# ---- block 1 ----
Block 1, where the registers sit:
(3 px per um)
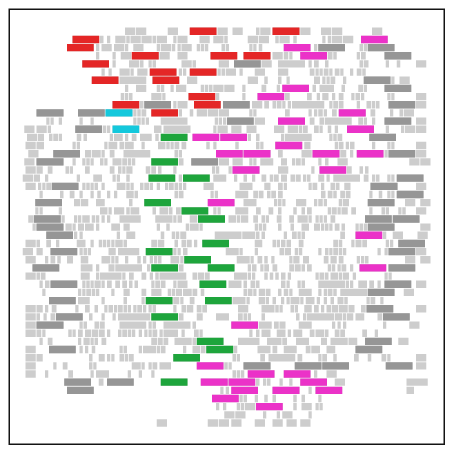

[config.mk]
export PLATFORM = sky130hd
export DESIGN_NAME = pe_weight_load_ctrl
export DESIGN_NICKNAME = d
export VERILOG_FILES = /design/src/rtl/pe_weight_load_ctrl_pkg.sv /design/src/rtl/pe_wload_checksum.sv /design/src/rtl/pe_weight_load_ctrl.sv
export SDC_FILE = /design/constraint.sdc
export NUM_CORES = 1
export LEC_CHECK = 0
export ABC_AREA = 1
export ABC_CLOCK_PERIOD_IN_PS = 3900
export CAP_MARGIN = 20
export CORE_MARGIN = 4
export CORE_UTILIZATION = 40
export DETAILED_ROUTE_END_ITERATION = 8
export HOLD_SLACK_MARGIN = 0.02
export PLACE_DENSITY = 0.62
export SYNTH_ARGS = -nofsm -noshare
export SYNTH_HDL_FRONTEND = slang
export SYNTH_SLANG_ARGS = --single-unit
[constraint.sdc]
create_clock -name clk -period 3.9 [get_ports clk]
set_input_delay 1.17 -clock clk [delete_from_list [all_inputs] [get_ports clk]]
set_output_delay 1.17 -clock clk [all_outputs]
set_load 0.005 [all_outputs]
[src/rtl/pe_weight_load_ctrl_pkg.sv]
// Shared definitions for the PE weight-load controller: FSM state encoding
// and the default bus widths used by the PE weight write port.
package pe_weight_load_ctrl_pkg;

  localparam int WEIGHT_ADDR_W = 32;
  localparam int WEIGHT_DATA_W = 16;
  localparam int CHECKSUM_W    = 32;

  typedef enum logic [1:0] {
    IDLE = 2'd0,
    LOAD = 2'd1,
    DONE = 2'd2
  } wload_state_e;

endpackage : pe_weight_load_ctrl_pkg

[src/rtl/pe_wload_checksum.sv]
// Running checksum over the accepted weight words of one load, compared with
// the expected value in the DONE cycle. Only instantiated when the top is
// built with WEIGHT_LOAD_CHECKSUM_EN.
module pe_wload_checksum
  import pe_weight_load_ctrl_pkg::*;
#(
  parameter int DATA_W = WEIGHT_DATA_W,
  parameter int SUM_W  = CHECKSUM_W
) (
  input  logic              clk,
  input  logic              rst_n,
  input  logic              clr,           // accepted start: restart sum, latch expected
  input  logic [SUM_W-1:0]  cfg_checksum,
  input  logic              acc_en,        // stream handshake
  input  logic [DATA_W-1:0] acc_data,
  input  logic              chk_en,        // high in the DONE cycle
  output logic              sum_ok,
  output logic              checksum_err
);

  logic [SUM_W-1:0] sum_q;
  logic [SUM_W-1:0] exp_q;

  // The sum is complete in DONE because the last word was added on the edge entering DONE.
  assign sum_ok = (sum_q == exp_q);

  // Accumulate zero-extended words; the error flag is sticky until the next load starts.
  always_ff @(posedge clk or negedge rst_n) begin
    if (!rst_n) begin
      sum_q        <= '0;
      exp_q        <= '0;
      checksum_err <= 1'b0;
    end else if (clr) begin
      sum_q        <= '0;
      exp_q        <= cfg_checksum;
      checksum_err <= 1'b0;
    end else begin
      if (acc_en) begin
        sum_q <= sum_q + SUM_W'(acc_data);
      end
      if (chk_en && !sum_ok) begin
        checksum_err <= 1'b1;
      end
    end
  end

endmodule : pe_wload_checksum

[src/rtl/pe_weight_load_ctrl.sv]
// Weight-load sequencer for one PE layer. Streams cfg_num_words weight words
// into the PE weight write bus at consecutive addresses from cfg_base_addr and
// keeps the feature-map handshake closed until a full load has completed.
// Optional build macro: WEIGHT_LOAD_CHECKSUM_EN adds an expected-checksum
// check; a mismatch raises checksum_err and keeps the PE gated.
module pe_weight_load_ctrl
  import pe_weight_load_ctrl_pkg::*;
#(
  parameter int CNT_W  = 20,
  parameter int ADDR_W = WEIGHT_ADDR_W,
  parameter int DATA_W = WEIGHT_DATA_W
) (
  input  logic              clk,
  input  logic              rst_n,
  input  logic              start,
  input  logic [ADDR_W-1:0] cfg_base_addr,
  input  logic [CNT_W-1:0]  cfg_num_words,
  input  logic [DATA_W-1:0] s_data,
  input  logic              s_valid,
  output logic              s_ready,
  output logic [DATA_W-1:0] weight_wr_data,
  output logic [ADDR_W-1:0] weight_wr_addr,
  output logic              weight_wr_en,
  output logic              busy,
  output logic              done,
  output logic              loaded,
  input  logic              fm_valid,
  output logic              fm_ready,
  output logic              pe_i_valid,
  input  logic              pe_ready
`ifdef WEIGHT_LOAD_CHECKSUM_EN
  ,
  input  logic [CHECKSUM_W-1:0] cfg_checksum,
  output logic                  checksum_err
`endif
);

  wload_state_e      state;
  logic [ADDR_W-1:0] base_q;
  logic [CNT_W-1:0]  count_q;
  logic [CNT_W-1:0]  idx_q;
  logic              start_acc;
  logic              handshake;
  logic              last_word;
  logic              chk_ok;

  // Status and stream-ready are plain decodes of the state register.
  assign s_ready   = (state == LOAD);
  assign busy      = (state != IDLE);
  assign done      = (state == DONE);
  assign start_acc = start && (state == IDLE);
  assign handshake = s_valid && s_ready;
  assign last_word = (idx_q == (count_q - CNT_W'(1)));

  // Feature-map passthrough: open only when a complete load is in place.
  assign fm_ready   = pe_ready && loaded && !busy;
  assign pe_i_valid = fm_valid && loaded && !busy;

`ifdef WEIGHT_LOAD_CHECKSUM_EN
  pe_wload_checksum #(
    .DATA_W (DATA_W),
    .SUM_W  (CHECKSUM_W)
  ) u_checksum (
    .clk          (clk),
    .rst_n        (rst_n),
    .clr          (start_acc),
    .cfg_checksum (cfg_checksum),
    .acc_en       (handshake),
    .acc_data     (s_data),
    .chk_en       (done),
    .sum_ok       (chk_ok),
    .checksum_err (checksum_err)
  );
`else
  assign chk_ok = 1'b1;
`endif

  // FSM, word index and the registered PE write port.
  // NOTE: asynchronous reset clears everything at once, so a mid-load reset aborts
  // the load and drops loaded without waiting for a clock edge.
  always_ff @(posedge clk or negedge rst_n) begin
    if (!rst_n) begin
      state          <= IDLE;
      base_q         <= '0;
      count_q        <= '0;
      idx_q          <= '0;
      weight_wr_en   <= 1'b0;
      weight_wr_data <= '0;
      weight_wr_addr <= '0;
      loaded         <= 1'b0;
    end else begin
      // NOTE: non-blocking assignments here so every register samples pre-edge
      // values; blocking ones would make idx_q/state updates order-dependent.
      weight_wr_en <= 1'b0;
      unique case (state)
        IDLE: begin
          if (start) begin
            base_q  <= cfg_base_addr;
            count_q <= cfg_num_words;
            idx_q   <= '0;
            loaded  <= 1'b0;
            state   <= (cfg_num_words == '0) ? DONE : LOAD;
          end
        end
        LOAD: begin
          if (handshake) begin
            weight_wr_en   <= 1'b1;
            weight_wr_data <= s_data;
            weight_wr_addr <= base_q + ADDR_W'(idx_q);
            idx_q          <= idx_q + CNT_W'(1);
            if (last_word) begin
              state <= DONE;
            end
          end
        end
        DONE: begin
          loaded <= chk_ok;
          state  <= IDLE;
        end
        default: state <= IDLE;
      endcase
    end
  end

endmodule : pe_weight_load_ctrl

# ---- block 2 ----
<file path="src/rtl/pipeline_ctrl.sv">
// pipeline_ctrl: stall/flush scheduler for the 5-stage RV32 pipeline (load-use, redirect, D$ busy, divide).
// Define PIPE_CTRL_PERF_EN to build the frozen-fetch cycle counter behind StallCycles.
module pipeline_ctrl #(
    parameter int unsigned DIV_CYCLES  = 32,
    parameter int unsigned MEM_TIMEOUT = 255
) (
    input  logic        clk,
    input  logic        rst_n,
    input  logic        LoadUseStall,
    input  logic        PCSrcE,
    input  logic        DCacheBusy,
    input  logic        DivStartE,
    output logic        EnF,
    output logic        EnD,
    output logic        EnE,
    output logic        EnM,
    output logic        EnW,
    output logic        FlushD,
    output logic        FlushE,
    output logic        FlushM,
    output logic        FlushW,
    output logic        DivBusy,
    output logic        DivDone,
    output logic        MemTimeout,
    output logic [31:0] StallCycles
);

    localparam int unsigned DW = $clog2(DIV_CYCLES);
    localparam logic [DW-1:0] DCNT_INIT = DW'(DIV_CYCLES - 2);
    localparam logic [7:0]    MT_LAST   = 8'(MEM_TIMEOUT - 1);

    typedef enum logic [1:0] {RUN, MEM_WAIT, DIV} state_t;

    state_t        state, state_nx;
    logic [7:0]    mcnt, mcnt_nx;
    logic [DW-1:0] dcnt, dcnt_nx;
    logic          run_rules;
    logic          allow_div;
    logic          tmo_set;

    always_comb begin
        EnF       = 1'b1;
        EnD       = 1'b1;
        EnE       = 1'b1;
        EnM       = 1'b1;
        EnW       = 1'b1;
        FlushD    = 1'b0;
        FlushE    = 1'b0;
        FlushM    = 1'b0;
        FlushW    = 1'b0;
        DivBusy   = 1'b0;
        DivDone   = 1'b0;
        state_nx  = state;
        mcnt_nx   = mcnt;
        dcnt_nx   = dcnt;
        run_rules = 1'b0;
        allow_div = 1'b0;
        tmo_set   = 1'b0;

        case (state)
            RUN, MEM_WAIT: begin
                run_rules = 1'b1;
                allow_div = 1'b1;
            end
            DIV: begin
                DivBusy = 1'b1;
                if (dcnt != '0) begin
                    // Divide still owns Execute: every other request is masked.
                    EnF     = 1'b0;
                    EnD     = 1'b0;
                    EnE     = 1'b0;
                    FlushM  = 1'b1;
                    dcnt_nx = dcnt - 1'b1;
                end else begin
                    DivDone   = 1'b1;
                    run_rules = 1'b1;
                    state_nx  = RUN;
                end
            end
            default: state_nx = RUN;
        endcase

        if (run_rules) begin
            if (DCacheBusy) begin
                EnF      = 1'b0;
                EnD      = 1'b0;
                EnE      = 1'b0;
                EnM      = 1'b0;
                FlushW   = 1'b1;
                state_nx = MEM_WAIT;
                mcnt_nx  = (mcnt == 8'hFF) ? mcnt : mcnt + 8'd1;
                tmo_set  = (mcnt >= MT_LAST);
            end else begin
                mcnt_nx  = '0;
                state_nx = RUN;
                if (PCSrcE) begin
                    FlushD = 1'b1;
                    FlushE = 1'b1;
                end else if (LoadUseStall) begin
                    EnF    = 1'b0;
                    EnD    = 1'b0;
                    FlushE = 1'b1;
                end else if (DivStartE && allow_div) begin
                    EnF      = 1'b0;
                    EnD      = 1'b0;
                    EnE      = 1'b0;
                    FlushM   = 1'b1;
                    state_nx = DIV;
                    dcnt_nx  = DCNT_INIT;
                end
            end
        end

        if (!rst_n) begin
            EnF     = 1'b0;
            EnD     = 1'b0;
            EnE     = 1'b0;
            EnM     = 1'b0;
            EnW     = 1'b0;
            FlushD  = 1'b1;
            FlushE  = 1'b1;
            FlushM  = 1'b1;
            FlushW  = 1'b1;
            DivBusy = 1'b0;
            DivDone = 1'b0;
        end
    end

    always_ff @(posedge clk or negedge rst_n) begin
        if (!rst_n) begin
            state      <= RUN;
            mcnt       <= '0;
            dcnt       <= '0;
            MemTimeout <= 1'b0;
        end else begin
            state <= state_nx;
            mcnt  <= mcnt_nx;
            dcnt  <= dcnt_nx;
            if (tmo_set)
                MemTimeout <= 1'b1;
        end
    end

`ifdef PIPE_CTRL_PERF_EN
    logic [31:0] scnt;

    always_ff @(posedge clk or negedge rst_n) begin
        if (!rst_n)
            scnt <= '0;
        else if (!EnF)
            scnt <= scnt + 32'd1;
    end

    assign StallCycles = scnt;
`else
    assign StallCycles = '0;
`endif

endmodule

</file>
<file path="config.mk">
export PLATFORM = sky130hd
export DESIGN_NAME = pipeline_ctrl
export DESIGN_NICKNAME = d
export VERILOG_FILES = /design/src/rtl/pipeline_ctrl.sv
export SDC_FILE = /design/constraint.sdc
export NUM_CORES = 1
export LEC_CHECK = 0
export CAP_MARGIN = 20
export CORE_UTILIZATION = 39
export CTS_BUF_LIST = sky130_fd_sc_hd__clkbuf_16
export CTS_CLUSTER_SIZE = 24
export DETAILED_ROUTE_END_ITERATION = 7
export GPL_TIMING_DRIVEN = 0
export MAX_ROUTING_LAYER = met4
export PLACE_DENSITY = 0.88
export REMOVE_ABC_BUFFERS = 1
export SLEW_MARGIN = 40
export SYNTH_ARGS = -nofsm -noshare
export SYNTH_HDL_FRONTEND = slang
export SYNTH_SLANG_ARGS = --single-unit
</file>
<file path="constraint.sdc">
create_clock -name clk -period 2.1 [get_ports clk]
set_input_delay 0.42 -clock clk [delete_from_list [all_inputs] [get_ports clk]]
set_output_delay 0.42 -clock clk [all_outputs]
set_load 0.005 [all_outputs]
</file>
# ---- block 3 ----
### src/rtl/hs_rr_arbiter_if.sv
// hs_rr_arbiter_if: N request channels merged onto one shared valid/ready slave channel
interface hs_rr_arbiter_if #(
   parameter int N  = 4,
   parameter int DW = 32
);
   logic [N-1:0]    m_valid;
   logic [N*DW-1:0] m_data;
   logic [N-1:0]    m_ready;
   logic            s_valid;
   logic [DW-1:0]   s_data;
   logic            s_ready;
   modport master (
      output m_valid, m_data, s_ready,
      input  m_ready, s_valid, s_data
   );
   modport slave (
      input  m_valid, m_data, s_ready,
      output m_ready, s_valid, s_data
   );
endinterface

### src/rtl/hs_rr_arbiter.sv
// hs_rr_arbiter: round-robin burst arbiter, one master owns the slave until it drops valid or hits MAX_BEATS
module hs_rr_arbiter #(
   parameter int N         = 4,
   parameter int DW        = 32,
   parameter int MAX_BEATS = 16
) (
   input  logic         clk,
   input  logic         rst_n,
   hs_rr_arbiter_if.slave bus,
   output logic [N-1:0] grant,
   output logic         busy
);
   localparam int IW = $clog2(N);
   typedef enum logic {IDLE, BUSY} state_t;
   state_t        state, state_nx;
   logic [IW-1:0] rr_ptr, rr_ptr_nx, g, g_nx, pick;
   logic [N-1:0]  grant_nx;
   logic [7:0]    beat_cnt, beat_cnt_inc, beat_cnt_nx;
   logic          found, beat, forced, release_req;
   assign busy = state == BUSY;
   always_comb begin
      bus.s_valid = busy & bus.m_valid[g];
      bus.s_data  = (busy & bus.m_valid[g]) ? bus.m_data[g*DW +: DW] : '0;
      bus.m_ready = grant & {N{bus.s_ready}};
   end
   // Scan downward so the last hit written is the nearest set bit at or above rr_ptr.
   always_comb begin
      found = 1'b0;
      pick  = rr_ptr;
      for (int i = N - 1; i >= 0; i--) begin
         if (bus.m_valid[(int'(rr_ptr) + i) % N]) begin
            found = 1'b1;
            pick  = IW'((int'(rr_ptr) + i) % N);
         end
      end
   end
   assign beat         = bus.s_valid & bus.s_ready;
   assign beat_cnt_inc = (beat && beat_cnt != 8'hFF) ? beat_cnt + 8'd1 : beat_cnt;
   assign forced       = beat && beat_cnt_inc == 8'(MAX_BEATS);
   assign release_req  = !bus.m_valid[g];
   always_comb begin
      state_nx    = state;
      grant_nx    = grant;
      g_nx        = g;
      rr_ptr_nx   = rr_ptr;
      beat_cnt_nx = beat_cnt_inc;
      if (state == IDLE) begin
         if (found) begin
            state_nx    = BUSY;
            g_nx        = pick;
            grant_nx    = {{(N-1){1'b0}}, 1'b1} << pick;
            beat_cnt_nx = '0;
         end
      end else if (release_req || forced) begin
         state_nx  = IDLE;
         grant_nx  = '0;
         rr_ptr_nx = (g == IW'(N - 1)) ? '0 : g + 1'b1;
      end
   end
   always_ff @(posedge clk or negedge rst_n) begin
      if (!rst_n) begin
         state    <= IDLE;
         grant    <= '0;
         g        <= '0;
         rr_ptr   <= '0;
         beat_cnt <= '0;
      end else begin
         state    <= state_nx;
         grant    <= grant_nx;
         g        <= g_nx;
         rr_ptr   <= rr_ptr_nx;
         beat_cnt <= beat_cnt_nx;
      end
   end
endmodule

### src/flat_wrapper.sv
// flat-port wrapper written by rule: the top's interface ports become plain ports
module hs_rr_arbiter_flat 
#(
   parameter int N         = 4,
   parameter int DW        = 32,
   parameter int MAX_BEATS = 16
)
  (clk, rst_n, grant, busy, bus_m_valid, bus_m_data, bus_s_ready, bus_m_ready, bus_s_valid, bus_s_data);
  hs_rr_arbiter_if #(.N(N), .DW(DW)) bus_i ();
  input  logic clk;
  input  logic rst_n;
  output logic [N-1:0] grant;
  output logic busy;
  input wire logic [$bits(bus_i.m_valid)-1:0] bus_m_valid;
  input wire logic [$bits(bus_i.m_data)-1:0] bus_m_data;
  input wire logic [$bits(bus_i.s_ready)-1:0] bus_s_ready;
  output wire logic [$bits(bus_i.m_ready)-1:0] bus_m_ready;
  output wire logic [$bits(bus_i.s_valid)-1:0] bus_s_valid;
  output wire logic [$bits(bus_i.s_data)-1:0] bus_s_data;
  assign bus_i.m_valid = bus_m_valid;
  assign bus_i.m_data = bus_m_data;
  assign bus_i.s_ready = bus_s_ready;
  assign bus_m_ready = bus_i.m_ready;
  assign bus_s_valid = bus_i.s_valid;
  assign bus_s_data = bus_i.s_data;
  hs_rr_arbiter #(.N(N), .DW(DW), .MAX_BEATS(MAX_BEATS)) u_core (.clk(clk), .rst_n(rst_n), .bus(bus_i), .grant(grant), .busy(busy));
endmodule
### config.mk
export PLATFORM = sky130hd
export DESIGN_NAME = hs_rr_arbiter_flat
export DESIGN_NICKNAME = d
export VERILOG_FILES = /design/src/rtl/hs_rr_arbiter_if.sv /design/src/rtl/hs_rr_arbiter.sv /design/src/flat_wrapper.sv
export SDC_FILE = /design/constraint.sdc
export NUM_CORES = 1
export LEC_CHECK = 0
export CORE_UTILIZATION = 36
export CTS_CLUSTER_SIZE = 25
export DETAILED_ROUTE_END_ITERATION = 16
export PLACE_DENSITY = 0.87
export REMOVE_ABC_BUFFERS = 1
export SYNTH_ARGS = -nofsm -noshare
export SYNTH_HDL_FRONTEND = slang
export SYNTH_SLANG_ARGS = --single-unit
### constraint.sdc
create_clock -name clk -period 4.55 [get_ports clk]
set_input_delay 0.6825 -clock clk [delete_from_list [all_inputs] [get_ports clk]]
set_output_delay 0.6825 -clock clk [all_outputs]
set_load 0.05 [all_outputs]
Block 1, routing congestion:
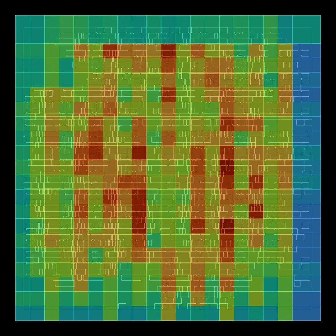
drt wl/cell: 14.1 um
total track usage: 0.198
met1 Use GR: 0.265

Notes on 'where the registers sit' of block 1 above:
- weight_wr_data: red (flops 16)
- state: cyan (flops 2)
- base_q: magenta (flops 32)
- idx_q: green (flops 20)
- not colored: 54
flop share of the area: 0.325
Final Util: 0.526

==> results.txt, block 1 <==
status = completed
vias in the first global route = 6612
yosys cell count = 1025
Clock Power Share = 0.238
Place WS = 0.451 ns
RSZ-0062 raised after global routing = false
ratio of final minimum period to clock period = 0.886
most common cell in the netlist = nand2_1
EDFF count, synth = 0
core footprint = 18100 sq um
Int Power = 0.00400 W
setup TNS = 0 ns
Worst-Skew Late Latency = 0.42 ns
Non-clk bufs = 134
Fmax = 289 MHz
CTS buffer count = 17
register area = 3100 sq um
RR Endpoint = weight_wr_addr[30]$_DFFE_PN0P_
Post-synth top flop = dfrtp_1
Final Instance Area = 9540 sq um
Biggest consumer = combinational logic
Tapcell Cnt = 229
Final Hold Fails = 0
leakage dissipation = 4.66 nW
Commonest Layout Cell = nand2_1
## block 1: how the worst max path moves through the flow
stage               startpoint    endpoint  slack, ns  depth (start not counted)
finish                pe_ready    fm_ready       0.45                          4
detailed placement    fm_valid  pe_i_valid       0.45                          4
floorplan             pe_ready    fm_ready       1.41                          2
global placement      fm_valid  pe_i_valid       0.45                          4
global route          fm_valid  pe_i_valid       0.35                          4
CTS                   fm_valid  pe_i_valid       0.44                          4
## block 1: worst max-delay path, cell delays in order
cell	delay, ns
clkdlybuf4s50_1	0.46
nand2_1	0.05
nor2_1	0.10
clkdlybuf4s50_1	0.51
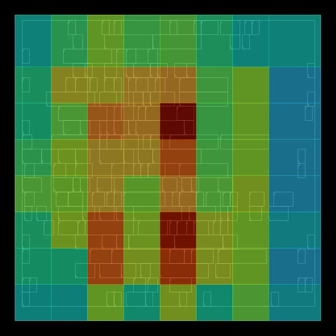
Block 2: routing congestion
drt wl/cell: 11.6 um
Final Util: 0.499
met2 usage: 0.230

==> results.txt, block 2 <==
fillers = 293
xor+xnor area frac = 0.00712
Synth Area in Compound Gates = 0.183
Max Root-Sink Buffers = 2
met1 Use GR = 0.195
worst-path cell chain = inv_2, ha_4, or4b_4, buf_6, o21a_4, o31ai_4, buf_2
Floorplan Utilization = 0.406
EDFF count, synth = 0
cell area after synthesis = 1230 sq um
post-DP HPWL = 1.54 mm
synthesis area per yosys = 1230 sq um
critical path data required time = 1.68 ns
slack of the critical path = -0.330 ns
yosys cell count = 147
Synth Area in Adders = 0.0305
failing checks = setup timing
Reg2Reg Depth = 9
GP Congestion = 0.765
WS Path Type = reg2out
Post-DRT Antenna Nets = 0
drt first pass iters = 4
Finished Layout Cells = 220
status = finished, violations left
Tmin final = 2.43 ns
ratio of final minimum period to clock period = 1.16
pwr/cell area = 772 nW/um^2
Tool Warnings = 28
placed inst area = 1290 sq um
switching share of power = 0.312
sequential power = 0.000423 W
RSZ-0062 raised after global routing = true
chip area = 3380 sq um
Top Layout Cells = conb_1 (32), dfrtp_1 (16), nand2_1 (16), buf_4 (9)
worst setup path start = dcnt[0]$_DFF_PN0_
mux frac, synth = 0
# setup viols final = 10
Worst-path clk slew = 0.05 ns
-- block 2: area by class of cell --
| class | instances | area share |
|---|---|---|
| Clock inverter | 1 | 0.00249 |
| Timing Repair Buffer | 30 | 0.157 |
| Multi-Input combinational cell | 116 | 0.465 |
| Tap cell | 44 | 0.0365 |
| Inverter | 10 | 0.0249 |
| Clock buffer | 3 | 0.0497 |
| Sequential cell | 16 | 0.265 |
-- block 2: registers in the layout (all words and copies together), names as in the netlist --
| register | count |
|---|---|
| mcnt | 8 |
| dcnt | 5 |
| state | 2 |
| MemTimeout | 1 |
Block 3, cells colored by class:
(6 px per um) Fill, decap, tap and diode cells in gray.
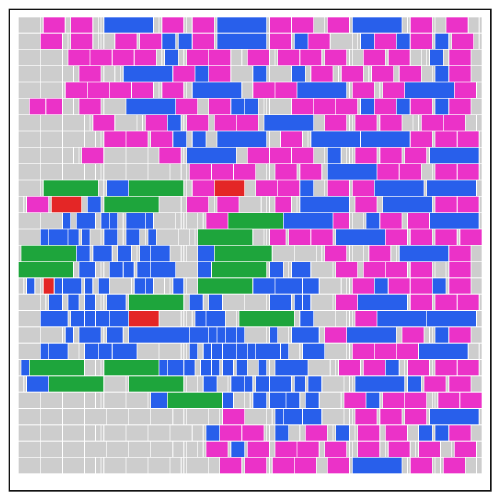
- other buffers and delay cells: magenta (cells 179; share of their area 45%)
- combinational and other logic: blue (cells 176; share of their area 42%)
- clock drivers and dummy loads: red (cells 4; share of their area 1.2%)
- flops: green (cells 17; share of their area 11%)

==> results.txt, block 3 <==
Post-DRT Antenna Nets = 0
synthesis area per yosys = 2190 sq um
Netlist cell types = 48
Tmin final = 4.15 ns
Place WS = 0.473 ns
drt first pass iters = 4
Finished Layout Cells = 451
Max Root-Sink Buffers = 2
met2 usage = 0.470
Synth Area in Compound Gates = 0.121
GP Congestion = 0.895
Top-area cell share = 0.329
DR top layer = met4
Fmax = 241 MHz
port buffer count = 176
critical path data required time = 3.87 ns
RSZ-0062 raised after global routing = false
Max-slew headroom = 0.262
largest registers = u_core.beat_cnt x8, u_core.grant x4
ratio of final minimum period to clock period = 0.912
hold endpoint = u_core.grant[1]$_DFFE_PN0P_
area grow syn2layout = 82.8%
status = completed
vias per cell = 5.61
FP Rows = 28
DR WL met2 = 4.65 mm
xor+xnor area frac = 0.0240
Post-synth area hogs = mux4_2 (33%), dfrtp_1 (19%), and3_1 (9.7%)
worst-path cell chain = clkdlybuf4s50_1, mux2i_1, o21ai_2, and3_1, clkdlybuf4s50_1
post-DP HPWL = 7.49 mm
Worst-Skew Late Latency = 0.26 ns
Reg2Reg Depth = 6
Gate power share = 0.786
Biggest consumer = combinational logic
hold depth = 1
Remaining Overflow, GRT = 0
[block 3: layout make-up]
type / instances / area (sq um)
fillers: 463 / 1880
clock buffers: 3 / 41.3
well taps: 75 / 93.8
clock inverters: 1 / 5.00
repair buffers: 179 / 1780
flip-flops and latches: 17 / 427
multi-input cells: 170 / 1640
inverters: 6 / 22.5
[block 3: through the flow]
step / area (sq um) / util
2_1_floorplan: 2080 / -
3_3_place_gp: 3960 / 0.673
3_5_place_dp: 3960 / 0.673
4_1_cts: 4010 / 0.680
5_1_grt: 4010 / 0.680
6_report: 4010 / 0.680

# ---- block 4 ----
Block 4, cells colored by class:
(8 px per um) Fill, decap, tap and diode cells in gray.
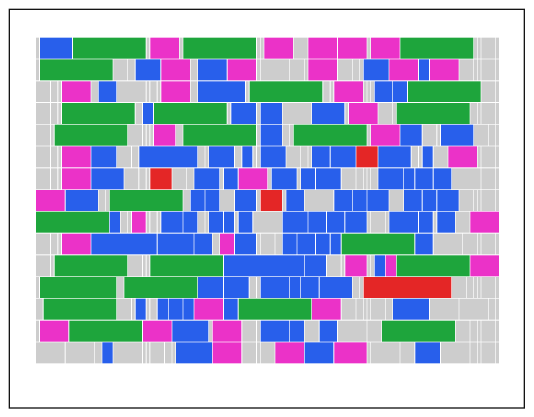

**src/rtl/memory_r1_up_3_sel.sv**
```systemverilog
// Timing and word-selection controller for the r1 upper-bank tank 3 delay line:
// free-running digit/minor counters and clear/inject/read gates for one word.
module memory_r1_up_3_sel #(
  parameter int         DIGITS  = 18,
  parameter int         MINORS  = 32,
  parameter logic [4:0] TANK_ID = 5'd3
) (
  input  logic       r1_clk,
  input  logic       r1_rst_n,
  input  logic       req,
  input  logic [9:0] addr,
  input  logic       wr,
  input  logic       long,
  output logic       ack,
  output logic       busy,
  output logic       r1_up_t3_clr,
  output logic       r1_up_t3_in,
  output logic       r1_up_t3_out,
  output logic [4:0] digit_cnt,
  output logic [4:0] minor_cnt,
  output logic       major_sync
);

  typedef enum logic [1:0] {
    S_IDLE = 2'd0,
    S_WAIT = 2'd1,
    S_XFER = 2'd2,
    S_DONE = 2'd3
  } state_t;

  localparam logic [4:0] DIGIT_LAST = 5'(DIGITS - 1);
  localparam logic [4:0] MINOR_LAST = 5'(MINORS - 1);

  state_t     r_state;
  logic [4:0] r_digit;
  logic [4:0] r_minor;
  logic [4:0] r_tgt;
  logic       r_wr;
  logic       r_long;
  logic       r_ack;
  logic       r_busy;
  logic       r_clr;
  logic       r_in;
  logic       r_out;
  logic       r_major;

  state_t     w_state_nxt;
  logic [4:0] w_digit_nxt;
  logic [4:0] w_minor_nxt;
  logic       w_digit_wrap;
  logic       w_accept;
  logic [4:0] w_tgt_in;
  logic [4:0] w_last_minor;

  // Next counter values; everything downstream is timed against these.
  always_comb begin
    w_digit_wrap = (r_digit == DIGIT_LAST);
    w_digit_nxt  = r_digit + 5'd1;
    w_minor_nxt  = r_minor;
    if (w_digit_wrap) begin
      w_digit_nxt = 5'd0;
      if (r_minor == MINOR_LAST) begin
        w_minor_nxt = 5'd0;
      end else begin
        w_minor_nxt = r_minor + 5'd1;
      end
    end else begin
      w_minor_nxt = r_minor;
    end
  end

  // Long words live at even addresses, so the second minor cycle is tgt|1 and never wraps.
  always_comb begin
    w_tgt_in     = long ? {addr[4:1], 1'b0} : addr[4:0];
    w_last_minor = r_long ? (r_tgt | 5'd1) : r_tgt;
    w_accept     = 1'b0;
    w_state_nxt  = r_state;
    case (r_state)
      S_IDLE: begin
        if (req && (addr[9:5] == TANK_ID)) begin
          w_accept    = 1'b1;
          w_state_nxt = S_WAIT;
        end else begin
          w_state_nxt = S_IDLE;
        end
      end
      S_WAIT: begin
        if ((w_digit_nxt == 5'd0) && (w_minor_nxt == r_tgt)) begin
          w_state_nxt = S_XFER;
        end else begin
          w_state_nxt = S_WAIT;
        end
      end
      S_XFER: begin
        if (w_digit_wrap && (r_minor == w_last_minor)) begin
          w_state_nxt = S_DONE;
        end else begin
          w_state_nxt = S_XFER;
        end
      end
      S_DONE:  w_state_nxt = S_IDLE;
      default: w_state_nxt = S_IDLE;
    endcase
  end

  always_ff @(posedge r1_clk or negedge r1_rst_n) begin
    if (!r1_rst_n) begin
      r_digit <= 5'd0;
      r_minor <= 5'd0;
      r_major <= 1'b1;
    end else begin
      r_digit <= w_digit_nxt;
      r_minor <= w_minor_nxt;
      r_major <= (w_digit_nxt == 5'd0) && (w_minor_nxt == 5'd0);
    end
  end

  always_ff @(posedge r1_clk or negedge r1_rst_n) begin
    if (!r1_rst_n) begin
      r_state <= S_IDLE;
      r_tgt   <= 5'd0;
      r_wr    <= 1'b0;
      r_long  <= 1'b0;
    end else begin
      r_state <= w_state_nxt;
      if (w_accept) begin
        r_tgt  <= w_tgt_in;
        r_wr   <= wr;
        r_long <= long;
      end
    end
  end

  // Outputs registered from the next state so they line up exactly with the state register.
  always_ff @(posedge r1_clk or negedge r1_rst_n) begin
    if (!r1_rst_n) begin
      r_ack  <= 1'b0;
      r_busy <= 1'b0;
      r_clr  <= 1'b0;
      r_in   <= 1'b0;
      r_out  <= 1'b0;
    end else begin
      r_ack  <= (w_state_nxt == S_DONE);
      r_busy <= (w_state_nxt != S_IDLE);
      r_clr  <= (w_state_nxt == S_XFER) && r_wr;
      r_in   <= (w_state_nxt == S_XFER) && r_wr;
      r_out  <= (w_state_nxt == S_XFER) && !r_wr;
    end
  end

  assign ack          = r_ack;
  assign busy         = r_busy;
  assign r1_up_t3_clr = r_clr;
  assign r1_up_t3_in  = r_in;
  assign r1_up_t3_out = r_out;
  assign digit_cnt    = r_digit;
  assign minor_cnt    = r_minor;
  assign major_sync   = r_major;

endmodule

```
**config.mk**
```make
export PLATFORM = sky130hd
export DESIGN_NAME = memory_r1_up_3_sel
export DESIGN_NICKNAME = d
export VERILOG_FILES = /design/src/rtl/memory_r1_up_3_sel.sv
export SDC_FILE = /design/constraint.sdc
export NUM_CORES = 1
export LEC_CHECK = 0
export CORE_ASPECT_RATIO = 0.75
export CORE_MARGIN = 3
export CORE_UTILIZATION = 53
export CTS_CLUSTER_SIZE = 30
export DETAILED_ROUTE_END_ITERATION = 16
export GPL_TIMING_DRIVEN = 0
export HOLD_SLACK_MARGIN = 0.05
export PLACE_DENSITY = 0.84
export SYNTH_ARGS = -nofsm -noshare
export SYNTH_HDL_FRONTEND = slang
export SYNTH_SLANG_ARGS = --single-unit
```
**constraint.sdc**
```tcl
create_clock -name r1_clk -period 4.9 [get_ports r1_clk]
set_input_delay 0.735 -clock r1_clk [delete_from_list [all_inputs] [get_ports r1_clk]]
set_output_delay 0.735 -clock r1_clk [all_outputs]
set_load 0.005 [all_outputs]
```
# ---- block 5 ----
===== src/rtl/uart_loader_pkg.sv =====
// Shared types and constants for the serial program loader.
// The timeout helper is only referenced when UART_LOADER_TIMEOUT_EN is defined.
package uart_loader_pkg;

    typedef enum logic [2:0] {
        ST_IDLE,
        ST_ADDR_LO,
        ST_ADDR_HI,
        ST_LEN_LO,
        ST_LEN_HI,
        ST_DATA,
        ST_CSUM
    } state_e;

    typedef logic [1:0] err_code_t;

    localparam logic [7:0] SYNC_BYTE   = 8'hA5;

    localparam err_code_t  ERR_NONE    = 2'b00;
    localparam err_code_t  ERR_CSUM    = 2'b01;
    localparam err_code_t  ERR_OVERRUN = 2'b10;
    localparam err_code_t  ERR_TIMEOUT = 2'b11;

    // Inter-byte timeout expressed in clock cycles.
    function automatic int unsigned timeout_cycles(input int unsigned clk_freq,
                                                   input int unsigned timeout_us);
        return (clk_freq / 32'd1000000) * timeout_us;
    endfunction

endpackage


===== src/rtl/uart_loader_if.sv =====
// Byte-stream input, RAM write port and status outputs of the loader.
// master is the loader side, slave is the surrounding system (UART, RAM, CPU).
interface uart_loader_if;
    import uart_loader_pkg::*;

    logic [7:0]  rx_data;
    logic        rx_valid;
    logic [15:0] mem_addr;
    logic [7:0]  mem_wdata;
    logic        mem_we;
    logic        mem_ack;
    logic        cpu_hold;
    logic        done;
    logic        err;
    err_code_t   err_code;

    modport master (
        input  rx_data, rx_valid, mem_ack,
        output mem_addr, mem_wdata, mem_we, cpu_hold, done, err, err_code
    );

    modport slave (
        output rx_data, rx_valid, mem_ack,
        input  mem_addr, mem_wdata, mem_we, cpu_hold, done, err, err_code
    );

endinterface


===== src/rtl/uart_loader_timer.sv =====
// Loadable down-counter; expired pulses for one cycle as the count runs out.
// Only instantiated when UART_LOADER_TIMEOUT_EN is defined.
module uart_loader_timer #(
    parameter int unsigned LOAD_VAL = 10
) (
    input  logic clk,
    input  logic rst,
    input  logic load,
    input  logic run,
    output logic expired
);

    localparam int W = (LOAD_VAL < 2) ? 1 : $clog2(LOAD_VAL + 1);

    logic [W-1:0] cnt_q, cnt_d;

    always_comb begin
        cnt_d   = cnt_q;
        expired = 1'b0;
        if (load) begin
            cnt_d = W'(LOAD_VAL);
        end else if (run && (cnt_q != '0)) begin
            cnt_d   = cnt_q - W'(1);
            expired = (cnt_q == W'(1));
        end
    end

    always_ff @(posedge clk) begin
        if (rst) cnt_q <= '0;
        else     cnt_q <= cnt_d;
    end

endmodule


===== src/rtl/uart_loader.sv =====
// Framed serial loader: parses A5/addr/len/data/csum records into RAM writes and
// releases the CPU on a zero-length frame. Optional timeout: UART_LOADER_TIMEOUT_EN.
module uart_loader
    import uart_loader_pkg::*;
#(
    parameter int unsigned CLK_FREQ   = 184333000,
    parameter int unsigned TIMEOUT_US = 10000
) (
    input  logic          clk,
    input  logic          rst,
    uart_loader_if.master bus
);

    state_e      state_q, state_d;
    logic [15:0] addr_q, addr_d;
    logic [15:0] len_q, len_d;
    logic [15:0] cnt_q, cnt_d;
    logic [7:0]  sum_q, sum_d;
    logic [7:0]  sum_next;
    logic [15:0] mem_addr_q, mem_addr_d;
    logic [7:0]  mem_wdata_q, mem_wdata_d;
    logic        mem_we_q, mem_we_d;
    logic        cpu_hold_q, cpu_hold_d;
    logic        done_q, done_d;
    logic        err_q, err_d;
    err_code_t   err_code_q, err_code_d;
    logic        overrun;
    logic        timeout_hit;

`ifdef UART_LOADER_TIMEOUT_EN
    localparam int unsigned TIMEOUT_CYCLES = timeout_cycles(CLK_FREQ, TIMEOUT_US);

    uart_loader_timer #(
        .LOAD_VAL (TIMEOUT_CYCLES)
    ) u_timer (
        .clk     (clk),
        .rst     (rst),
        .load    (bus.rx_valid),
        .run     (state_q != ST_IDLE),
        .expired (timeout_hit)
    );
`else
    assign timeout_hit = 1'b0;
`endif

    assign sum_next = sum_q + bus.rx_data;
    // A byte arriving while the previous write is still unacknowledged cannot be stored.
    assign overrun  = bus.rx_valid && mem_we_q && !bus.mem_ack;

    always_comb begin
        state_d     = state_q;
        addr_d      = addr_q;
        len_d       = len_q;
        cnt_d       = cnt_q;
        sum_d       = sum_q;
        mem_addr_d  = mem_addr_q;
        mem_wdata_d = mem_wdata_q;
        mem_we_d    = mem_we_q;
        cpu_hold_d  = cpu_hold_q;
        done_d      = 1'b0;
        err_d       = err_q;
        err_code_d  = err_code_q;

        if (mem_we_q && bus.mem_ack) mem_we_d = 1'b0;

        if (overrun) begin
            state_d = ST_IDLE;
            if (!err_q) begin
                err_d      = 1'b1;
                err_code_d = ERR_OVERRUN;
            end
        end else if (bus.rx_valid) begin
            unique case (state_q)
                ST_IDLE: begin
                    if (bus.rx_data == SYNC_BYTE) begin
                        state_d    = ST_ADDR_LO;
                        cpu_hold_d = 1'b1;
                        err_d      = 1'b0;
                        err_code_d = ERR_NONE;
                        sum_d      = 8'h00;
                    end
                end
                ST_ADDR_LO: begin
                    addr_d  = {addr_q[15:8], bus.rx_data};
                    sum_d   = sum_next;
                    state_d = ST_ADDR_HI;
                end
                ST_ADDR_HI: begin
                    addr_d  = {bus.rx_data, addr_q[7:0]};
                    sum_d   = sum_next;
                    state_d = ST_LEN_LO;
                end
                ST_LEN_LO: begin
                    len_d   = {len_q[15:8], bus.rx_data};
                    sum_d   = sum_next;
                    state_d = ST_LEN_HI;
                end
                ST_LEN_HI: begin
                    len_d   = {bus.rx_data, len_q[7:0]};
                    cnt_d   = {bus.rx_data, len_q[7:0]};
                    sum_d   = sum_next;
                    state_d = ({bus.rx_data, len_q[7:0]} == 16'h0000) ? ST_CSUM : ST_DATA;
                end
                ST_DATA: begin
                    mem_addr_d  = addr_q;
                    mem_wdata_d = bus.rx_data;
                    mem_we_d    = 1'b1;
                    addr_d      = addr_q + 16'd1;
                    cnt_d       = cnt_q - 16'd1;
                    sum_d       = sum_next;
                    if (cnt_q == 16'd1) state_d = ST_CSUM;
                end
                ST_CSUM: begin
                    state_d = ST_IDLE;
                    if (sum_next == 8'h00) begin
                        if (len_q != 16'h0000) done_d     = 1'b1;
                        else                   cpu_hold_d = 1'b0;
                    end else if (!err_q) begin
                        err_d      = 1'b1;
                        err_code_d = ERR_CSUM;
                    end
                end
                default: state_d = ST_IDLE;
            endcase
        end else if (timeout_hit) begin
            // Abandon the frame; an outstanding write is left to finish on its own.
            state_d = ST_IDLE;
            if (!err_q) begin
                err_d      = 1'b1;
                err_code_d = ERR_TIMEOUT;
            end
        end
    end

    always_ff @(posedge clk) begin
        if (rst) begin
            state_q     <= ST_IDLE;
            mem_addr_q  <= 16'h0000;
            mem_wdata_q <= 8'h00;
            mem_we_q    <= 1'b0;
            cpu_hold_q  <= 1'b1;
            done_q      <= 1'b0;
            err_q       <= 1'b0;
            err_code_q  <= ERR_NONE;
        end else begin
            state_q     <= state_d;
            mem_addr_q  <= mem_addr_d;
            mem_wdata_q <= mem_wdata_d;
            mem_we_q    <= mem_we_d;
            cpu_hold_q  <= cpu_hold_d;
            done_q      <= done_d;
            err_q       <= err_d;
            err_code_q  <= err_code_d;
        end
    end

    // Frame bookkeeping is always loaded before use, so it carries no reset.
    always_ff @(posedge clk) begin
        addr_q <= addr_d;
        len_q  <= len_d;
        cnt_q  <= cnt_d;
        sum_q  <= sum_d;
    end

    assign bus.mem_addr  = mem_addr_q;
    assign bus.mem_wdata = mem_wdata_q;
    assign bus.mem_we    = mem_we_q;
    assign bus.cpu_hold  = cpu_hold_q;
    assign bus.done      = done_q;
    assign bus.err       = err_q;
    assign bus.err_code  = err_code_q;

endmodule


===== src/flat_wrapper.sv =====
// flat-port wrapper written by rule: the top's interface ports become plain ports
module uart_loader_flat import uart_loader_pkg::*;
#(
    parameter int unsigned CLK_FREQ   = 184333000,
    parameter int unsigned TIMEOUT_US = 10000
)
  (clk, rst, bus_rx_data, bus_rx_valid, bus_mem_ack, bus_mem_addr, bus_mem_wdata, bus_mem_we, bus_cpu_hold, bus_done, bus_err, bus_err_code);
  uart_loader_if bus_i ();
  input  logic clk;
  input  logic rst;
  input wire logic [$bits(bus_i.rx_data)-1:0] bus_rx_data;
  input wire logic [$bits(bus_i.rx_valid)-1:0] bus_rx_valid;
  input wire logic [$bits(bus_i.mem_ack)-1:0] bus_mem_ack;
  output wire logic [$bits(bus_i.mem_addr)-1:0] bus_mem_addr;
  output wire logic [$bits(bus_i.mem_wdata)-1:0] bus_mem_wdata;
  output wire logic [$bits(bus_i.mem_we)-1:0] bus_mem_we;
  output wire logic [$bits(bus_i.cpu_hold)-1:0] bus_cpu_hold;
  output wire logic [$bits(bus_i.done)-1:0] bus_done;
  output wire logic [$bits(bus_i.err)-1:0] bus_err;
  output wire logic [$bits(bus_i.err_code)-1:0] bus_err_code;
  assign bus_i.rx_data = bus_rx_data;
  assign bus_i.rx_valid = bus_rx_valid;
  assign bus_i.mem_ack = bus_mem_ack;
  assign bus_mem_addr = bus_i.mem_addr;
  assign bus_mem_wdata = bus_i.mem_wdata;
  assign bus_mem_we = bus_i.mem_we;
  assign bus_cpu_hold = bus_i.cpu_hold;
  assign bus_done = bus_i.done;
  assign bus_err = bus_i.err;
  assign bus_err_code = bus_i.err_code;
  uart_loader #(.CLK_FREQ(CLK_FREQ), .TIMEOUT_US(TIMEOUT_US)) u_core (.clk(clk), .rst(rst), .bus(bus_i));
endmodule

===== config.mk =====
export PLATFORM = sky130hd
export DESIGN_NAME = uart_loader_flat
export DESIGN_NICKNAME = d
export VERILOG_FILES = /design/src/rtl/uart_loader_pkg.sv /design/src/rtl/uart_loader_if.sv /design/src/rtl/uart_loader_timer.sv /design/src/rtl/uart_loader.sv /design/src/flat_wrapper.sv
export SDC_FILE = /design/constraint.sdc
export NUM_CORES = 1
export LEC_CHECK = 0
export CAP_MARGIN = 30
export CORE_ASPECT_RATIO = 1.4
export CORE_UTILIZATION = 50
export CTS_CLUSTER_SIZE = 12
export DETAILED_ROUTE_END_ITERATION = 8
export PLACE_DENSITY = 0.71
export SYNTH_ARGS = -nofsm -noshare
export SYNTH_HDL_FRONTEND = slang
export SYNTH_SLANG_ARGS = --single-unit

===== constraint.sdc =====
create_clock -name clk -period 2.98 [get_ports clk]
set_input_delay 0.596 -clock clk [delete_from_list [all_inputs] [get_ports clk]]
set_output_delay 0.596 -clock clk [all_outputs]
set_load 0.005 [all_outputs]

# ---- block 6 ----
File: src/rtl/operand_skid_buffer_pkg.sv
// rtl/operand_skid_buffer_pkg.sv - shared operand/adder definitions: state encoding and default width
package operand_skid_buffer_pkg;

  localparam int DEFAULT_WIDTH = 32;

  typedef enum logic [1:0] {
    EMPTY = 2'd0,
    BUSY  = 2'd1,
    FULL  = 2'd2
  } skid_state_e;

endpackage

File: src/rtl/operand_skid_buffer_pair_reg.sv
// rtl/operand_skid_buffer_pair_reg.sv - operand pair register with load enable and async clear
module pair_reg #(
  parameter int WIDTH = 64
) (
  input  logic             clock,
  input  logic             reset,
  input  logic             load,
  input  logic [WIDTH-1:0] d,
  output logic [WIDTH-1:0] q
);

  always_ff @(posedge clock or negedge reset) begin
    if (!reset) begin
      q <= '0;
    end else if (load) begin
      q <= d;
    end
  end

endmodule

File: src/rtl/operand_skid_buffer.sv
// rtl/operand_skid_buffer.sv - two-entry skid buffer registering operand pairs into the adder stage
module operand_skid_buffer
  import operand_skid_buffer_pkg::*;
#(
  parameter int WIDTH = DEFAULT_WIDTH
) (
  input  logic             clock,
  input  logic             reset,
  input  logic             in_valid,
  output logic             in_ready,
  input  logic [WIDTH-1:0] in_a,
  input  logic [WIDTH-1:0] in_b,
  output logic             out_valid,
  input  logic             out_ready,
  output logic [WIDTH-1:0] out_a,
  output logic [WIDTH-1:0] out_b,
  output logic [1:0]       level
);

  localparam int PAIR_W = 2 * WIDTH;

  skid_state_e       state, next_state;
  logic              in_fire, out_fire;
  logic              load_main, load_skid, main_from_skid;
  logic [PAIR_W-1:0] main_d, main_q, skid_q;

  assign in_fire  = in_valid & in_ready;
  assign out_fire = out_valid & out_ready;

  always_comb begin
    next_state     = state;
    load_main      = 1'b0;
    load_skid      = 1'b0;
    main_from_skid = 1'b0;
    case (state)
      EMPTY: begin
        if (in_fire) begin
          next_state = BUSY;
          load_main  = 1'b1;
        end
      end
      BUSY: begin
        if (in_fire && !out_fire) begin
          next_state = FULL;
          load_skid  = 1'b1;
        end else if (!in_fire && out_fire) begin
          next_state = EMPTY;
        end else if (in_fire && out_fire) begin
          load_main = 1'b1;
        end
      end
      FULL: begin
        if (out_fire) begin
          next_state     = BUSY;
          load_main      = 1'b1;
          main_from_skid = 1'b1;
        end
      end
      default: next_state = EMPTY;
    endcase
  end

  assign main_d = main_from_skid ? skid_q : {in_a, in_b};

  // in_ready is held low through reset and rises on the first edge after release.
  always_ff @(posedge clock or negedge reset) begin
    if (!reset) begin
      state     <= EMPTY;
      out_valid <= 1'b0;
      in_ready  <= 1'b0;
      level     <= 2'd0;
    end else begin
      state     <= next_state;
      out_valid <= (next_state != EMPTY);
      in_ready  <= (next_state != FULL);
      level     <= next_state;
    end
  end

  pair_reg #(.WIDTH(PAIR_W)) u_main (
    .clock (clock),
    .reset (reset),
    .load  (load_main),
    .d     (main_d),
    .q     (main_q)
  );

  pair_reg #(.WIDTH(PAIR_W)) u_skid (
    .clock (clock),
    .reset (reset),
    .load  (load_skid),
    .d     ({in_a, in_b}),
    .q     (skid_q)
  );

  assign {out_a, out_b} = main_q;

endmodule

File: config.mk
export PLATFORM = sky130hd
export DESIGN_NAME = operand_skid_buffer
export DESIGN_NICKNAME = d
export VERILOG_FILES = /design/src/rtl/operand_skid_buffer_pkg.sv /design/src/rtl/operand_skid_buffer_pair_reg.sv /design/src/rtl/operand_skid_buffer.sv
export SDC_FILE = /design/constraint.sdc
export NUM_CORES = 1
export LEC_CHECK = 0
export ABC_AREA = 1
export ABC_CLOCK_PERIOD_IN_PS = 1900
export CAP_MARGIN = 0
export CELL_PAD_IN_SITES_DETAIL_PLACEMENT = 1
export CELL_PAD_IN_SITES_GLOBAL_PLACEMENT = 2
export CORE_MARGIN = 4
export CORE_UTILIZATION = 31
export CTS_CLUSTER_DIAMETER = 150
export CTS_CLUSTER_SIZE = 25
export DETAILED_ROUTE_END_ITERATION = 8
export PLACE_DENSITY = 0.94
export SLEW_MARGIN = 10
export SYNTH_ARGS = -nofsm -noshare
export SYNTH_HDL_FRONTEND = slang
export SYNTH_SLANG_ARGS = --single-unit
File: constraint.sdc
create_clock -name clock -period 1.9 [get_ports clock]
set_input_delay 0.38 -clock clock [delete_from_list [all_inputs] [get_ports clock]]
set_output_delay 0.38 -clock clock [all_outputs]
set_load 0.02 [all_outputs]

## Gallery

Clock distribution.
image #1
(10 px per um)
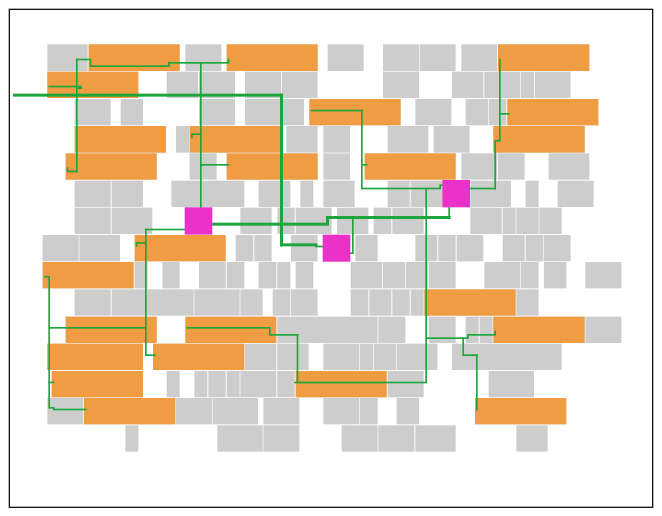
image #2
(4 px per um)
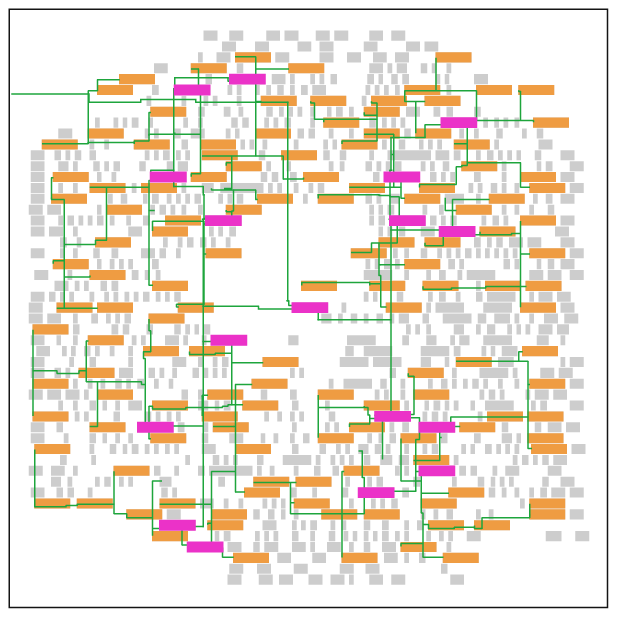
image #3
(4 px per um)
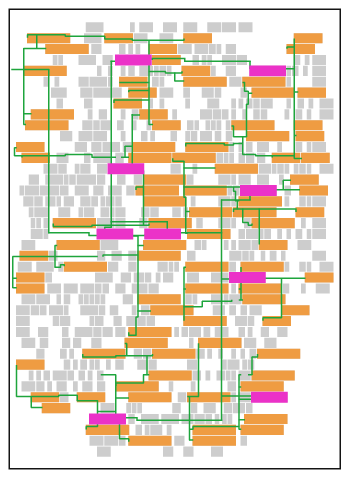
block 5: image #3
block 6: image #2
block 4: image #1
- smallest die: image #1
- largest die: image #2

Block 5, cells colored by class:
(4 px per um) Fill, decap, tap and diode cells in gray.
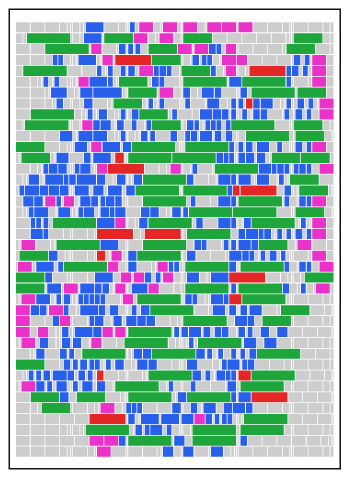
- combinational and other logic: blue (cells 364; share of their area 39%)
- clock drivers and dummy loads: red (cells 16; share of their area 5.1%)
- other buffers and delay cells: magenta (cells 69; share of their area 12%)
- flops: green (cells 89; share of their area 44%)
FP Rows: 40
core footprint: 8660 sq um

==> results.txt, block 5 <==
status = completed
antenna violations before repair = 0
sequential power = 0.00130 W
ratio of final minimum period to clock period = 0.885
leakage dissipation = 1.94 nW
Final Hold Fails = 0
most common cell in the netlist = nand2_1
Reg2Reg Depth = 7
Final nets = 556
Final Instance Area = 5460 sq um
Synth Area in Adders = 0.0321
drt wl/cell = 16.6 um
chip height = 114 um
Arr. time, crit path = 2.88 ns
Tool Warnings = 27
total track usage = 0.252
CP delay by family, top = AND-OR/OR-AND gates
Worst Path Buf+Inv = 2
port buffer count = 41
largest family of logic cells by area = simple AND/OR/NAND/NOR gates
Seq share, synth = 0.518
placed inst area = 5190 sq um
slack of the critical path = 0.342 ns
Commonest Layout Cell = nand2_1
Tmin final = 2.64 ns
xor+xnor area frac = 0.0581
number of synthesized register bits = 89
GP Congestion = 0.873
critical path data required time = 3.22 ns
cell type with the highest aggregate area in the netlist = edfxtp_1
# diodes = 0
post-synthesis average cell area = 9.53 sq um
DIE WIDTH = 82.4 um
post-route DRC violation count = 0
vias in the first global route = 3613
metal3 WL = 455 um
Floorplan Utilization = 0.522
Top-area cell share = 0.372
worst setup path end = u_core.bus.cpu_hold$_SDFFE_PP1P_
Simple-Gate Fraction of Synth Area = 0.238
Place WS = 0.00169 ns
block 5: worst register-to-register path: cells and delay by family, from the launching register on:
family,cells,cell delay [ns]
simple gates,2,0.21
compound gates,4,1.24
fa+ha+maj,1,0.30
flops,1,0.40
block 5: area by class of cell:
class                      instances  area, sq um
tap                              105          131
inverter                          11         41.3
sequential                        89         2340
clock buffer                       9          225
clock inverter                     7         45.0
fill                             747         3190
multi-input combinational        353         2060
timing repair buffer              69          621
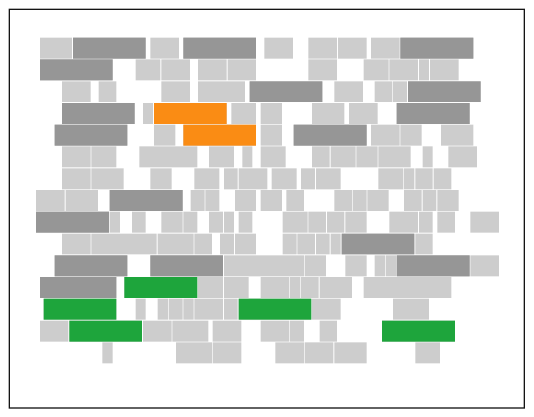
Block 4: where the registers sit
(8 px per um)
- r_state: orange (flops 2)
- digit_cnt: green (flops 5)
- not colored: 17
Final Util: 0.737
sequential power: 0.000236 W
register area: 602 sq um
flop share of the area: 0.346

Block 4, PDN straps and rails:
(6 px per um) Pins as bars on the die edge.
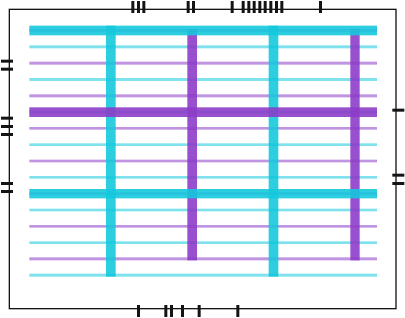
- VDD: purple
- VSS: cyan
- met5 straps: 3
- signal pins: 31

About 'cells colored by class' of block 4:
- flops: green (cells 24; share of their area 35%)
- clock drivers and dummy loads: red (cells 4; share of their area 3.1%)
- combinational and other logic: blue (cells 91; share of their area 41%)
- other buffers and delay cells: magenta (cells 36; share of their area 20%)

==> results.txt, block 4 <==
RR Endpoint = r_state[0]$_DFF_PN0_
Multi-In Gates = 88
Async SR Flop Fraction = 1.00
Seq share, synth = 0.447
GP Congestion = 0.837
logic area = 693 sq um
CTS sink cnt = 24
Tool Warnings = 27
drt wl/cell = 16.0 um
DR top layer = met4
Synth top cells by count = dfrtp_1 (23), nor2_1 (8), xnor2_1 (7)
Routed WL = 3.03 mm
status = completed
Tmin final = 3.11 ns
combinational gate power = 0.0000771 W
fillers = 185
Top Layout Cells = clkdlybuf4s50_1 (30), dfrtp_1 (23), nor2_1 (8), xnor2_1 (7)
Slowest cell on crit path = dfrtp_1
drt first pass iters = 4
largest class = combinational gates
block 4: kinds of logic after synthesis:
kind of cell | after synthesis | synth area share
AND-OR/OR-AND | 20 | 0.115
XOR/XNOR | 9 | 0.0641
adder cells (fa/ha/maj) | 4 | 0.0372
buffers and inverters | 9 | 0.0381
flip-flops | 24 | 0.447
multiplexers | 8 | 0.0743
AND/OR/NAND/NOR | 47 | 0.224
block 4: sequential cells by signal, summed over array words and instances (netlist names), 2 cells and up:
| name | count |
|---|---|
| r_tgt | 5 |
| minor_cnt | 5 |
| r_state | 2 |
| digit_cnt | 5 |
Block 6, routing congestion:
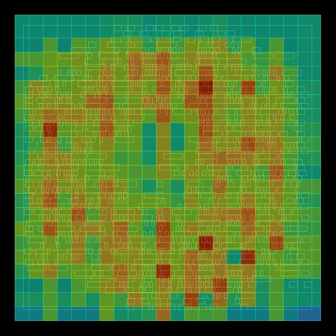
met1 Use GR: 0.244
met2 usage: 0.291
total track usage: 0.181
drt wl/cell: 16.3 um

Block 6, where the registers sit:
(3 px per um)
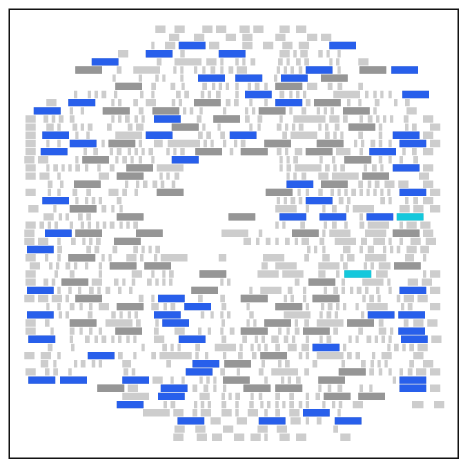
- state: cyan (flops 2)
- u_main.q: blue (flops 64; where spread over the die)

==> results.txt, block 6 <==
Sw Pwr = 0.00586 W
Tmin final = 1.81 ns
vias in the first global route = 5969
GP Congestion = 0.758
post-synthesis average cell area = 7.80 sq um
crit-path max FO = 2
status = completed
cell type with the highest aggregate area in the netlist = dfrtp_1
Floorplan Utilization = 0.317
critical path data required time = 1.52 ns
Final Hold Fails = 0
pwr/cell area = 1730 nW/um^2
metal3 WL = 895 um
Non-clk invs = 6
Simple-Gate Fraction of Synth Area = 0.399
chip area = 22300 sq um
Slowest cell on crit path = clkdlybuf4s50_1
post-DP HPWL = 12.4 mm
grt met3 use = 0.0419
path type of the worst min-delay path = in2async
Clock Power Share = 0.229
placed inst area = 7920 sq um
first-pass GRT wire length = 32.1 mm
max-cap violation count = 0
Final Instance Area = 8530 sq um
-- block 6: stage by stage --
stage	worst slack, ns	instances	total power (W)	hold slack [ns]	utilization
after floorplan	0.598	792	0.00854	0.0844	-
after global placement	0.120	1159	0.0113	0.330	0.406
after detailed placement	0.0766	1159	0.0115	0.328	0.406
after CTS	0.0662	1192	0.0150	0.455	0.437
after global routing	0.0499	1192	0.0158	0.469	0.437
final	0.0861	1192	0.0148	0.445	0.437
-- block 6: repair_timing --
action / 4_1_cts / 5_1_grt
hold buffers: 1 / 0
hold endpoints to repair: 37 / 0
setup endpoints to repair: 2 / 0
gates resized: 2 / 0

# ---- block 7 ----
Block 7, cells colored by class:
(4 px per um) Fill, decap, tap and diode cells in gray.
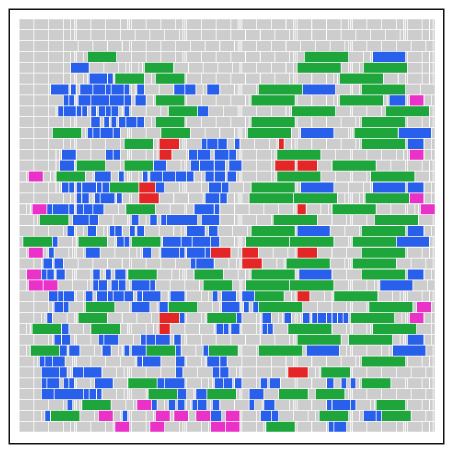

### config.mk
export PLATFORM = sky130hd
export DESIGN_NAME = morse_stream_decoder
export DESIGN_NICKNAME = d
export VERILOG_FILES = /design/src/rtl/morse_stream_decoder.sv
export SDC_FILE = /design/constraint.sdc
export NUM_CORES = 1
export LEC_CHECK = 0
export CORE_MARGIN = 2
export CORE_UTILIZATION = 40
export CTS_CLUSTER_DIAMETER = 40
export DETAILED_ROUTE_END_ITERATION = 8
export PLACE_DENSITY_LB_ADDON = 0.1
export SLEW_MARGIN = 20
export SYNTH_ARGS = -nofsm -noshare
export SYNTH_HDL_FRONTEND = slang
export SYNTH_SLANG_ARGS = --single-unit
### constraint.sdc
create_clock -name clk -period 6 [get_ports clk]
set_input_delay 0.9 -clock clk [delete_from_list [all_inputs] [get_ports clk]]
set_output_delay 0.9 -clock clk [all_outputs]
set_load 0.02 [all_outputs]
### src/rtl/morse_stream_decoder.sv
// Morse element stream to character-code decoder.
// Collects dots/dashes per character, looks up the code and queues it in a FIFO.
module morse_stream_decoder #(
  parameter int MAX_LEN    = 5,
  parameter int FIFO_DEPTH = 8,
  parameter int CODE_W     = 6
) (
  input  logic              clk,
  input  logic              rst,
  input  logic              in_valid,
  input  logic [1:0]        in_type,
  output logic              in_ready,
  output logic              out_valid,
  input  logic              out_ready,
  output logic [CODE_W-1:0] out_code,
  output logic              overflow,
  output logic [7:0]        err_count
);

  localparam int LEN_W = $clog2(MAX_LEN + 1);
  localparam int PTR_W = $clog2(FIFO_DEPTH);
  localparam int CNT_W = PTR_W + 1;

  localparam logic [1:0] COLLECT    = 2'd0;
  localparam logic [1:0] EMIT_CHAR  = 2'd1;
  localparam logic [1:0] EMIT_SPACE = 2'd2;

  localparam logic [CODE_W-1:0] C_SPACE = CODE_W'(26);
  localparam logic [CODE_W-1:0] C_ERR   = CODE_W'(27);

  logic [1:0]         state;
  logic [LEN_W-1:0]   len;
  logic [MAX_LEN-1:0] shreg;
  logic               ovf_char;
  logic               space_pend;
  logic               last_space;

  logic [CODE_W-1:0]  mem [FIFO_DEPTH];
  logic [PTR_W-1:0]   wr_ptr;
  logic [PTR_W-1:0]   rd_ptr;
  logic [CNT_W-1:0]   count;

  logic               accept;
  logic               push;
  logic               pop;
  logic [CODE_W-1:0]  wr_code;

  function automatic logic [CODE_W-1:0] lookup(
    input logic [LEN_W-1:0]   l,
    input logic [MAX_LEN-1:0] s
  );
    logic [4:0] v;
    int c;
    v = 5'(s);
    c = 27;
    case (int'(l))
      1: c = v[0] ? 19 : 4;
      2: case (v[1:0])
           2'd0: c = 8;
           2'd1: c = 0;
           2'd2: c = 13;
           default: c = 12;
         endcase
      3: case (v[2:0])
           3'd0: c = 18;
           3'd1: c = 20;
           3'd2: c = 17;
           3'd3: c = 22;
           3'd4: c = 3;
           3'd5: c = 10;
           3'd6: c = 6;
           default: c = 14;
         endcase
      4: case (v[3:0])
           4'd0:  c = 7;
           4'd1:  c = 21;
           4'd2:  c = 5;
           4'd4:  c = 11;
           4'd6:  c = 15;
           4'd7:  c = 9;
           4'd8:  c = 1;
           4'd9:  c = 23;
           4'd10: c = 2;
           4'd11: c = 24;
           4'd12: c = 25;
           4'd13: c = 16;
           4'd15: c = 26;
           default: c = 27;
         endcase
      5: case (v)
           5'd31: c = 28;
           5'd15: c = 29;
           5'd7:  c = 30;
           5'd3:  c = 31;
           5'd1:  c = 32;
           5'd0:  c = 33;
           5'd16: c = 34;
           5'd24: c = 35;
           5'd28: c = 36;
           5'd30: c = 37;
           default: c = 27;
         endcase
      default: c = 27;
    endcase
    return CODE_W'(c);
  endfunction

  // Two free slots keep a char+space emit pair from ever hitting a full FIFO
  assign in_ready  = (state == COLLECT) &&
                     (count <= CNT_W'(FIFO_DEPTH - 2));
  assign accept    = in_valid & in_ready;
  assign out_valid = (count != '0);
  assign out_code  = mem[rd_ptr];
  assign pop       = out_valid & out_ready;

  // FIFO write request and data from the emit states
  always_comb begin
    push    = 1'b0;
    wr_code = C_SPACE;
    case (state)
      EMIT_CHAR: begin
        push    = 1'b1;
        wr_code = ovf_char ? C_ERR : lookup(len, shreg);
      end
      EMIT_SPACE: push = 1'b1;
      default: push = 1'b0;
    endcase
  end

  // FIFO storage
  always_ff @(posedge clk) begin
    if (push) mem[wr_ptr] <= wr_code;
  end

  // FIFO pointers, occupancy and error counter
  always_ff @(posedge clk) begin
    if (!rst) begin
      wr_ptr    <= '0;
      rd_ptr    <= '0;
      count     <= '0;
      err_count <= '0;
    end else begin
      if (push) wr_ptr <= wr_ptr + PTR_W'(1);
      if (pop)  rd_ptr <= rd_ptr + PTR_W'(1);
      case ({push, pop})
        2'b10:   count <= count + CNT_W'(1);
        2'b01:   count <= count - CNT_W'(1);
        default: count <= count;
      endcase
      if (push && wr_code == C_ERR && err_count != 8'hff)
        err_count <= err_count + 8'd1;
    end
  end

  // Element collection and emit sequencing
  always_ff @(posedge clk) begin
    if (!rst) begin
      state      <= COLLECT;
      len        <= '0;
      shreg      <= '0;
      ovf_char   <= 1'b0;
      space_pend <= 1'b0;
      last_space <= 1'b1;
      overflow   <= 1'b0;
    end else begin
      case (state)
        COLLECT: begin
          if (accept) begin
            case (in_type)
              2'd0, 2'd1: begin
                if (len < LEN_W'(MAX_LEN)) begin
                  shreg <= {shreg[MAX_LEN-2:0], in_type[0]};
                  len   <= len + LEN_W'(1);
                end else begin
                  ovf_char <= 1'b1;
                  overflow <= 1'b1;
                end
              end
              2'd2: begin
                if (len != '0) state <= EMIT_CHAR;
              end
              default: begin
                if (len != '0) begin
                  state      <= EMIT_CHAR;
                  space_pend <= 1'b1;
                end else if (!last_space) begin
                  state <= EMIT_SPACE;
                end
              end
            endcase
          end
        end
        EMIT_CHAR: begin
          len        <= '0;
          shreg      <= '0;
          ovf_char   <= 1'b0;
          last_space <= (wr_code == C_SPACE);
          state      <= space_pend ? EMIT_SPACE : COLLECT;
        end
        EMIT_SPACE: begin
          last_space <= 1'b1;
          space_pend <= 1'b0;
          state      <= COLLECT;
        end
        default: state <= COLLECT;
      endcase
    end
  end

endmodule
# ---- block 8 ----
### config.mk
export PLATFORM = sky130hd
export DESIGN_NAME = csel_pipe_adder_flat
export DESIGN_NICKNAME = d
export VERILOG_FILES = /design/src/rtl/csel_pkg.sv /design/src/rtl/csel_pipe_adder_if.sv /design/src/rtl/csel_block.sv /design/src/rtl/csel_pipe_adder.sv /design/src/flat_wrapper.sv
export SDC_FILE = /design/constraint.sdc
export NUM_CORES = 1
export LEC_CHECK = 0
export ABC_CLOCK_PERIOD_IN_PS = 6500
export CAP_MARGIN = 10
export CORE_ASPECT_RATIO = 1.5
export CORE_MARGIN = 5
export CORE_UTILIZATION = 54
export DETAILED_ROUTE_END_ITERATION = 16
export GPL_ROUTABILITY_DRIVEN = 0
export PLACE_DENSITY = 0.85
export SYNTH_ARGS = -nofsm -noshare
export SYNTH_HDL_FRONTEND = slang
export SYNTH_SLANG_ARGS = --single-unit
### constraint.sdc
create_clock -name clk -period 6.5 [get_ports clk]
set_input_delay 1.3 -clock clk [delete_from_list [all_inputs] [get_ports clk]]
set_output_delay 1.3 -clock clk [all_outputs]
set_load 0.02 [all_outputs]
### src/rtl/csel_pkg.sv
// Shared helpers for the pipelined carry-select adder: geometry derivation,
// parameter legality and the per-stage control bundle.
package csel_pkg;

  function automatic int ceil_div(input int n, input int d);
    return (n + d - 1) / d;
  endfunction

  function automatic int nblk_of(input int width, input int blk);
    return width / blk;
  endfunction

  function automatic int stages_of(input int width, input int blk, input int bps);
    return ceil_div(width / blk, bps);
  endfunction

  function automatic bit params_ok(input int width, input int blk, input int bps);
    return (blk >= 2) && (bps >= 1) && (width >= blk) && (width % blk == 0);
  endfunction

  // Control travelling alongside each beat: carry into the next block and
  // the operand sign bits needed for the overflow flag at the end.
  typedef struct packed {
    logic sub;
    logic c;
    logic am;
    logic bm;
  } stage_ctl_t;

endpackage

### src/rtl/csel_pipe_adder_if.sv
// Operand-in / result-out handshake bundle for csel_pipe_adder.
interface csel_pipe_adder_if #(parameter int WIDTH = 16);
  import csel_pkg::*;

  logic             in_valid;
  logic             in_ready;
  logic [WIDTH-1:0] a;
  logic [WIDTH-1:0] b;
  logic             ci;
  logic             sub;
  logic             out_valid;
  logic             out_ready;
  logic [WIDTH-1:0] sum;
  logic             co;
  logic             ovf;

  modport master (
    output in_valid, a, b, ci, sub, out_ready,
    input  in_ready, out_valid, sum, co, ovf
  );

  modport slave (
    input  in_valid, a, b, ci, sub, out_ready,
    output in_ready, out_valid, sum, co, ovf
  );
endinterface

### src/rtl/csel_block.sv
// One carry-select block: both carry-in hypotheses computed up front, the
// real incoming carry only drives the final mux.
module csel_block
  import csel_pkg::*;
#(
  parameter int W = 4
) (
  input  logic [W-1:0] a,
  input  logic [W-1:0] b,
  input  logic         cin,
  output logic [W-1:0] s,
  output logic         cout
);

  logic [W:0] r0, r1;

  assign r0 = {1'b0, a} + {1'b0, b};
  assign r1 = {1'b0, a} + {1'b0, b} + {{W{1'b0}}, 1'b1};

  assign {cout, s} = cin ? r1 : r0;

endmodule

### src/rtl/csel_pipe_adder.sv
// Pipelined carry-select adder/subtractor: BLK-bit blocks, a register stage
// after every BPS blocks, one global advance for valid/ready flow control.
module csel_pipe_adder
  import csel_pkg::*;
#(
  parameter int WIDTH = 16,
  parameter int BLK   = 4,
  parameter int BPS   = 2
) (
  input  logic                clk,
  input  logic                rst,
  csel_pipe_adder_if.slave    io
);

  localparam int NBLK   = nblk_of(WIDTH, BLK);
  localparam int STAGES = stages_of(WIDTH, BLK, BPS);
  localparam int MSB    = WIDTH - 1;

  generate
    if (!params_ok(WIDTH, BLK, BPS)) begin : g_bad_params
      $error("csel_pipe_adder: WIDTH must be a multiple of BLK, BLK>=2, BPS>=1");
    end
  endgenerate

  logic                          adv;
  logic [WIDTH-1:0]              b_eff;
  logic                          c_in;

  logic [STAGES-1:0][WIDTH-1:0]  src_a, src_b, src_s;
  stage_ctl_t [STAGES-1:0]       src_ctl;
  logic [STAGES-1:0][WIDTH-1:0]  a_d, a_q, b_d, b_q, s_d, s_q;
  stage_ctl_t [STAGES-1:0]       ctl_d, ctl_q;
  logic [STAGES-1:0]             vld_d, vld_q;
  logic [STAGES:0]               vld_pipe;

  logic [NBLK-1:0][BLK-1:0]      blk_s;
  logic [STAGES-1:0]             stage_co;

  assign vld_pipe    = {vld_q, io.in_valid};
  assign adv         = !vld_pipe[STAGES] || io.out_ready;
  assign io.in_ready = adv;

  // Stage k's combinational inputs: the raw operands for stage 0, the
  // previous stage's registers otherwise.
  always_comb begin
    b_eff      = io.sub ? ~io.b : io.b;
    c_in       = io.sub | io.ci;
    src_a[0]   = io.a;
    src_b[0]   = b_eff;
    src_s[0]   = '0;
    src_ctl[0] = '{sub: io.sub, c: c_in, am: io.a[MSB], bm: b_eff[MSB]};
    for (int k = 1; k < STAGES; k++) begin
      src_a[k]   = a_q[k-1];
      src_b[k]   = b_q[k-1];
      src_s[k]   = s_q[k-1];
      src_ctl[k] = ctl_q[k-1];
    end
  end

  genvar j;
  generate
    for (j = 0; j < NBLK; j++) begin : g_blk
      localparam int K = j / BPS;
      logic ci, co;

      if (j % BPS == 0) begin : g_ci_reg
        assign ci = src_ctl[K].c;
      end else begin : g_ci_chain
        assign ci = g_blk[j-1].co;
      end

      if (j == 0) begin : g_ripple
        assign {co, blk_s[j]} = {1'b0, src_a[K][BLK-1:0]} + {1'b0, src_b[K][BLK-1:0]}
                              + {{BLK{1'b0}}, ci};
      end else begin : g_sel
        csel_block #(.W(BLK)) u_blk (
          .a    (src_a[K][j*BLK +: BLK]),
          .b    (src_b[K][j*BLK +: BLK]),
          .cin  (ci),
          .s    (blk_s[j]),
          .cout (co)
        );
      end

      if ((j % BPS == BPS - 1) || (j == NBLK - 1)) begin : g_last
        assign stage_co[K] = co;
      end
    end
  endgenerate

  always_comb begin
    for (int k = 0; k < STAGES; k++) begin
      a_d[k]     = src_a[k];
      b_d[k]     = src_b[k];
      s_d[k]     = src_s[k];
      ctl_d[k]   = src_ctl[k];
      ctl_d[k].c = stage_co[k];
      for (int jj = 0; jj < NBLK; jj++) begin
        if (jj / BPS == k) s_d[k][jj*BLK +: BLK] = blk_s[jj];
      end
    end
    vld_d = vld_pipe[STAGES-1:0];
  end

  // Everything moves on adv only, so a stalled output holds bit-for-bit.
  always_ff @(posedge clk) begin
    if (rst) begin
      vld_q <= '0;
      a_q   <= '0;
      b_q   <= '0;
      s_q   <= '0;
      ctl_q <= '0;
    end else if (adv) begin
      vld_q <= vld_d;
      a_q   <= a_d;
      b_q   <= b_d;
      s_q   <= s_d;
      ctl_q <= ctl_d;
    end
  end

  assign io.out_valid = vld_pipe[STAGES];
  assign io.sum       = s_q[STAGES-1];
  assign io.co        = ctl_q[STAGES-1].c;
  assign io.ovf       = (ctl_q[STAGES-1].am == ctl_q[STAGES-1].bm) &&
                        (s_q[STAGES-1][MSB] != ctl_q[STAGES-1].am);

  // Operand copies past their last consumer and the carried sub flag.
  logic unused_bits;
  assign unused_bits = ^{a_q, b_q, ctl_q};

endmodule

### src/flat_wrapper.sv
// flat-port wrapper written by rule: the top's interface ports become plain ports
module csel_pipe_adder_flat import csel_pkg::*;
#(
  parameter int WIDTH = 16,
  parameter int BLK   = 4,
  parameter int BPS   = 2
)
  (clk, rst, io_in_valid, io_a, io_b, io_ci, io_sub, io_out_ready, io_in_ready, io_out_valid, io_sum, io_co, io_ovf);
  csel_pipe_adder_if #(.WIDTH(WIDTH)) io_i ();
  input  logic clk;
  input  logic rst;
  input wire logic [$bits(io_i.in_valid)-1:0] io_in_valid;
  input wire logic [$bits(io_i.a)-1:0] io_a;
  input wire logic [$bits(io_i.b)-1:0] io_b;
  input wire logic [$bits(io_i.ci)-1:0] io_ci;
  input wire logic [$bits(io_i.sub)-1:0] io_sub;
  input wire logic [$bits(io_i.out_ready)-1:0] io_out_ready;
  output wire logic [$bits(io_i.in_ready)-1:0] io_in_ready;
  output wire logic [$bits(io_i.out_valid)-1:0] io_out_valid;
  output wire logic [$bits(io_i.sum)-1:0] io_sum;
  output wire logic [$bits(io_i.co)-1:0] io_co;
  output wire logic [$bits(io_i.ovf)-1:0] io_ovf;
  assign io_i.in_valid = io_in_valid;
  assign io_i.a = io_a;
  assign io_i.b = io_b;
  assign io_i.ci = io_ci;
  assign io_i.sub = io_sub;
  assign io_i.out_ready = io_out_ready;
  assign io_in_ready = io_i.in_ready;
  assign io_out_valid = io_i.out_valid;
  assign io_sum = io_i.sum;
  assign io_co = io_i.co;
  assign io_ovf = io_i.ovf;
  csel_pipe_adder #(.WIDTH(WIDTH), .BLK(BLK), .BPS(BPS)) u_core (.clk(clk), .rst(rst), .io(io_i));
endmodule
# ---- block 9 ----
<file path="src/rtl/pipeline_pkg.sv">
// Shared types and constants for the pipeline hazard controller.
// Forward-select encoding, default mult/div latencies and small register-match helpers.
package pipeline_pkg;

  typedef enum logic [1:0] {
    FWD_RF = 2'b00,
    FWD_W  = 2'b01,
    FWD_M  = 2'b10
  } fwd_sel_e_t;

  localparam int MUL_LATENCY_DEF = 4;
  localparam int DIV_LATENCY_DEF = 32;

  // Register $0 is hard-wired to zero, so a write to it never creates a dependency.
  function automatic logic reg_hit(input logic rw, input logic [4:0] wr, input logic [4:0] r);
    return rw && (wr != 5'd0) && (wr == r);
  endfunction

  // M is the younger producer, so it takes priority over W.
  function automatic fwd_sel_e_t fwd_sel(input logic [4:0] src,
                                         input logic rw_m, input logic [4:0] wr_m,
                                         input logic rw_w, input logic [4:0] wr_w);
    fwd_sel_e_t sel;
    sel = FWD_RF;
    if (reg_hit(rw_m, wr_m, src))      sel = FWD_M;
    else if (reg_hit(rw_w, wr_w, src)) sel = FWD_W;
    return sel;
  endfunction

endpackage

</file>
<file path="src/rtl/hazard_controller_if.sv">
// Bundle of pipeline-stage hazard inputs and the forward/stall/flush controls returned to the stages.
// The pipeline side (master) drives stage info; the hazard controller (slave) drives the controls.
interface hazard_controller_if;
  import pipeline_pkg::*;

  logic [4:0] rs_d_i;
  logic [4:0] rt_d_i;
  logic       use_rs_d_i;
  logic       use_rt_d_i;
  logic       branch_d_i;
  logic       md_start_d_i;
  logic       md_read_d_i;
  logic [4:0] rs_e_i;
  logic [4:0] rt_e_i;
  logic [4:0] write_reg_e_i;
  logic       reg_write_e_i;
  logic       mem_to_reg_e_i;
  logic       md_start_e_i;
  logic       md_op_e_i;
  logic [4:0] write_reg_m_i;
  logic       reg_write_m_i;
  logic       mem_to_reg_m_i;
  logic [4:0] write_reg_w_i;
  logic       reg_write_w_i;

  logic       forward_a_d_o;
  logic       forward_b_d_o;
  fwd_sel_e_t forward_a_e_o;
  fwd_sel_e_t forward_b_e_o;
  logic       stall_f_o;
  logic       stall_d_o;
  logic       flush_e_o;
  logic       md_busy_o;

  modport master (
    output rs_d_i, rt_d_i, use_rs_d_i, use_rt_d_i, branch_d_i, md_start_d_i, md_read_d_i,
           rs_e_i, rt_e_i, write_reg_e_i, reg_write_e_i, mem_to_reg_e_i, md_start_e_i, md_op_e_i,
           write_reg_m_i, reg_write_m_i, mem_to_reg_m_i, write_reg_w_i, reg_write_w_i,
    input  forward_a_d_o, forward_b_d_o, forward_a_e_o, forward_b_e_o,
           stall_f_o, stall_d_o, flush_e_o, md_busy_o
  );

  modport slave (
    input  rs_d_i, rt_d_i, use_rs_d_i, use_rt_d_i, branch_d_i, md_start_d_i, md_read_d_i,
           rs_e_i, rt_e_i, write_reg_e_i, reg_write_e_i, mem_to_reg_e_i, md_start_e_i, md_op_e_i,
           write_reg_m_i, reg_write_m_i, mem_to_reg_m_i, write_reg_w_i, reg_write_w_i,
    output forward_a_d_o, forward_b_d_o, forward_a_e_o, forward_b_e_o,
           stall_f_o, stall_d_o, flush_e_o, md_busy_o
  );

endinterface

</file>
<file path="src/rtl/md_busy_counter.sv">
// Down-counter tracking how long the HI/LO unit stays busy after a mult/div leaves execute.
// A load always wins over the decrement.
module md_busy_counter #(
  parameter int WIDTH = 6
) (
  input  logic             clk_i,
  input  logic             rst_i,
  input  logic             load_en_i,
  input  logic [WIDTH-1:0] load_val_i,
  output logic             busy_o
);

  logic [WIDTH-1:0] cnt_q;
  logic [WIDTH-1:0] cnt_d;

  always_comb begin
    cnt_d = cnt_q;
    if (load_en_i)           cnt_d = load_val_i;
    else if (cnt_q != '0)    cnt_d = cnt_q - WIDTH'(1);
  end

  always_ff @(posedge clk_i) begin
    if (rst_i) cnt_q <= '0;
    else       cnt_q <= cnt_d;
  end

  assign busy_o = (cnt_q != '0);

endmodule

</file>
<file path="src/rtl/hazard_controller.sv">
// Hazard controller for the 5-stage MIPS pipeline: operand forwarding selects, load-use,
// branch and mult/div stalls, plus the HI/LO busy counter. All paths except the counter are combinational.
module hazard_controller
  import pipeline_pkg::*;
#(
  parameter int MUL_LATENCY = MUL_LATENCY_DEF,
  parameter int DIV_LATENCY = DIV_LATENCY_DEF
) (
  input logic                clk_i,
  input logic                rst_i,
  hazard_controller_if.slave hz
);

  localparam int CNT_W = $clog2(DIV_LATENCY + 1);
  localparam logic [CNT_W-1:0] MUL_LOAD = CNT_W'(MUL_LATENCY);
  localparam logic [CNT_W-1:0] DIV_LOAD = CNT_W'(DIV_LATENCY);

  logic md_busy;
  logic lw_stall;
  logic br_stall;
  logic md_stall;
  logic stall;
  logic br_dep_rs;
  logic br_dep_rt;

  md_busy_counter #(.WIDTH(CNT_W)) u_md_busy_counter (
    .clk_i      (clk_i),
    .rst_i      (rst_i),
    .load_en_i  (hz.md_start_e_i),
    .load_val_i (hz.md_op_e_i ? DIV_LOAD : MUL_LOAD),
    .busy_o     (md_busy)
  );

  always_comb begin
    lw_stall = hz.mem_to_reg_e_i &&
               ((hz.use_rs_d_i && reg_hit(hz.reg_write_e_i, hz.write_reg_e_i, hz.rs_d_i)) ||
                (hz.use_rt_d_i && reg_hit(hz.reg_write_e_i, hz.write_reg_e_i, hz.rt_d_i)));

    // A branch compares in D, so it waits for any E producer and for a load still in M.
    br_dep_rs = reg_hit(hz.reg_write_e_i, hz.write_reg_e_i, hz.rs_d_i) ||
                (hz.mem_to_reg_m_i && reg_hit(hz.reg_write_m_i, hz.write_reg_m_i, hz.rs_d_i));
    br_dep_rt = reg_hit(hz.reg_write_e_i, hz.write_reg_e_i, hz.rt_d_i) ||
                (hz.mem_to_reg_m_i && reg_hit(hz.reg_write_m_i, hz.write_reg_m_i, hz.rt_d_i));
    br_stall  = hz.branch_d_i && ((hz.use_rs_d_i && br_dep_rs) || (hz.use_rt_d_i && br_dep_rt));

    md_stall  = (md_busy || hz.md_start_e_i) && (hz.md_read_d_i || hz.md_start_d_i);
    stall     = !rst_i && (lw_stall || br_stall || md_stall);

    hz.stall_f_o = stall;
    hz.stall_d_o = stall;
    hz.flush_e_o = stall;
    hz.md_busy_o = md_busy;

    hz.forward_a_d_o = 1'b0;
    hz.forward_b_d_o = 1'b0;
    hz.forward_a_e_o = FWD_RF;
    hz.forward_b_e_o = FWD_RF;
    if (!rst_i) begin
      hz.forward_a_d_o = reg_hit(hz.reg_write_m_i, hz.write_reg_m_i, hz.rs_d_i);
      hz.forward_b_d_o = reg_hit(hz.reg_write_m_i, hz.write_reg_m_i, hz.rt_d_i);
      hz.forward_a_e_o = fwd_sel(hz.rs_e_i, hz.reg_write_m_i, hz.write_reg_m_i,
                                 hz.reg_write_w_i, hz.write_reg_w_i);
      hz.forward_b_e_o = fwd_sel(hz.rt_e_i, hz.reg_write_m_i, hz.write_reg_m_i,
                                 hz.reg_write_w_i, hz.write_reg_w_i);
    end
  end

  // md_stall keeps a second mult/div out of E while the unit is busy.
  md_start_while_busy_a: assert property (@(posedge clk_i) disable iff (rst_i)
    !(hz.md_start_e_i && md_busy));

endmodule
</file>
<file path="src/flat_wrapper.sv">
// flat-port wrapper written by rule: the top's interface ports become plain ports
module hazard_controller_flat import pipeline_pkg::*;
#(
  parameter int MUL_LATENCY = MUL_LATENCY_DEF,
  parameter int DIV_LATENCY = DIV_LATENCY_DEF
)
  (clk_i, rst_i, hz_rs_d_i, hz_rt_d_i, hz_use_rs_d_i, hz_use_rt_d_i, hz_branch_d_i, hz_md_start_d_i, hz_md_read_d_i, hz_rs_e_i, hz_rt_e_i, hz_write_reg_e_i, hz_reg_write_e_i, hz_mem_to_reg_e_i, hz_md_start_e_i, hz_md_op_e_i, hz_write_reg_m_i, hz_reg_write_m_i, hz_mem_to_reg_m_i, hz_write_reg_w_i, hz_reg_write_w_i, hz_forward_a_d_o, hz_forward_b_d_o, hz_forward_a_e_o, hz_forward_b_e_o, hz_stall_f_o, hz_stall_d_o, hz_flush_e_o, hz_md_busy_o);
  hazard_controller_if hz_i ();
  input logic clk_i;
  input logic rst_i;
  input wire logic [$bits(hz_i.rs_d_i)-1:0] hz_rs_d_i;
  input wire logic [$bits(hz_i.rt_d_i)-1:0] hz_rt_d_i;
  input wire logic [$bits(hz_i.use_rs_d_i)-1:0] hz_use_rs_d_i;
  input wire logic [$bits(hz_i.use_rt_d_i)-1:0] hz_use_rt_d_i;
  input wire logic [$bits(hz_i.branch_d_i)-1:0] hz_branch_d_i;
  input wire logic [$bits(hz_i.md_start_d_i)-1:0] hz_md_start_d_i;
  input wire logic [$bits(hz_i.md_read_d_i)-1:0] hz_md_read_d_i;
  input wire logic [$bits(hz_i.rs_e_i)-1:0] hz_rs_e_i;
  input wire logic [$bits(hz_i.rt_e_i)-1:0] hz_rt_e_i;
  input wire logic [$bits(hz_i.write_reg_e_i)-1:0] hz_write_reg_e_i;
  input wire logic [$bits(hz_i.reg_write_e_i)-1:0] hz_reg_write_e_i;
  input wire logic [$bits(hz_i.mem_to_reg_e_i)-1:0] hz_mem_to_reg_e_i;
  input wire logic [$bits(hz_i.md_start_e_i)-1:0] hz_md_start_e_i;
  input wire logic [$bits(hz_i.md_op_e_i)-1:0] hz_md_op_e_i;
  input wire logic [$bits(hz_i.write_reg_m_i)-1:0] hz_write_reg_m_i;
  input wire logic [$bits(hz_i.reg_write_m_i)-1:0] hz_reg_write_m_i;
  input wire logic [$bits(hz_i.mem_to_reg_m_i)-1:0] hz_mem_to_reg_m_i;
  input wire logic [$bits(hz_i.write_reg_w_i)-1:0] hz_write_reg_w_i;
  input wire logic [$bits(hz_i.reg_write_w_i)-1:0] hz_reg_write_w_i;
  output wire logic [$bits(hz_i.forward_a_d_o)-1:0] hz_forward_a_d_o;
  output wire logic [$bits(hz_i.forward_b_d_o)-1:0] hz_forward_b_d_o;
  output wire logic [$bits(hz_i.forward_a_e_o)-1:0] hz_forward_a_e_o;
  output wire logic [$bits(hz_i.forward_b_e_o)-1:0] hz_forward_b_e_o;
  output wire logic [$bits(hz_i.stall_f_o)-1:0] hz_stall_f_o;
  output wire logic [$bits(hz_i.stall_d_o)-1:0] hz_stall_d_o;
  output wire logic [$bits(hz_i.flush_e_o)-1:0] hz_flush_e_o;
  output wire logic [$bits(hz_i.md_busy_o)-1:0] hz_md_busy_o;
  assign hz_i.rs_d_i = hz_rs_d_i;
  assign hz_i.rt_d_i = hz_rt_d_i;
  assign hz_i.use_rs_d_i = hz_use_rs_d_i;
  assign hz_i.use_rt_d_i = hz_use_rt_d_i;
  assign hz_i.branch_d_i = hz_branch_d_i;
  assign hz_i.md_start_d_i = hz_md_start_d_i;
  assign hz_i.md_read_d_i = hz_md_read_d_i;
  assign hz_i.rs_e_i = hz_rs_e_i;
  assign hz_i.rt_e_i = hz_rt_e_i;
  assign hz_i.write_reg_e_i = hz_write_reg_e_i;
  assign hz_i.reg_write_e_i = hz_reg_write_e_i;
  assign hz_i.mem_to_reg_e_i = hz_mem_to_reg_e_i;
  assign hz_i.md_start_e_i = hz_md_start_e_i;
  assign hz_i.md_op_e_i = hz_md_op_e_i;
  assign hz_i.write_reg_m_i = hz_write_reg_m_i;
  assign hz_i.reg_write_m_i = hz_reg_write_m_i;
  assign hz_i.mem_to_reg_m_i = hz_mem_to_reg_m_i;
  assign hz_i.write_reg_w_i = hz_write_reg_w_i;
  assign hz_i.reg_write_w_i = hz_reg_write_w_i;
  assign hz_forward_a_d_o = hz_i.forward_a_d_o;
  assign hz_forward_b_d_o = hz_i.forward_b_d_o;
  assign hz_forward_a_e_o = hz_i.forward_a_e_o;
  assign hz_forward_b_e_o = hz_i.forward_b_e_o;
  assign hz_stall_f_o = hz_i.stall_f_o;
  assign hz_stall_d_o = hz_i.stall_d_o;
  assign hz_flush_e_o = hz_i.flush_e_o;
  assign hz_md_busy_o = hz_i.md_busy_o;
  hazard_controller #(.MUL_LATENCY(MUL_LATENCY), .DIV_LATENCY(DIV_LATENCY)) u_core (.clk_i(clk_i), .rst_i(rst_i), .hz(hz_i));
endmodule
</file>
<file path="config.mk">
export PLATFORM = sky130hd
export DESIGN_NAME = hazard_controller_flat
export DESIGN_NICKNAME = d
export VERILOG_FILES = /design/src/rtl/pipeline_pkg.sv /design/src/rtl/hazard_controller_if.sv /design/src/rtl/md_busy_counter.sv /design/src/rtl/hazard_controller.sv /design/src/flat_wrapper.sv
export SDC_FILE = /design/constraint.sdc
export NUM_CORES = 1
export LEC_CHECK = 0
export ABC_AREA = 1
export CAP_MARGIN = 20
export CORE_MARGIN = 1.5
export CORE_UTILIZATION = 35
export CTS_CLUSTER_DIAMETER = 60
export CTS_CLUSTER_SIZE = 30
export DETAILED_ROUTE_END_ITERATION = 7
export PLACE_DENSITY = 0.79
export RECOVER_POWER = 100
export SYNTH_ARGS = -nofsm -noshare
export SYNTH_HDL_FRONTEND = slang
export SYNTH_SLANG_ARGS = --single-unit
</file>
<file path="constraint.sdc">
create_clock -name clk_i -period 2.1 [get_ports clk_i]
set_input_delay 0.63 -clock clk_i [delete_from_list [all_inputs] [get_ports clk_i]]
set_output_delay 0.63 -clock clk_i [all_outputs]
set_load 0.05 [all_outputs]
</file>
Block 7, where the registers sit:
(4 px per um)
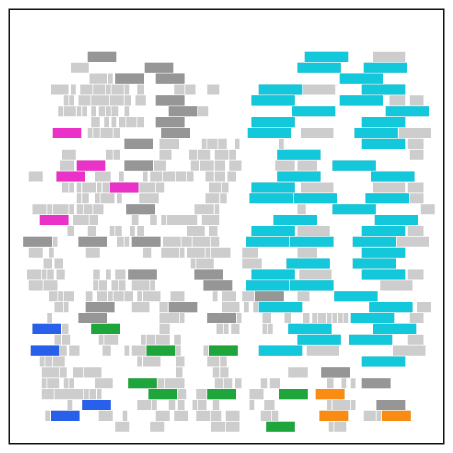
- rd_ptr: orange (flops 3)
- err_count: green (flops 8)
- count: blue (flops 4; where bottom left)
- mem: cyan (flops 48)
- shreg: magenta (flops 5; where left middle)
- not colored: 25
flop share of the area: 0.481
Final Util: 0.453
sequential power: 0.000755 W

Block 7, PDN straps and rails:
(3 px per um) Pins as bars on the die edge.
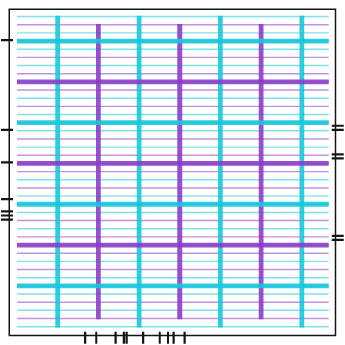
- VSS: cyan
- VDD: purple
- signal pins: 23
- rows: 38
- met5 straps: 7
- met1 rails: 39

About 'cells colored by class' of block 7:
- flops: green (cells 93; share of their area 50%)
- combinational and other logic: blue (cells 268; share of their area 42%)
- other buffers and delay cells: magenta (cells 22; share of their area 4.7%)
- clock drivers and dummy loads: red (cells 16; share of their area 3.9%)

==> results.txt, block 7 <==
Synth Area in Compound Gates = 0.104
Worst Path Buf+Inv = 1
VDD IR-drop max = 136 uV
DR WL met2 = 3.80 mm
number of synthesized register bits = 93
Commonest Layout Cell = edfxtp_1
max-cap violation count = 0
internal reg-to-reg setup slack = 2.81 ns
vias in the first global route = 2581
drt wl/cell = 14.9 um
Tmin final = 3.57 ns
power in the clock group = 0.000388 W
Setup Fix Bufs, Post-CTS = 0
Reg2Reg Depth = 8
vias per cell = 5.24
Worst Clk Skew = 0.0138 ns
pwr/cell area = 315 nW/um^2
HP Start = wr_ptr[0]$_SDFFE_PN0P_
share of layout cells above drive strength 1 = 0.105
PostCTS Resize Cnt = 0
post-DP HPWL = 5.86 mm
M1 WL = 3.89 mm
area grow syn2layout = 11.9%
# diodes = 0
DIE WIDTH = 108 um
Place WS = 2.39 ns
Worst-path clk slew = 0.10 ns
post-synthesis average cell area = 11.6 sq um
Power, Total = 0.00153 W
Top Layout Cells = edfxtp_1 (48), dfxtp_1 (45), nand2_1 (35), nor2_1 (28), clkdlybuf4s50_1 (22)
Routed WL = 8.03 mm
worst-path cell chain = mux4_2, mux2_2, clkdlybuf4s50_1
Sw Pwr = 0.000484 W
status = completed
crit-path max FO = 12
Max-slew headroom = 0.388
port buffer count = 22
H-tree depth reported by CTS = 3
Clock Power Share = 0.253
DR top layer = met4
# setup viols final = 0
GP Congestion = 0.827
RSZ-0062 raised after global routing = false
Critical Path Stages = 3
[block 7: area by class of cell]
class,count,area (sq um)
multi-input combinational,248,1870
clock buffer,10,128
tap,140,175
clock inverter,6,53.8
sequential,93,2340
timing repair buffer,22,220
inverter,20,75.1
fill,1009,5880
[block 7: per-layer routing]
metal / GRT usage / up-vias
li1: - / 1412
met1: 0.198 / 1356
met2: 0.240 / 46
met3: 0.0253 / 8
met4: 0.0577 / 0
met5: 0 / -
[block 7: tightest hold or removal path, delay by kind of cell (launching register included)]
kind             cells  cell delay (ns)
AND-OR/OR-AND        1             0.05
AND/OR/NAND/NOR      1             0.06
flip-flops           1             0.34
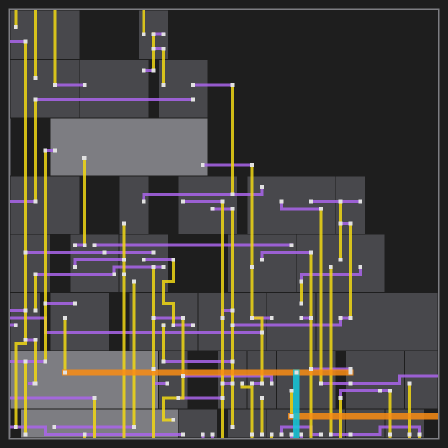
Block 9: layout detail
Window x 34 to 54, y 34 to 54 um. Cells in gray, sequential cells in the stronger gray; small squares are vias.
- metal 1: purple
- metal 3: orange
- metal 4: cyan
- metal 2: yellow
- cells with their middle in the window: 31
- most frequent: nor2_1 (3), xor2_1 (3), dfxtp_1 (3)
- sequential cells in the window: 3
- netlist names of flops here include: u_core.u_md_busy_counter.cnt_q (3)

==> results.txt, block 9 <==
H-tree depth reported by CTS = 1
Max-slew headroom = 0.811
Post-DRT Antenna Nets = 0
flop share of the area = 0.0527
Biggest register = u_core.u_md_busy_counter.cnt_q
Non-clk bufs = 89
CP max stage delay = 0.24 ns
Worst Clk Skew = 0.00390 ns
DIE WIDTH = 58.8 um
failing checks = setup timing
Synth Area in Adders = 0.0115
largest registers = u_core.u_md_busy_counter.cnt_q x6
post-DP HPWL = 2.93 mm
# setup viols final = 9
placed inst area = 2020 sq um
clock-cell share of area = 0.00978
logic area = 1070 sq um
slack of the critical path = -0.268 ns
Arr. time, crit path = 1.74 ns
leakage dissipation = 1.16 nW
CTS buffer count = 3
max-cap violation count = 0
number of synthesized register bits = 6
internal reg-to-reg setup slack = 0.65 ns
GP Congestion = 0.980
status = finished, violations left
RR Endpoint = u_core.u_md_busy_counter.cnt_q[1]$_SDFFE_PP0P_
ratio of final minimum period to clock period = 1.13
## block 9: metal layers
layer	vias up	part of all wire	GRT usage
met5	-	0	0
met1	727	0.37	0.269
met3	17	0.057	0.0198
met4	0	0.035	0.0974
li1	804	-	-
met2	71	0.54	0.487
## block 9: stage by stage
step / hold WS, ns / setup WS (ns) / total power [W] / std cells
floorplan: 0.457 / -0.307 / 0.000486 / 203
global placement: 0.471 / -0.729 / 0.000747 / 310
detailed placement: 0.473 / -0.745 / 0.000757 / 310
CTS: 0.470 / -0.256 / 0.000893 / 321
global route: 0.537 / -0.333 / 0.00101 / 322
finish: 0.509 / -0.268 / 0.000944 / 322
Block 8, PDN straps and rails:
(4 px per um) Pins as bars on the die edge.
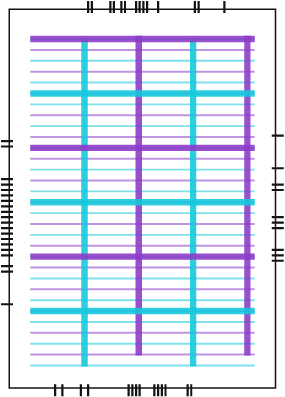
- VSS: cyan
- VDD: purple
- met1 rails: 31
- met4 straps: 4

==> results.txt, block 8 <==
status = completed
leakage dissipation = 1.36 nW
Netlist cell types = 35
WS Path Type = in2out
post-DP HPWL = 4.02 mm
Sw Pwr = 0.000227 W
flip-flops = 46
Multi-In Gates = 230
Synth top cells by count = nand2_1 (54), dfxtp_1 (46), a21oi_1 (35)
mux frac, synth = 0.0230
DR top layer = met4
power in the clock group = 0.000184 W
first-pass GRT wire length = 9.34 mm
chip height = 94.3 um
Worst setup EP type = output pin
M1 WL = 2.06 mm
PostCTS Resize Cnt = 0
met2 usage = 0.360
grt met3 use = 0.0383
fillers = 380
I/O Pins = 58
number of flip-flops in the largest register = 16
antenna violations before repair = 0
cell area after synthesis = 2560 sq um
number of synthesized register bits = 46
largest family of logic cells by area = simple AND/OR/NAND/NOR gates
slack of the critical path = 2.37 ns
-- block 8: path summary, 6_finish.rpt --
kind	slack [ns]	start	to
max	2.37	io_out_ready	io_in_ready
min	0.46	u_core.io.sum[3]$_SDFFE_PP0P_	u_core.io.sum[3]$_SDFFE_PP0P_
max reg2reg	3.81	u_core.a_d[24]$_SDFFE_PP0P_	u_core.io.sum[15]$_SDFFE_PP0P_
min reg2reg	0.46	u_core.io.sum[3]$_SDFFE_PP0P_	u_core.io.sum[3]$_SDFFE_PP0P_
-- block 8: critical path: cells and delay by family --
family	cells	cell delay, ns
buffers and inverters	4	1.41
and+or+nand+nor	1	0.11

==> layout pictures side by side <==
Clock distribution.
panel A
(6 px per um)
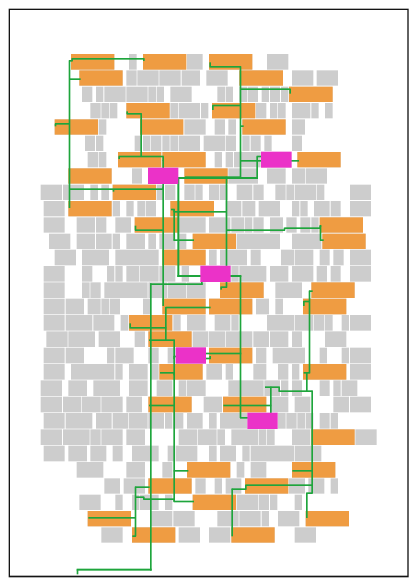
panel B
(6 px per um)
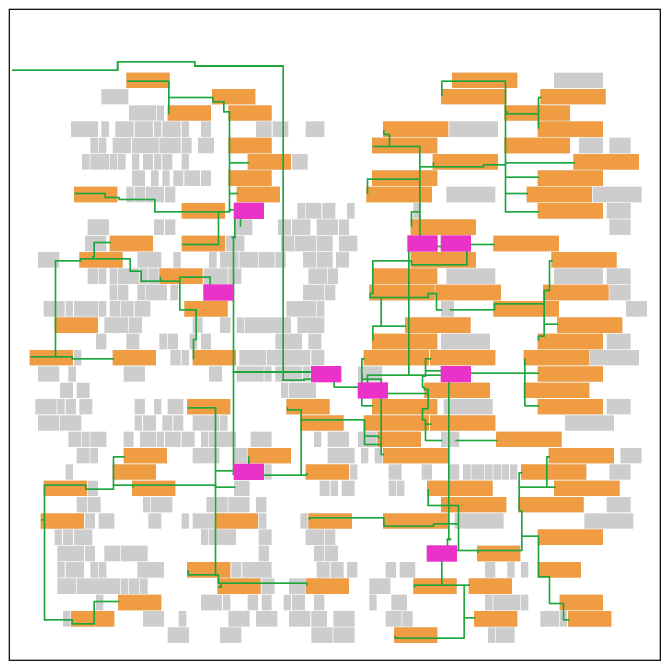
panel C
(10 px per um)
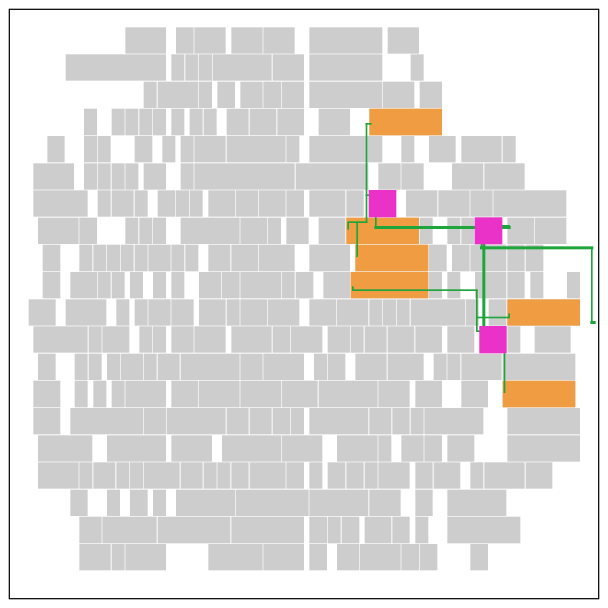
Of these, largest die: panel B
Of these, most sequential cells: panel B
block 8 -> panel A
block 9 -> panel C
block 7 -> panel B

Key to panel C:
- flip-flops: orange (count 6)
- clock drivers: magenta (count 3)
- clock wires: green (length 94.0 um)
- routed clock nets: 4



==> gallery <==
Clock distribution.
shot_01.png
(10 px per um)
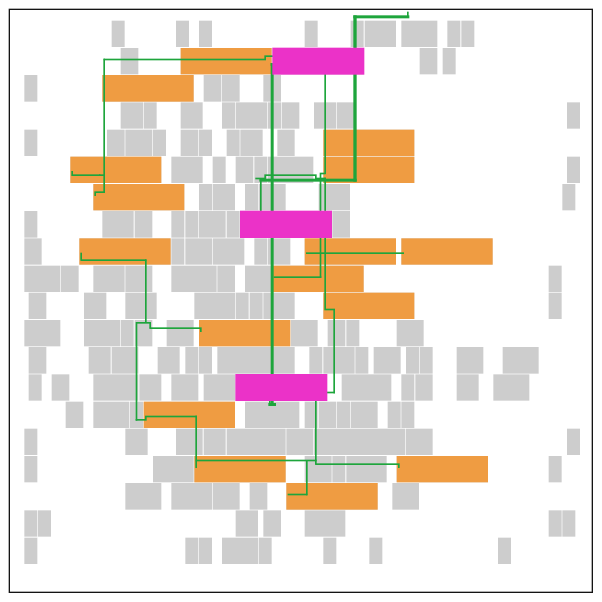
shot_02.png
(4 px per um)
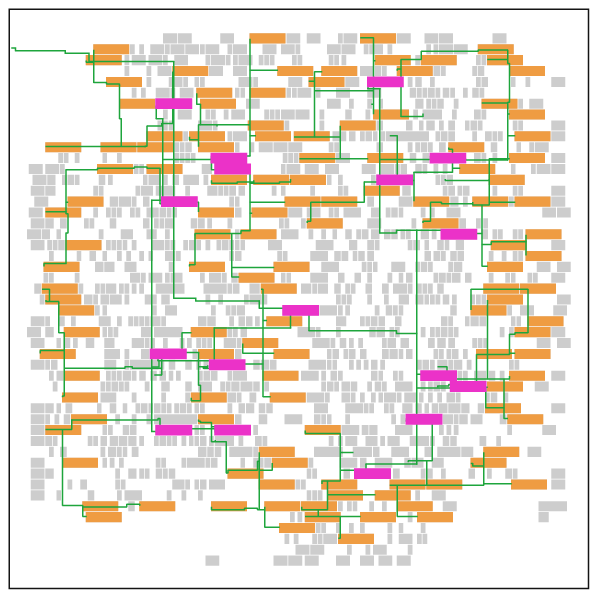
shot_03.png
(8 px per um)
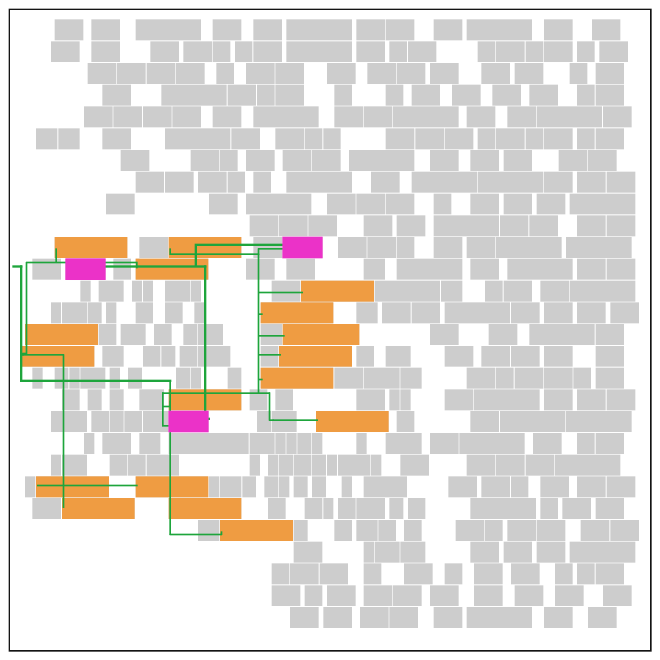
shot_03.png -> block 3
shot_02.png -> block 1
shot_01.png -> block 2
- smallest die: shot_01.png
- most sequential cells: shot_02.png


==> screenshots <==
Routing congestion.
Plate I
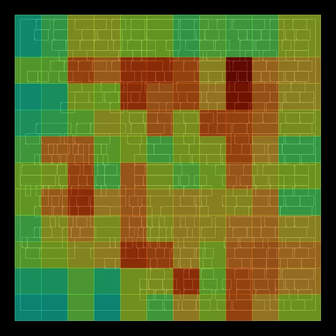
Plate II
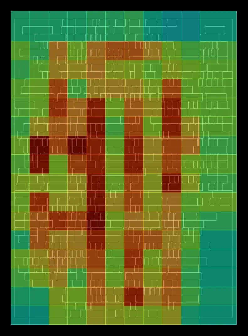
Plate III
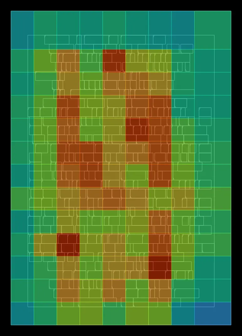
Plate IV
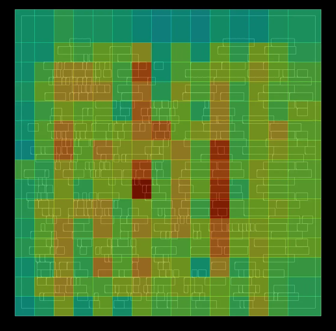
Plate V
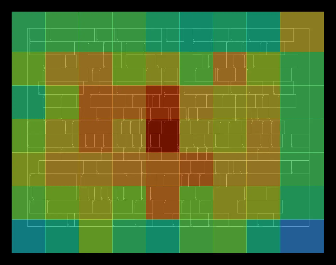
Plate VI
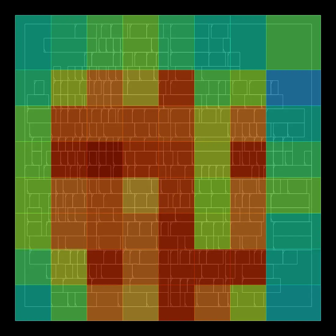
Block 8 is Plate III.
Block 9 is Plate VI.
Block 7 is Plate IV.
Block 4 is Plate V.
Block 5 is Plate II.
Block 3 is Plate I.
- lowest track usage: Plate IV

Power and IR drop assume default switching activity.
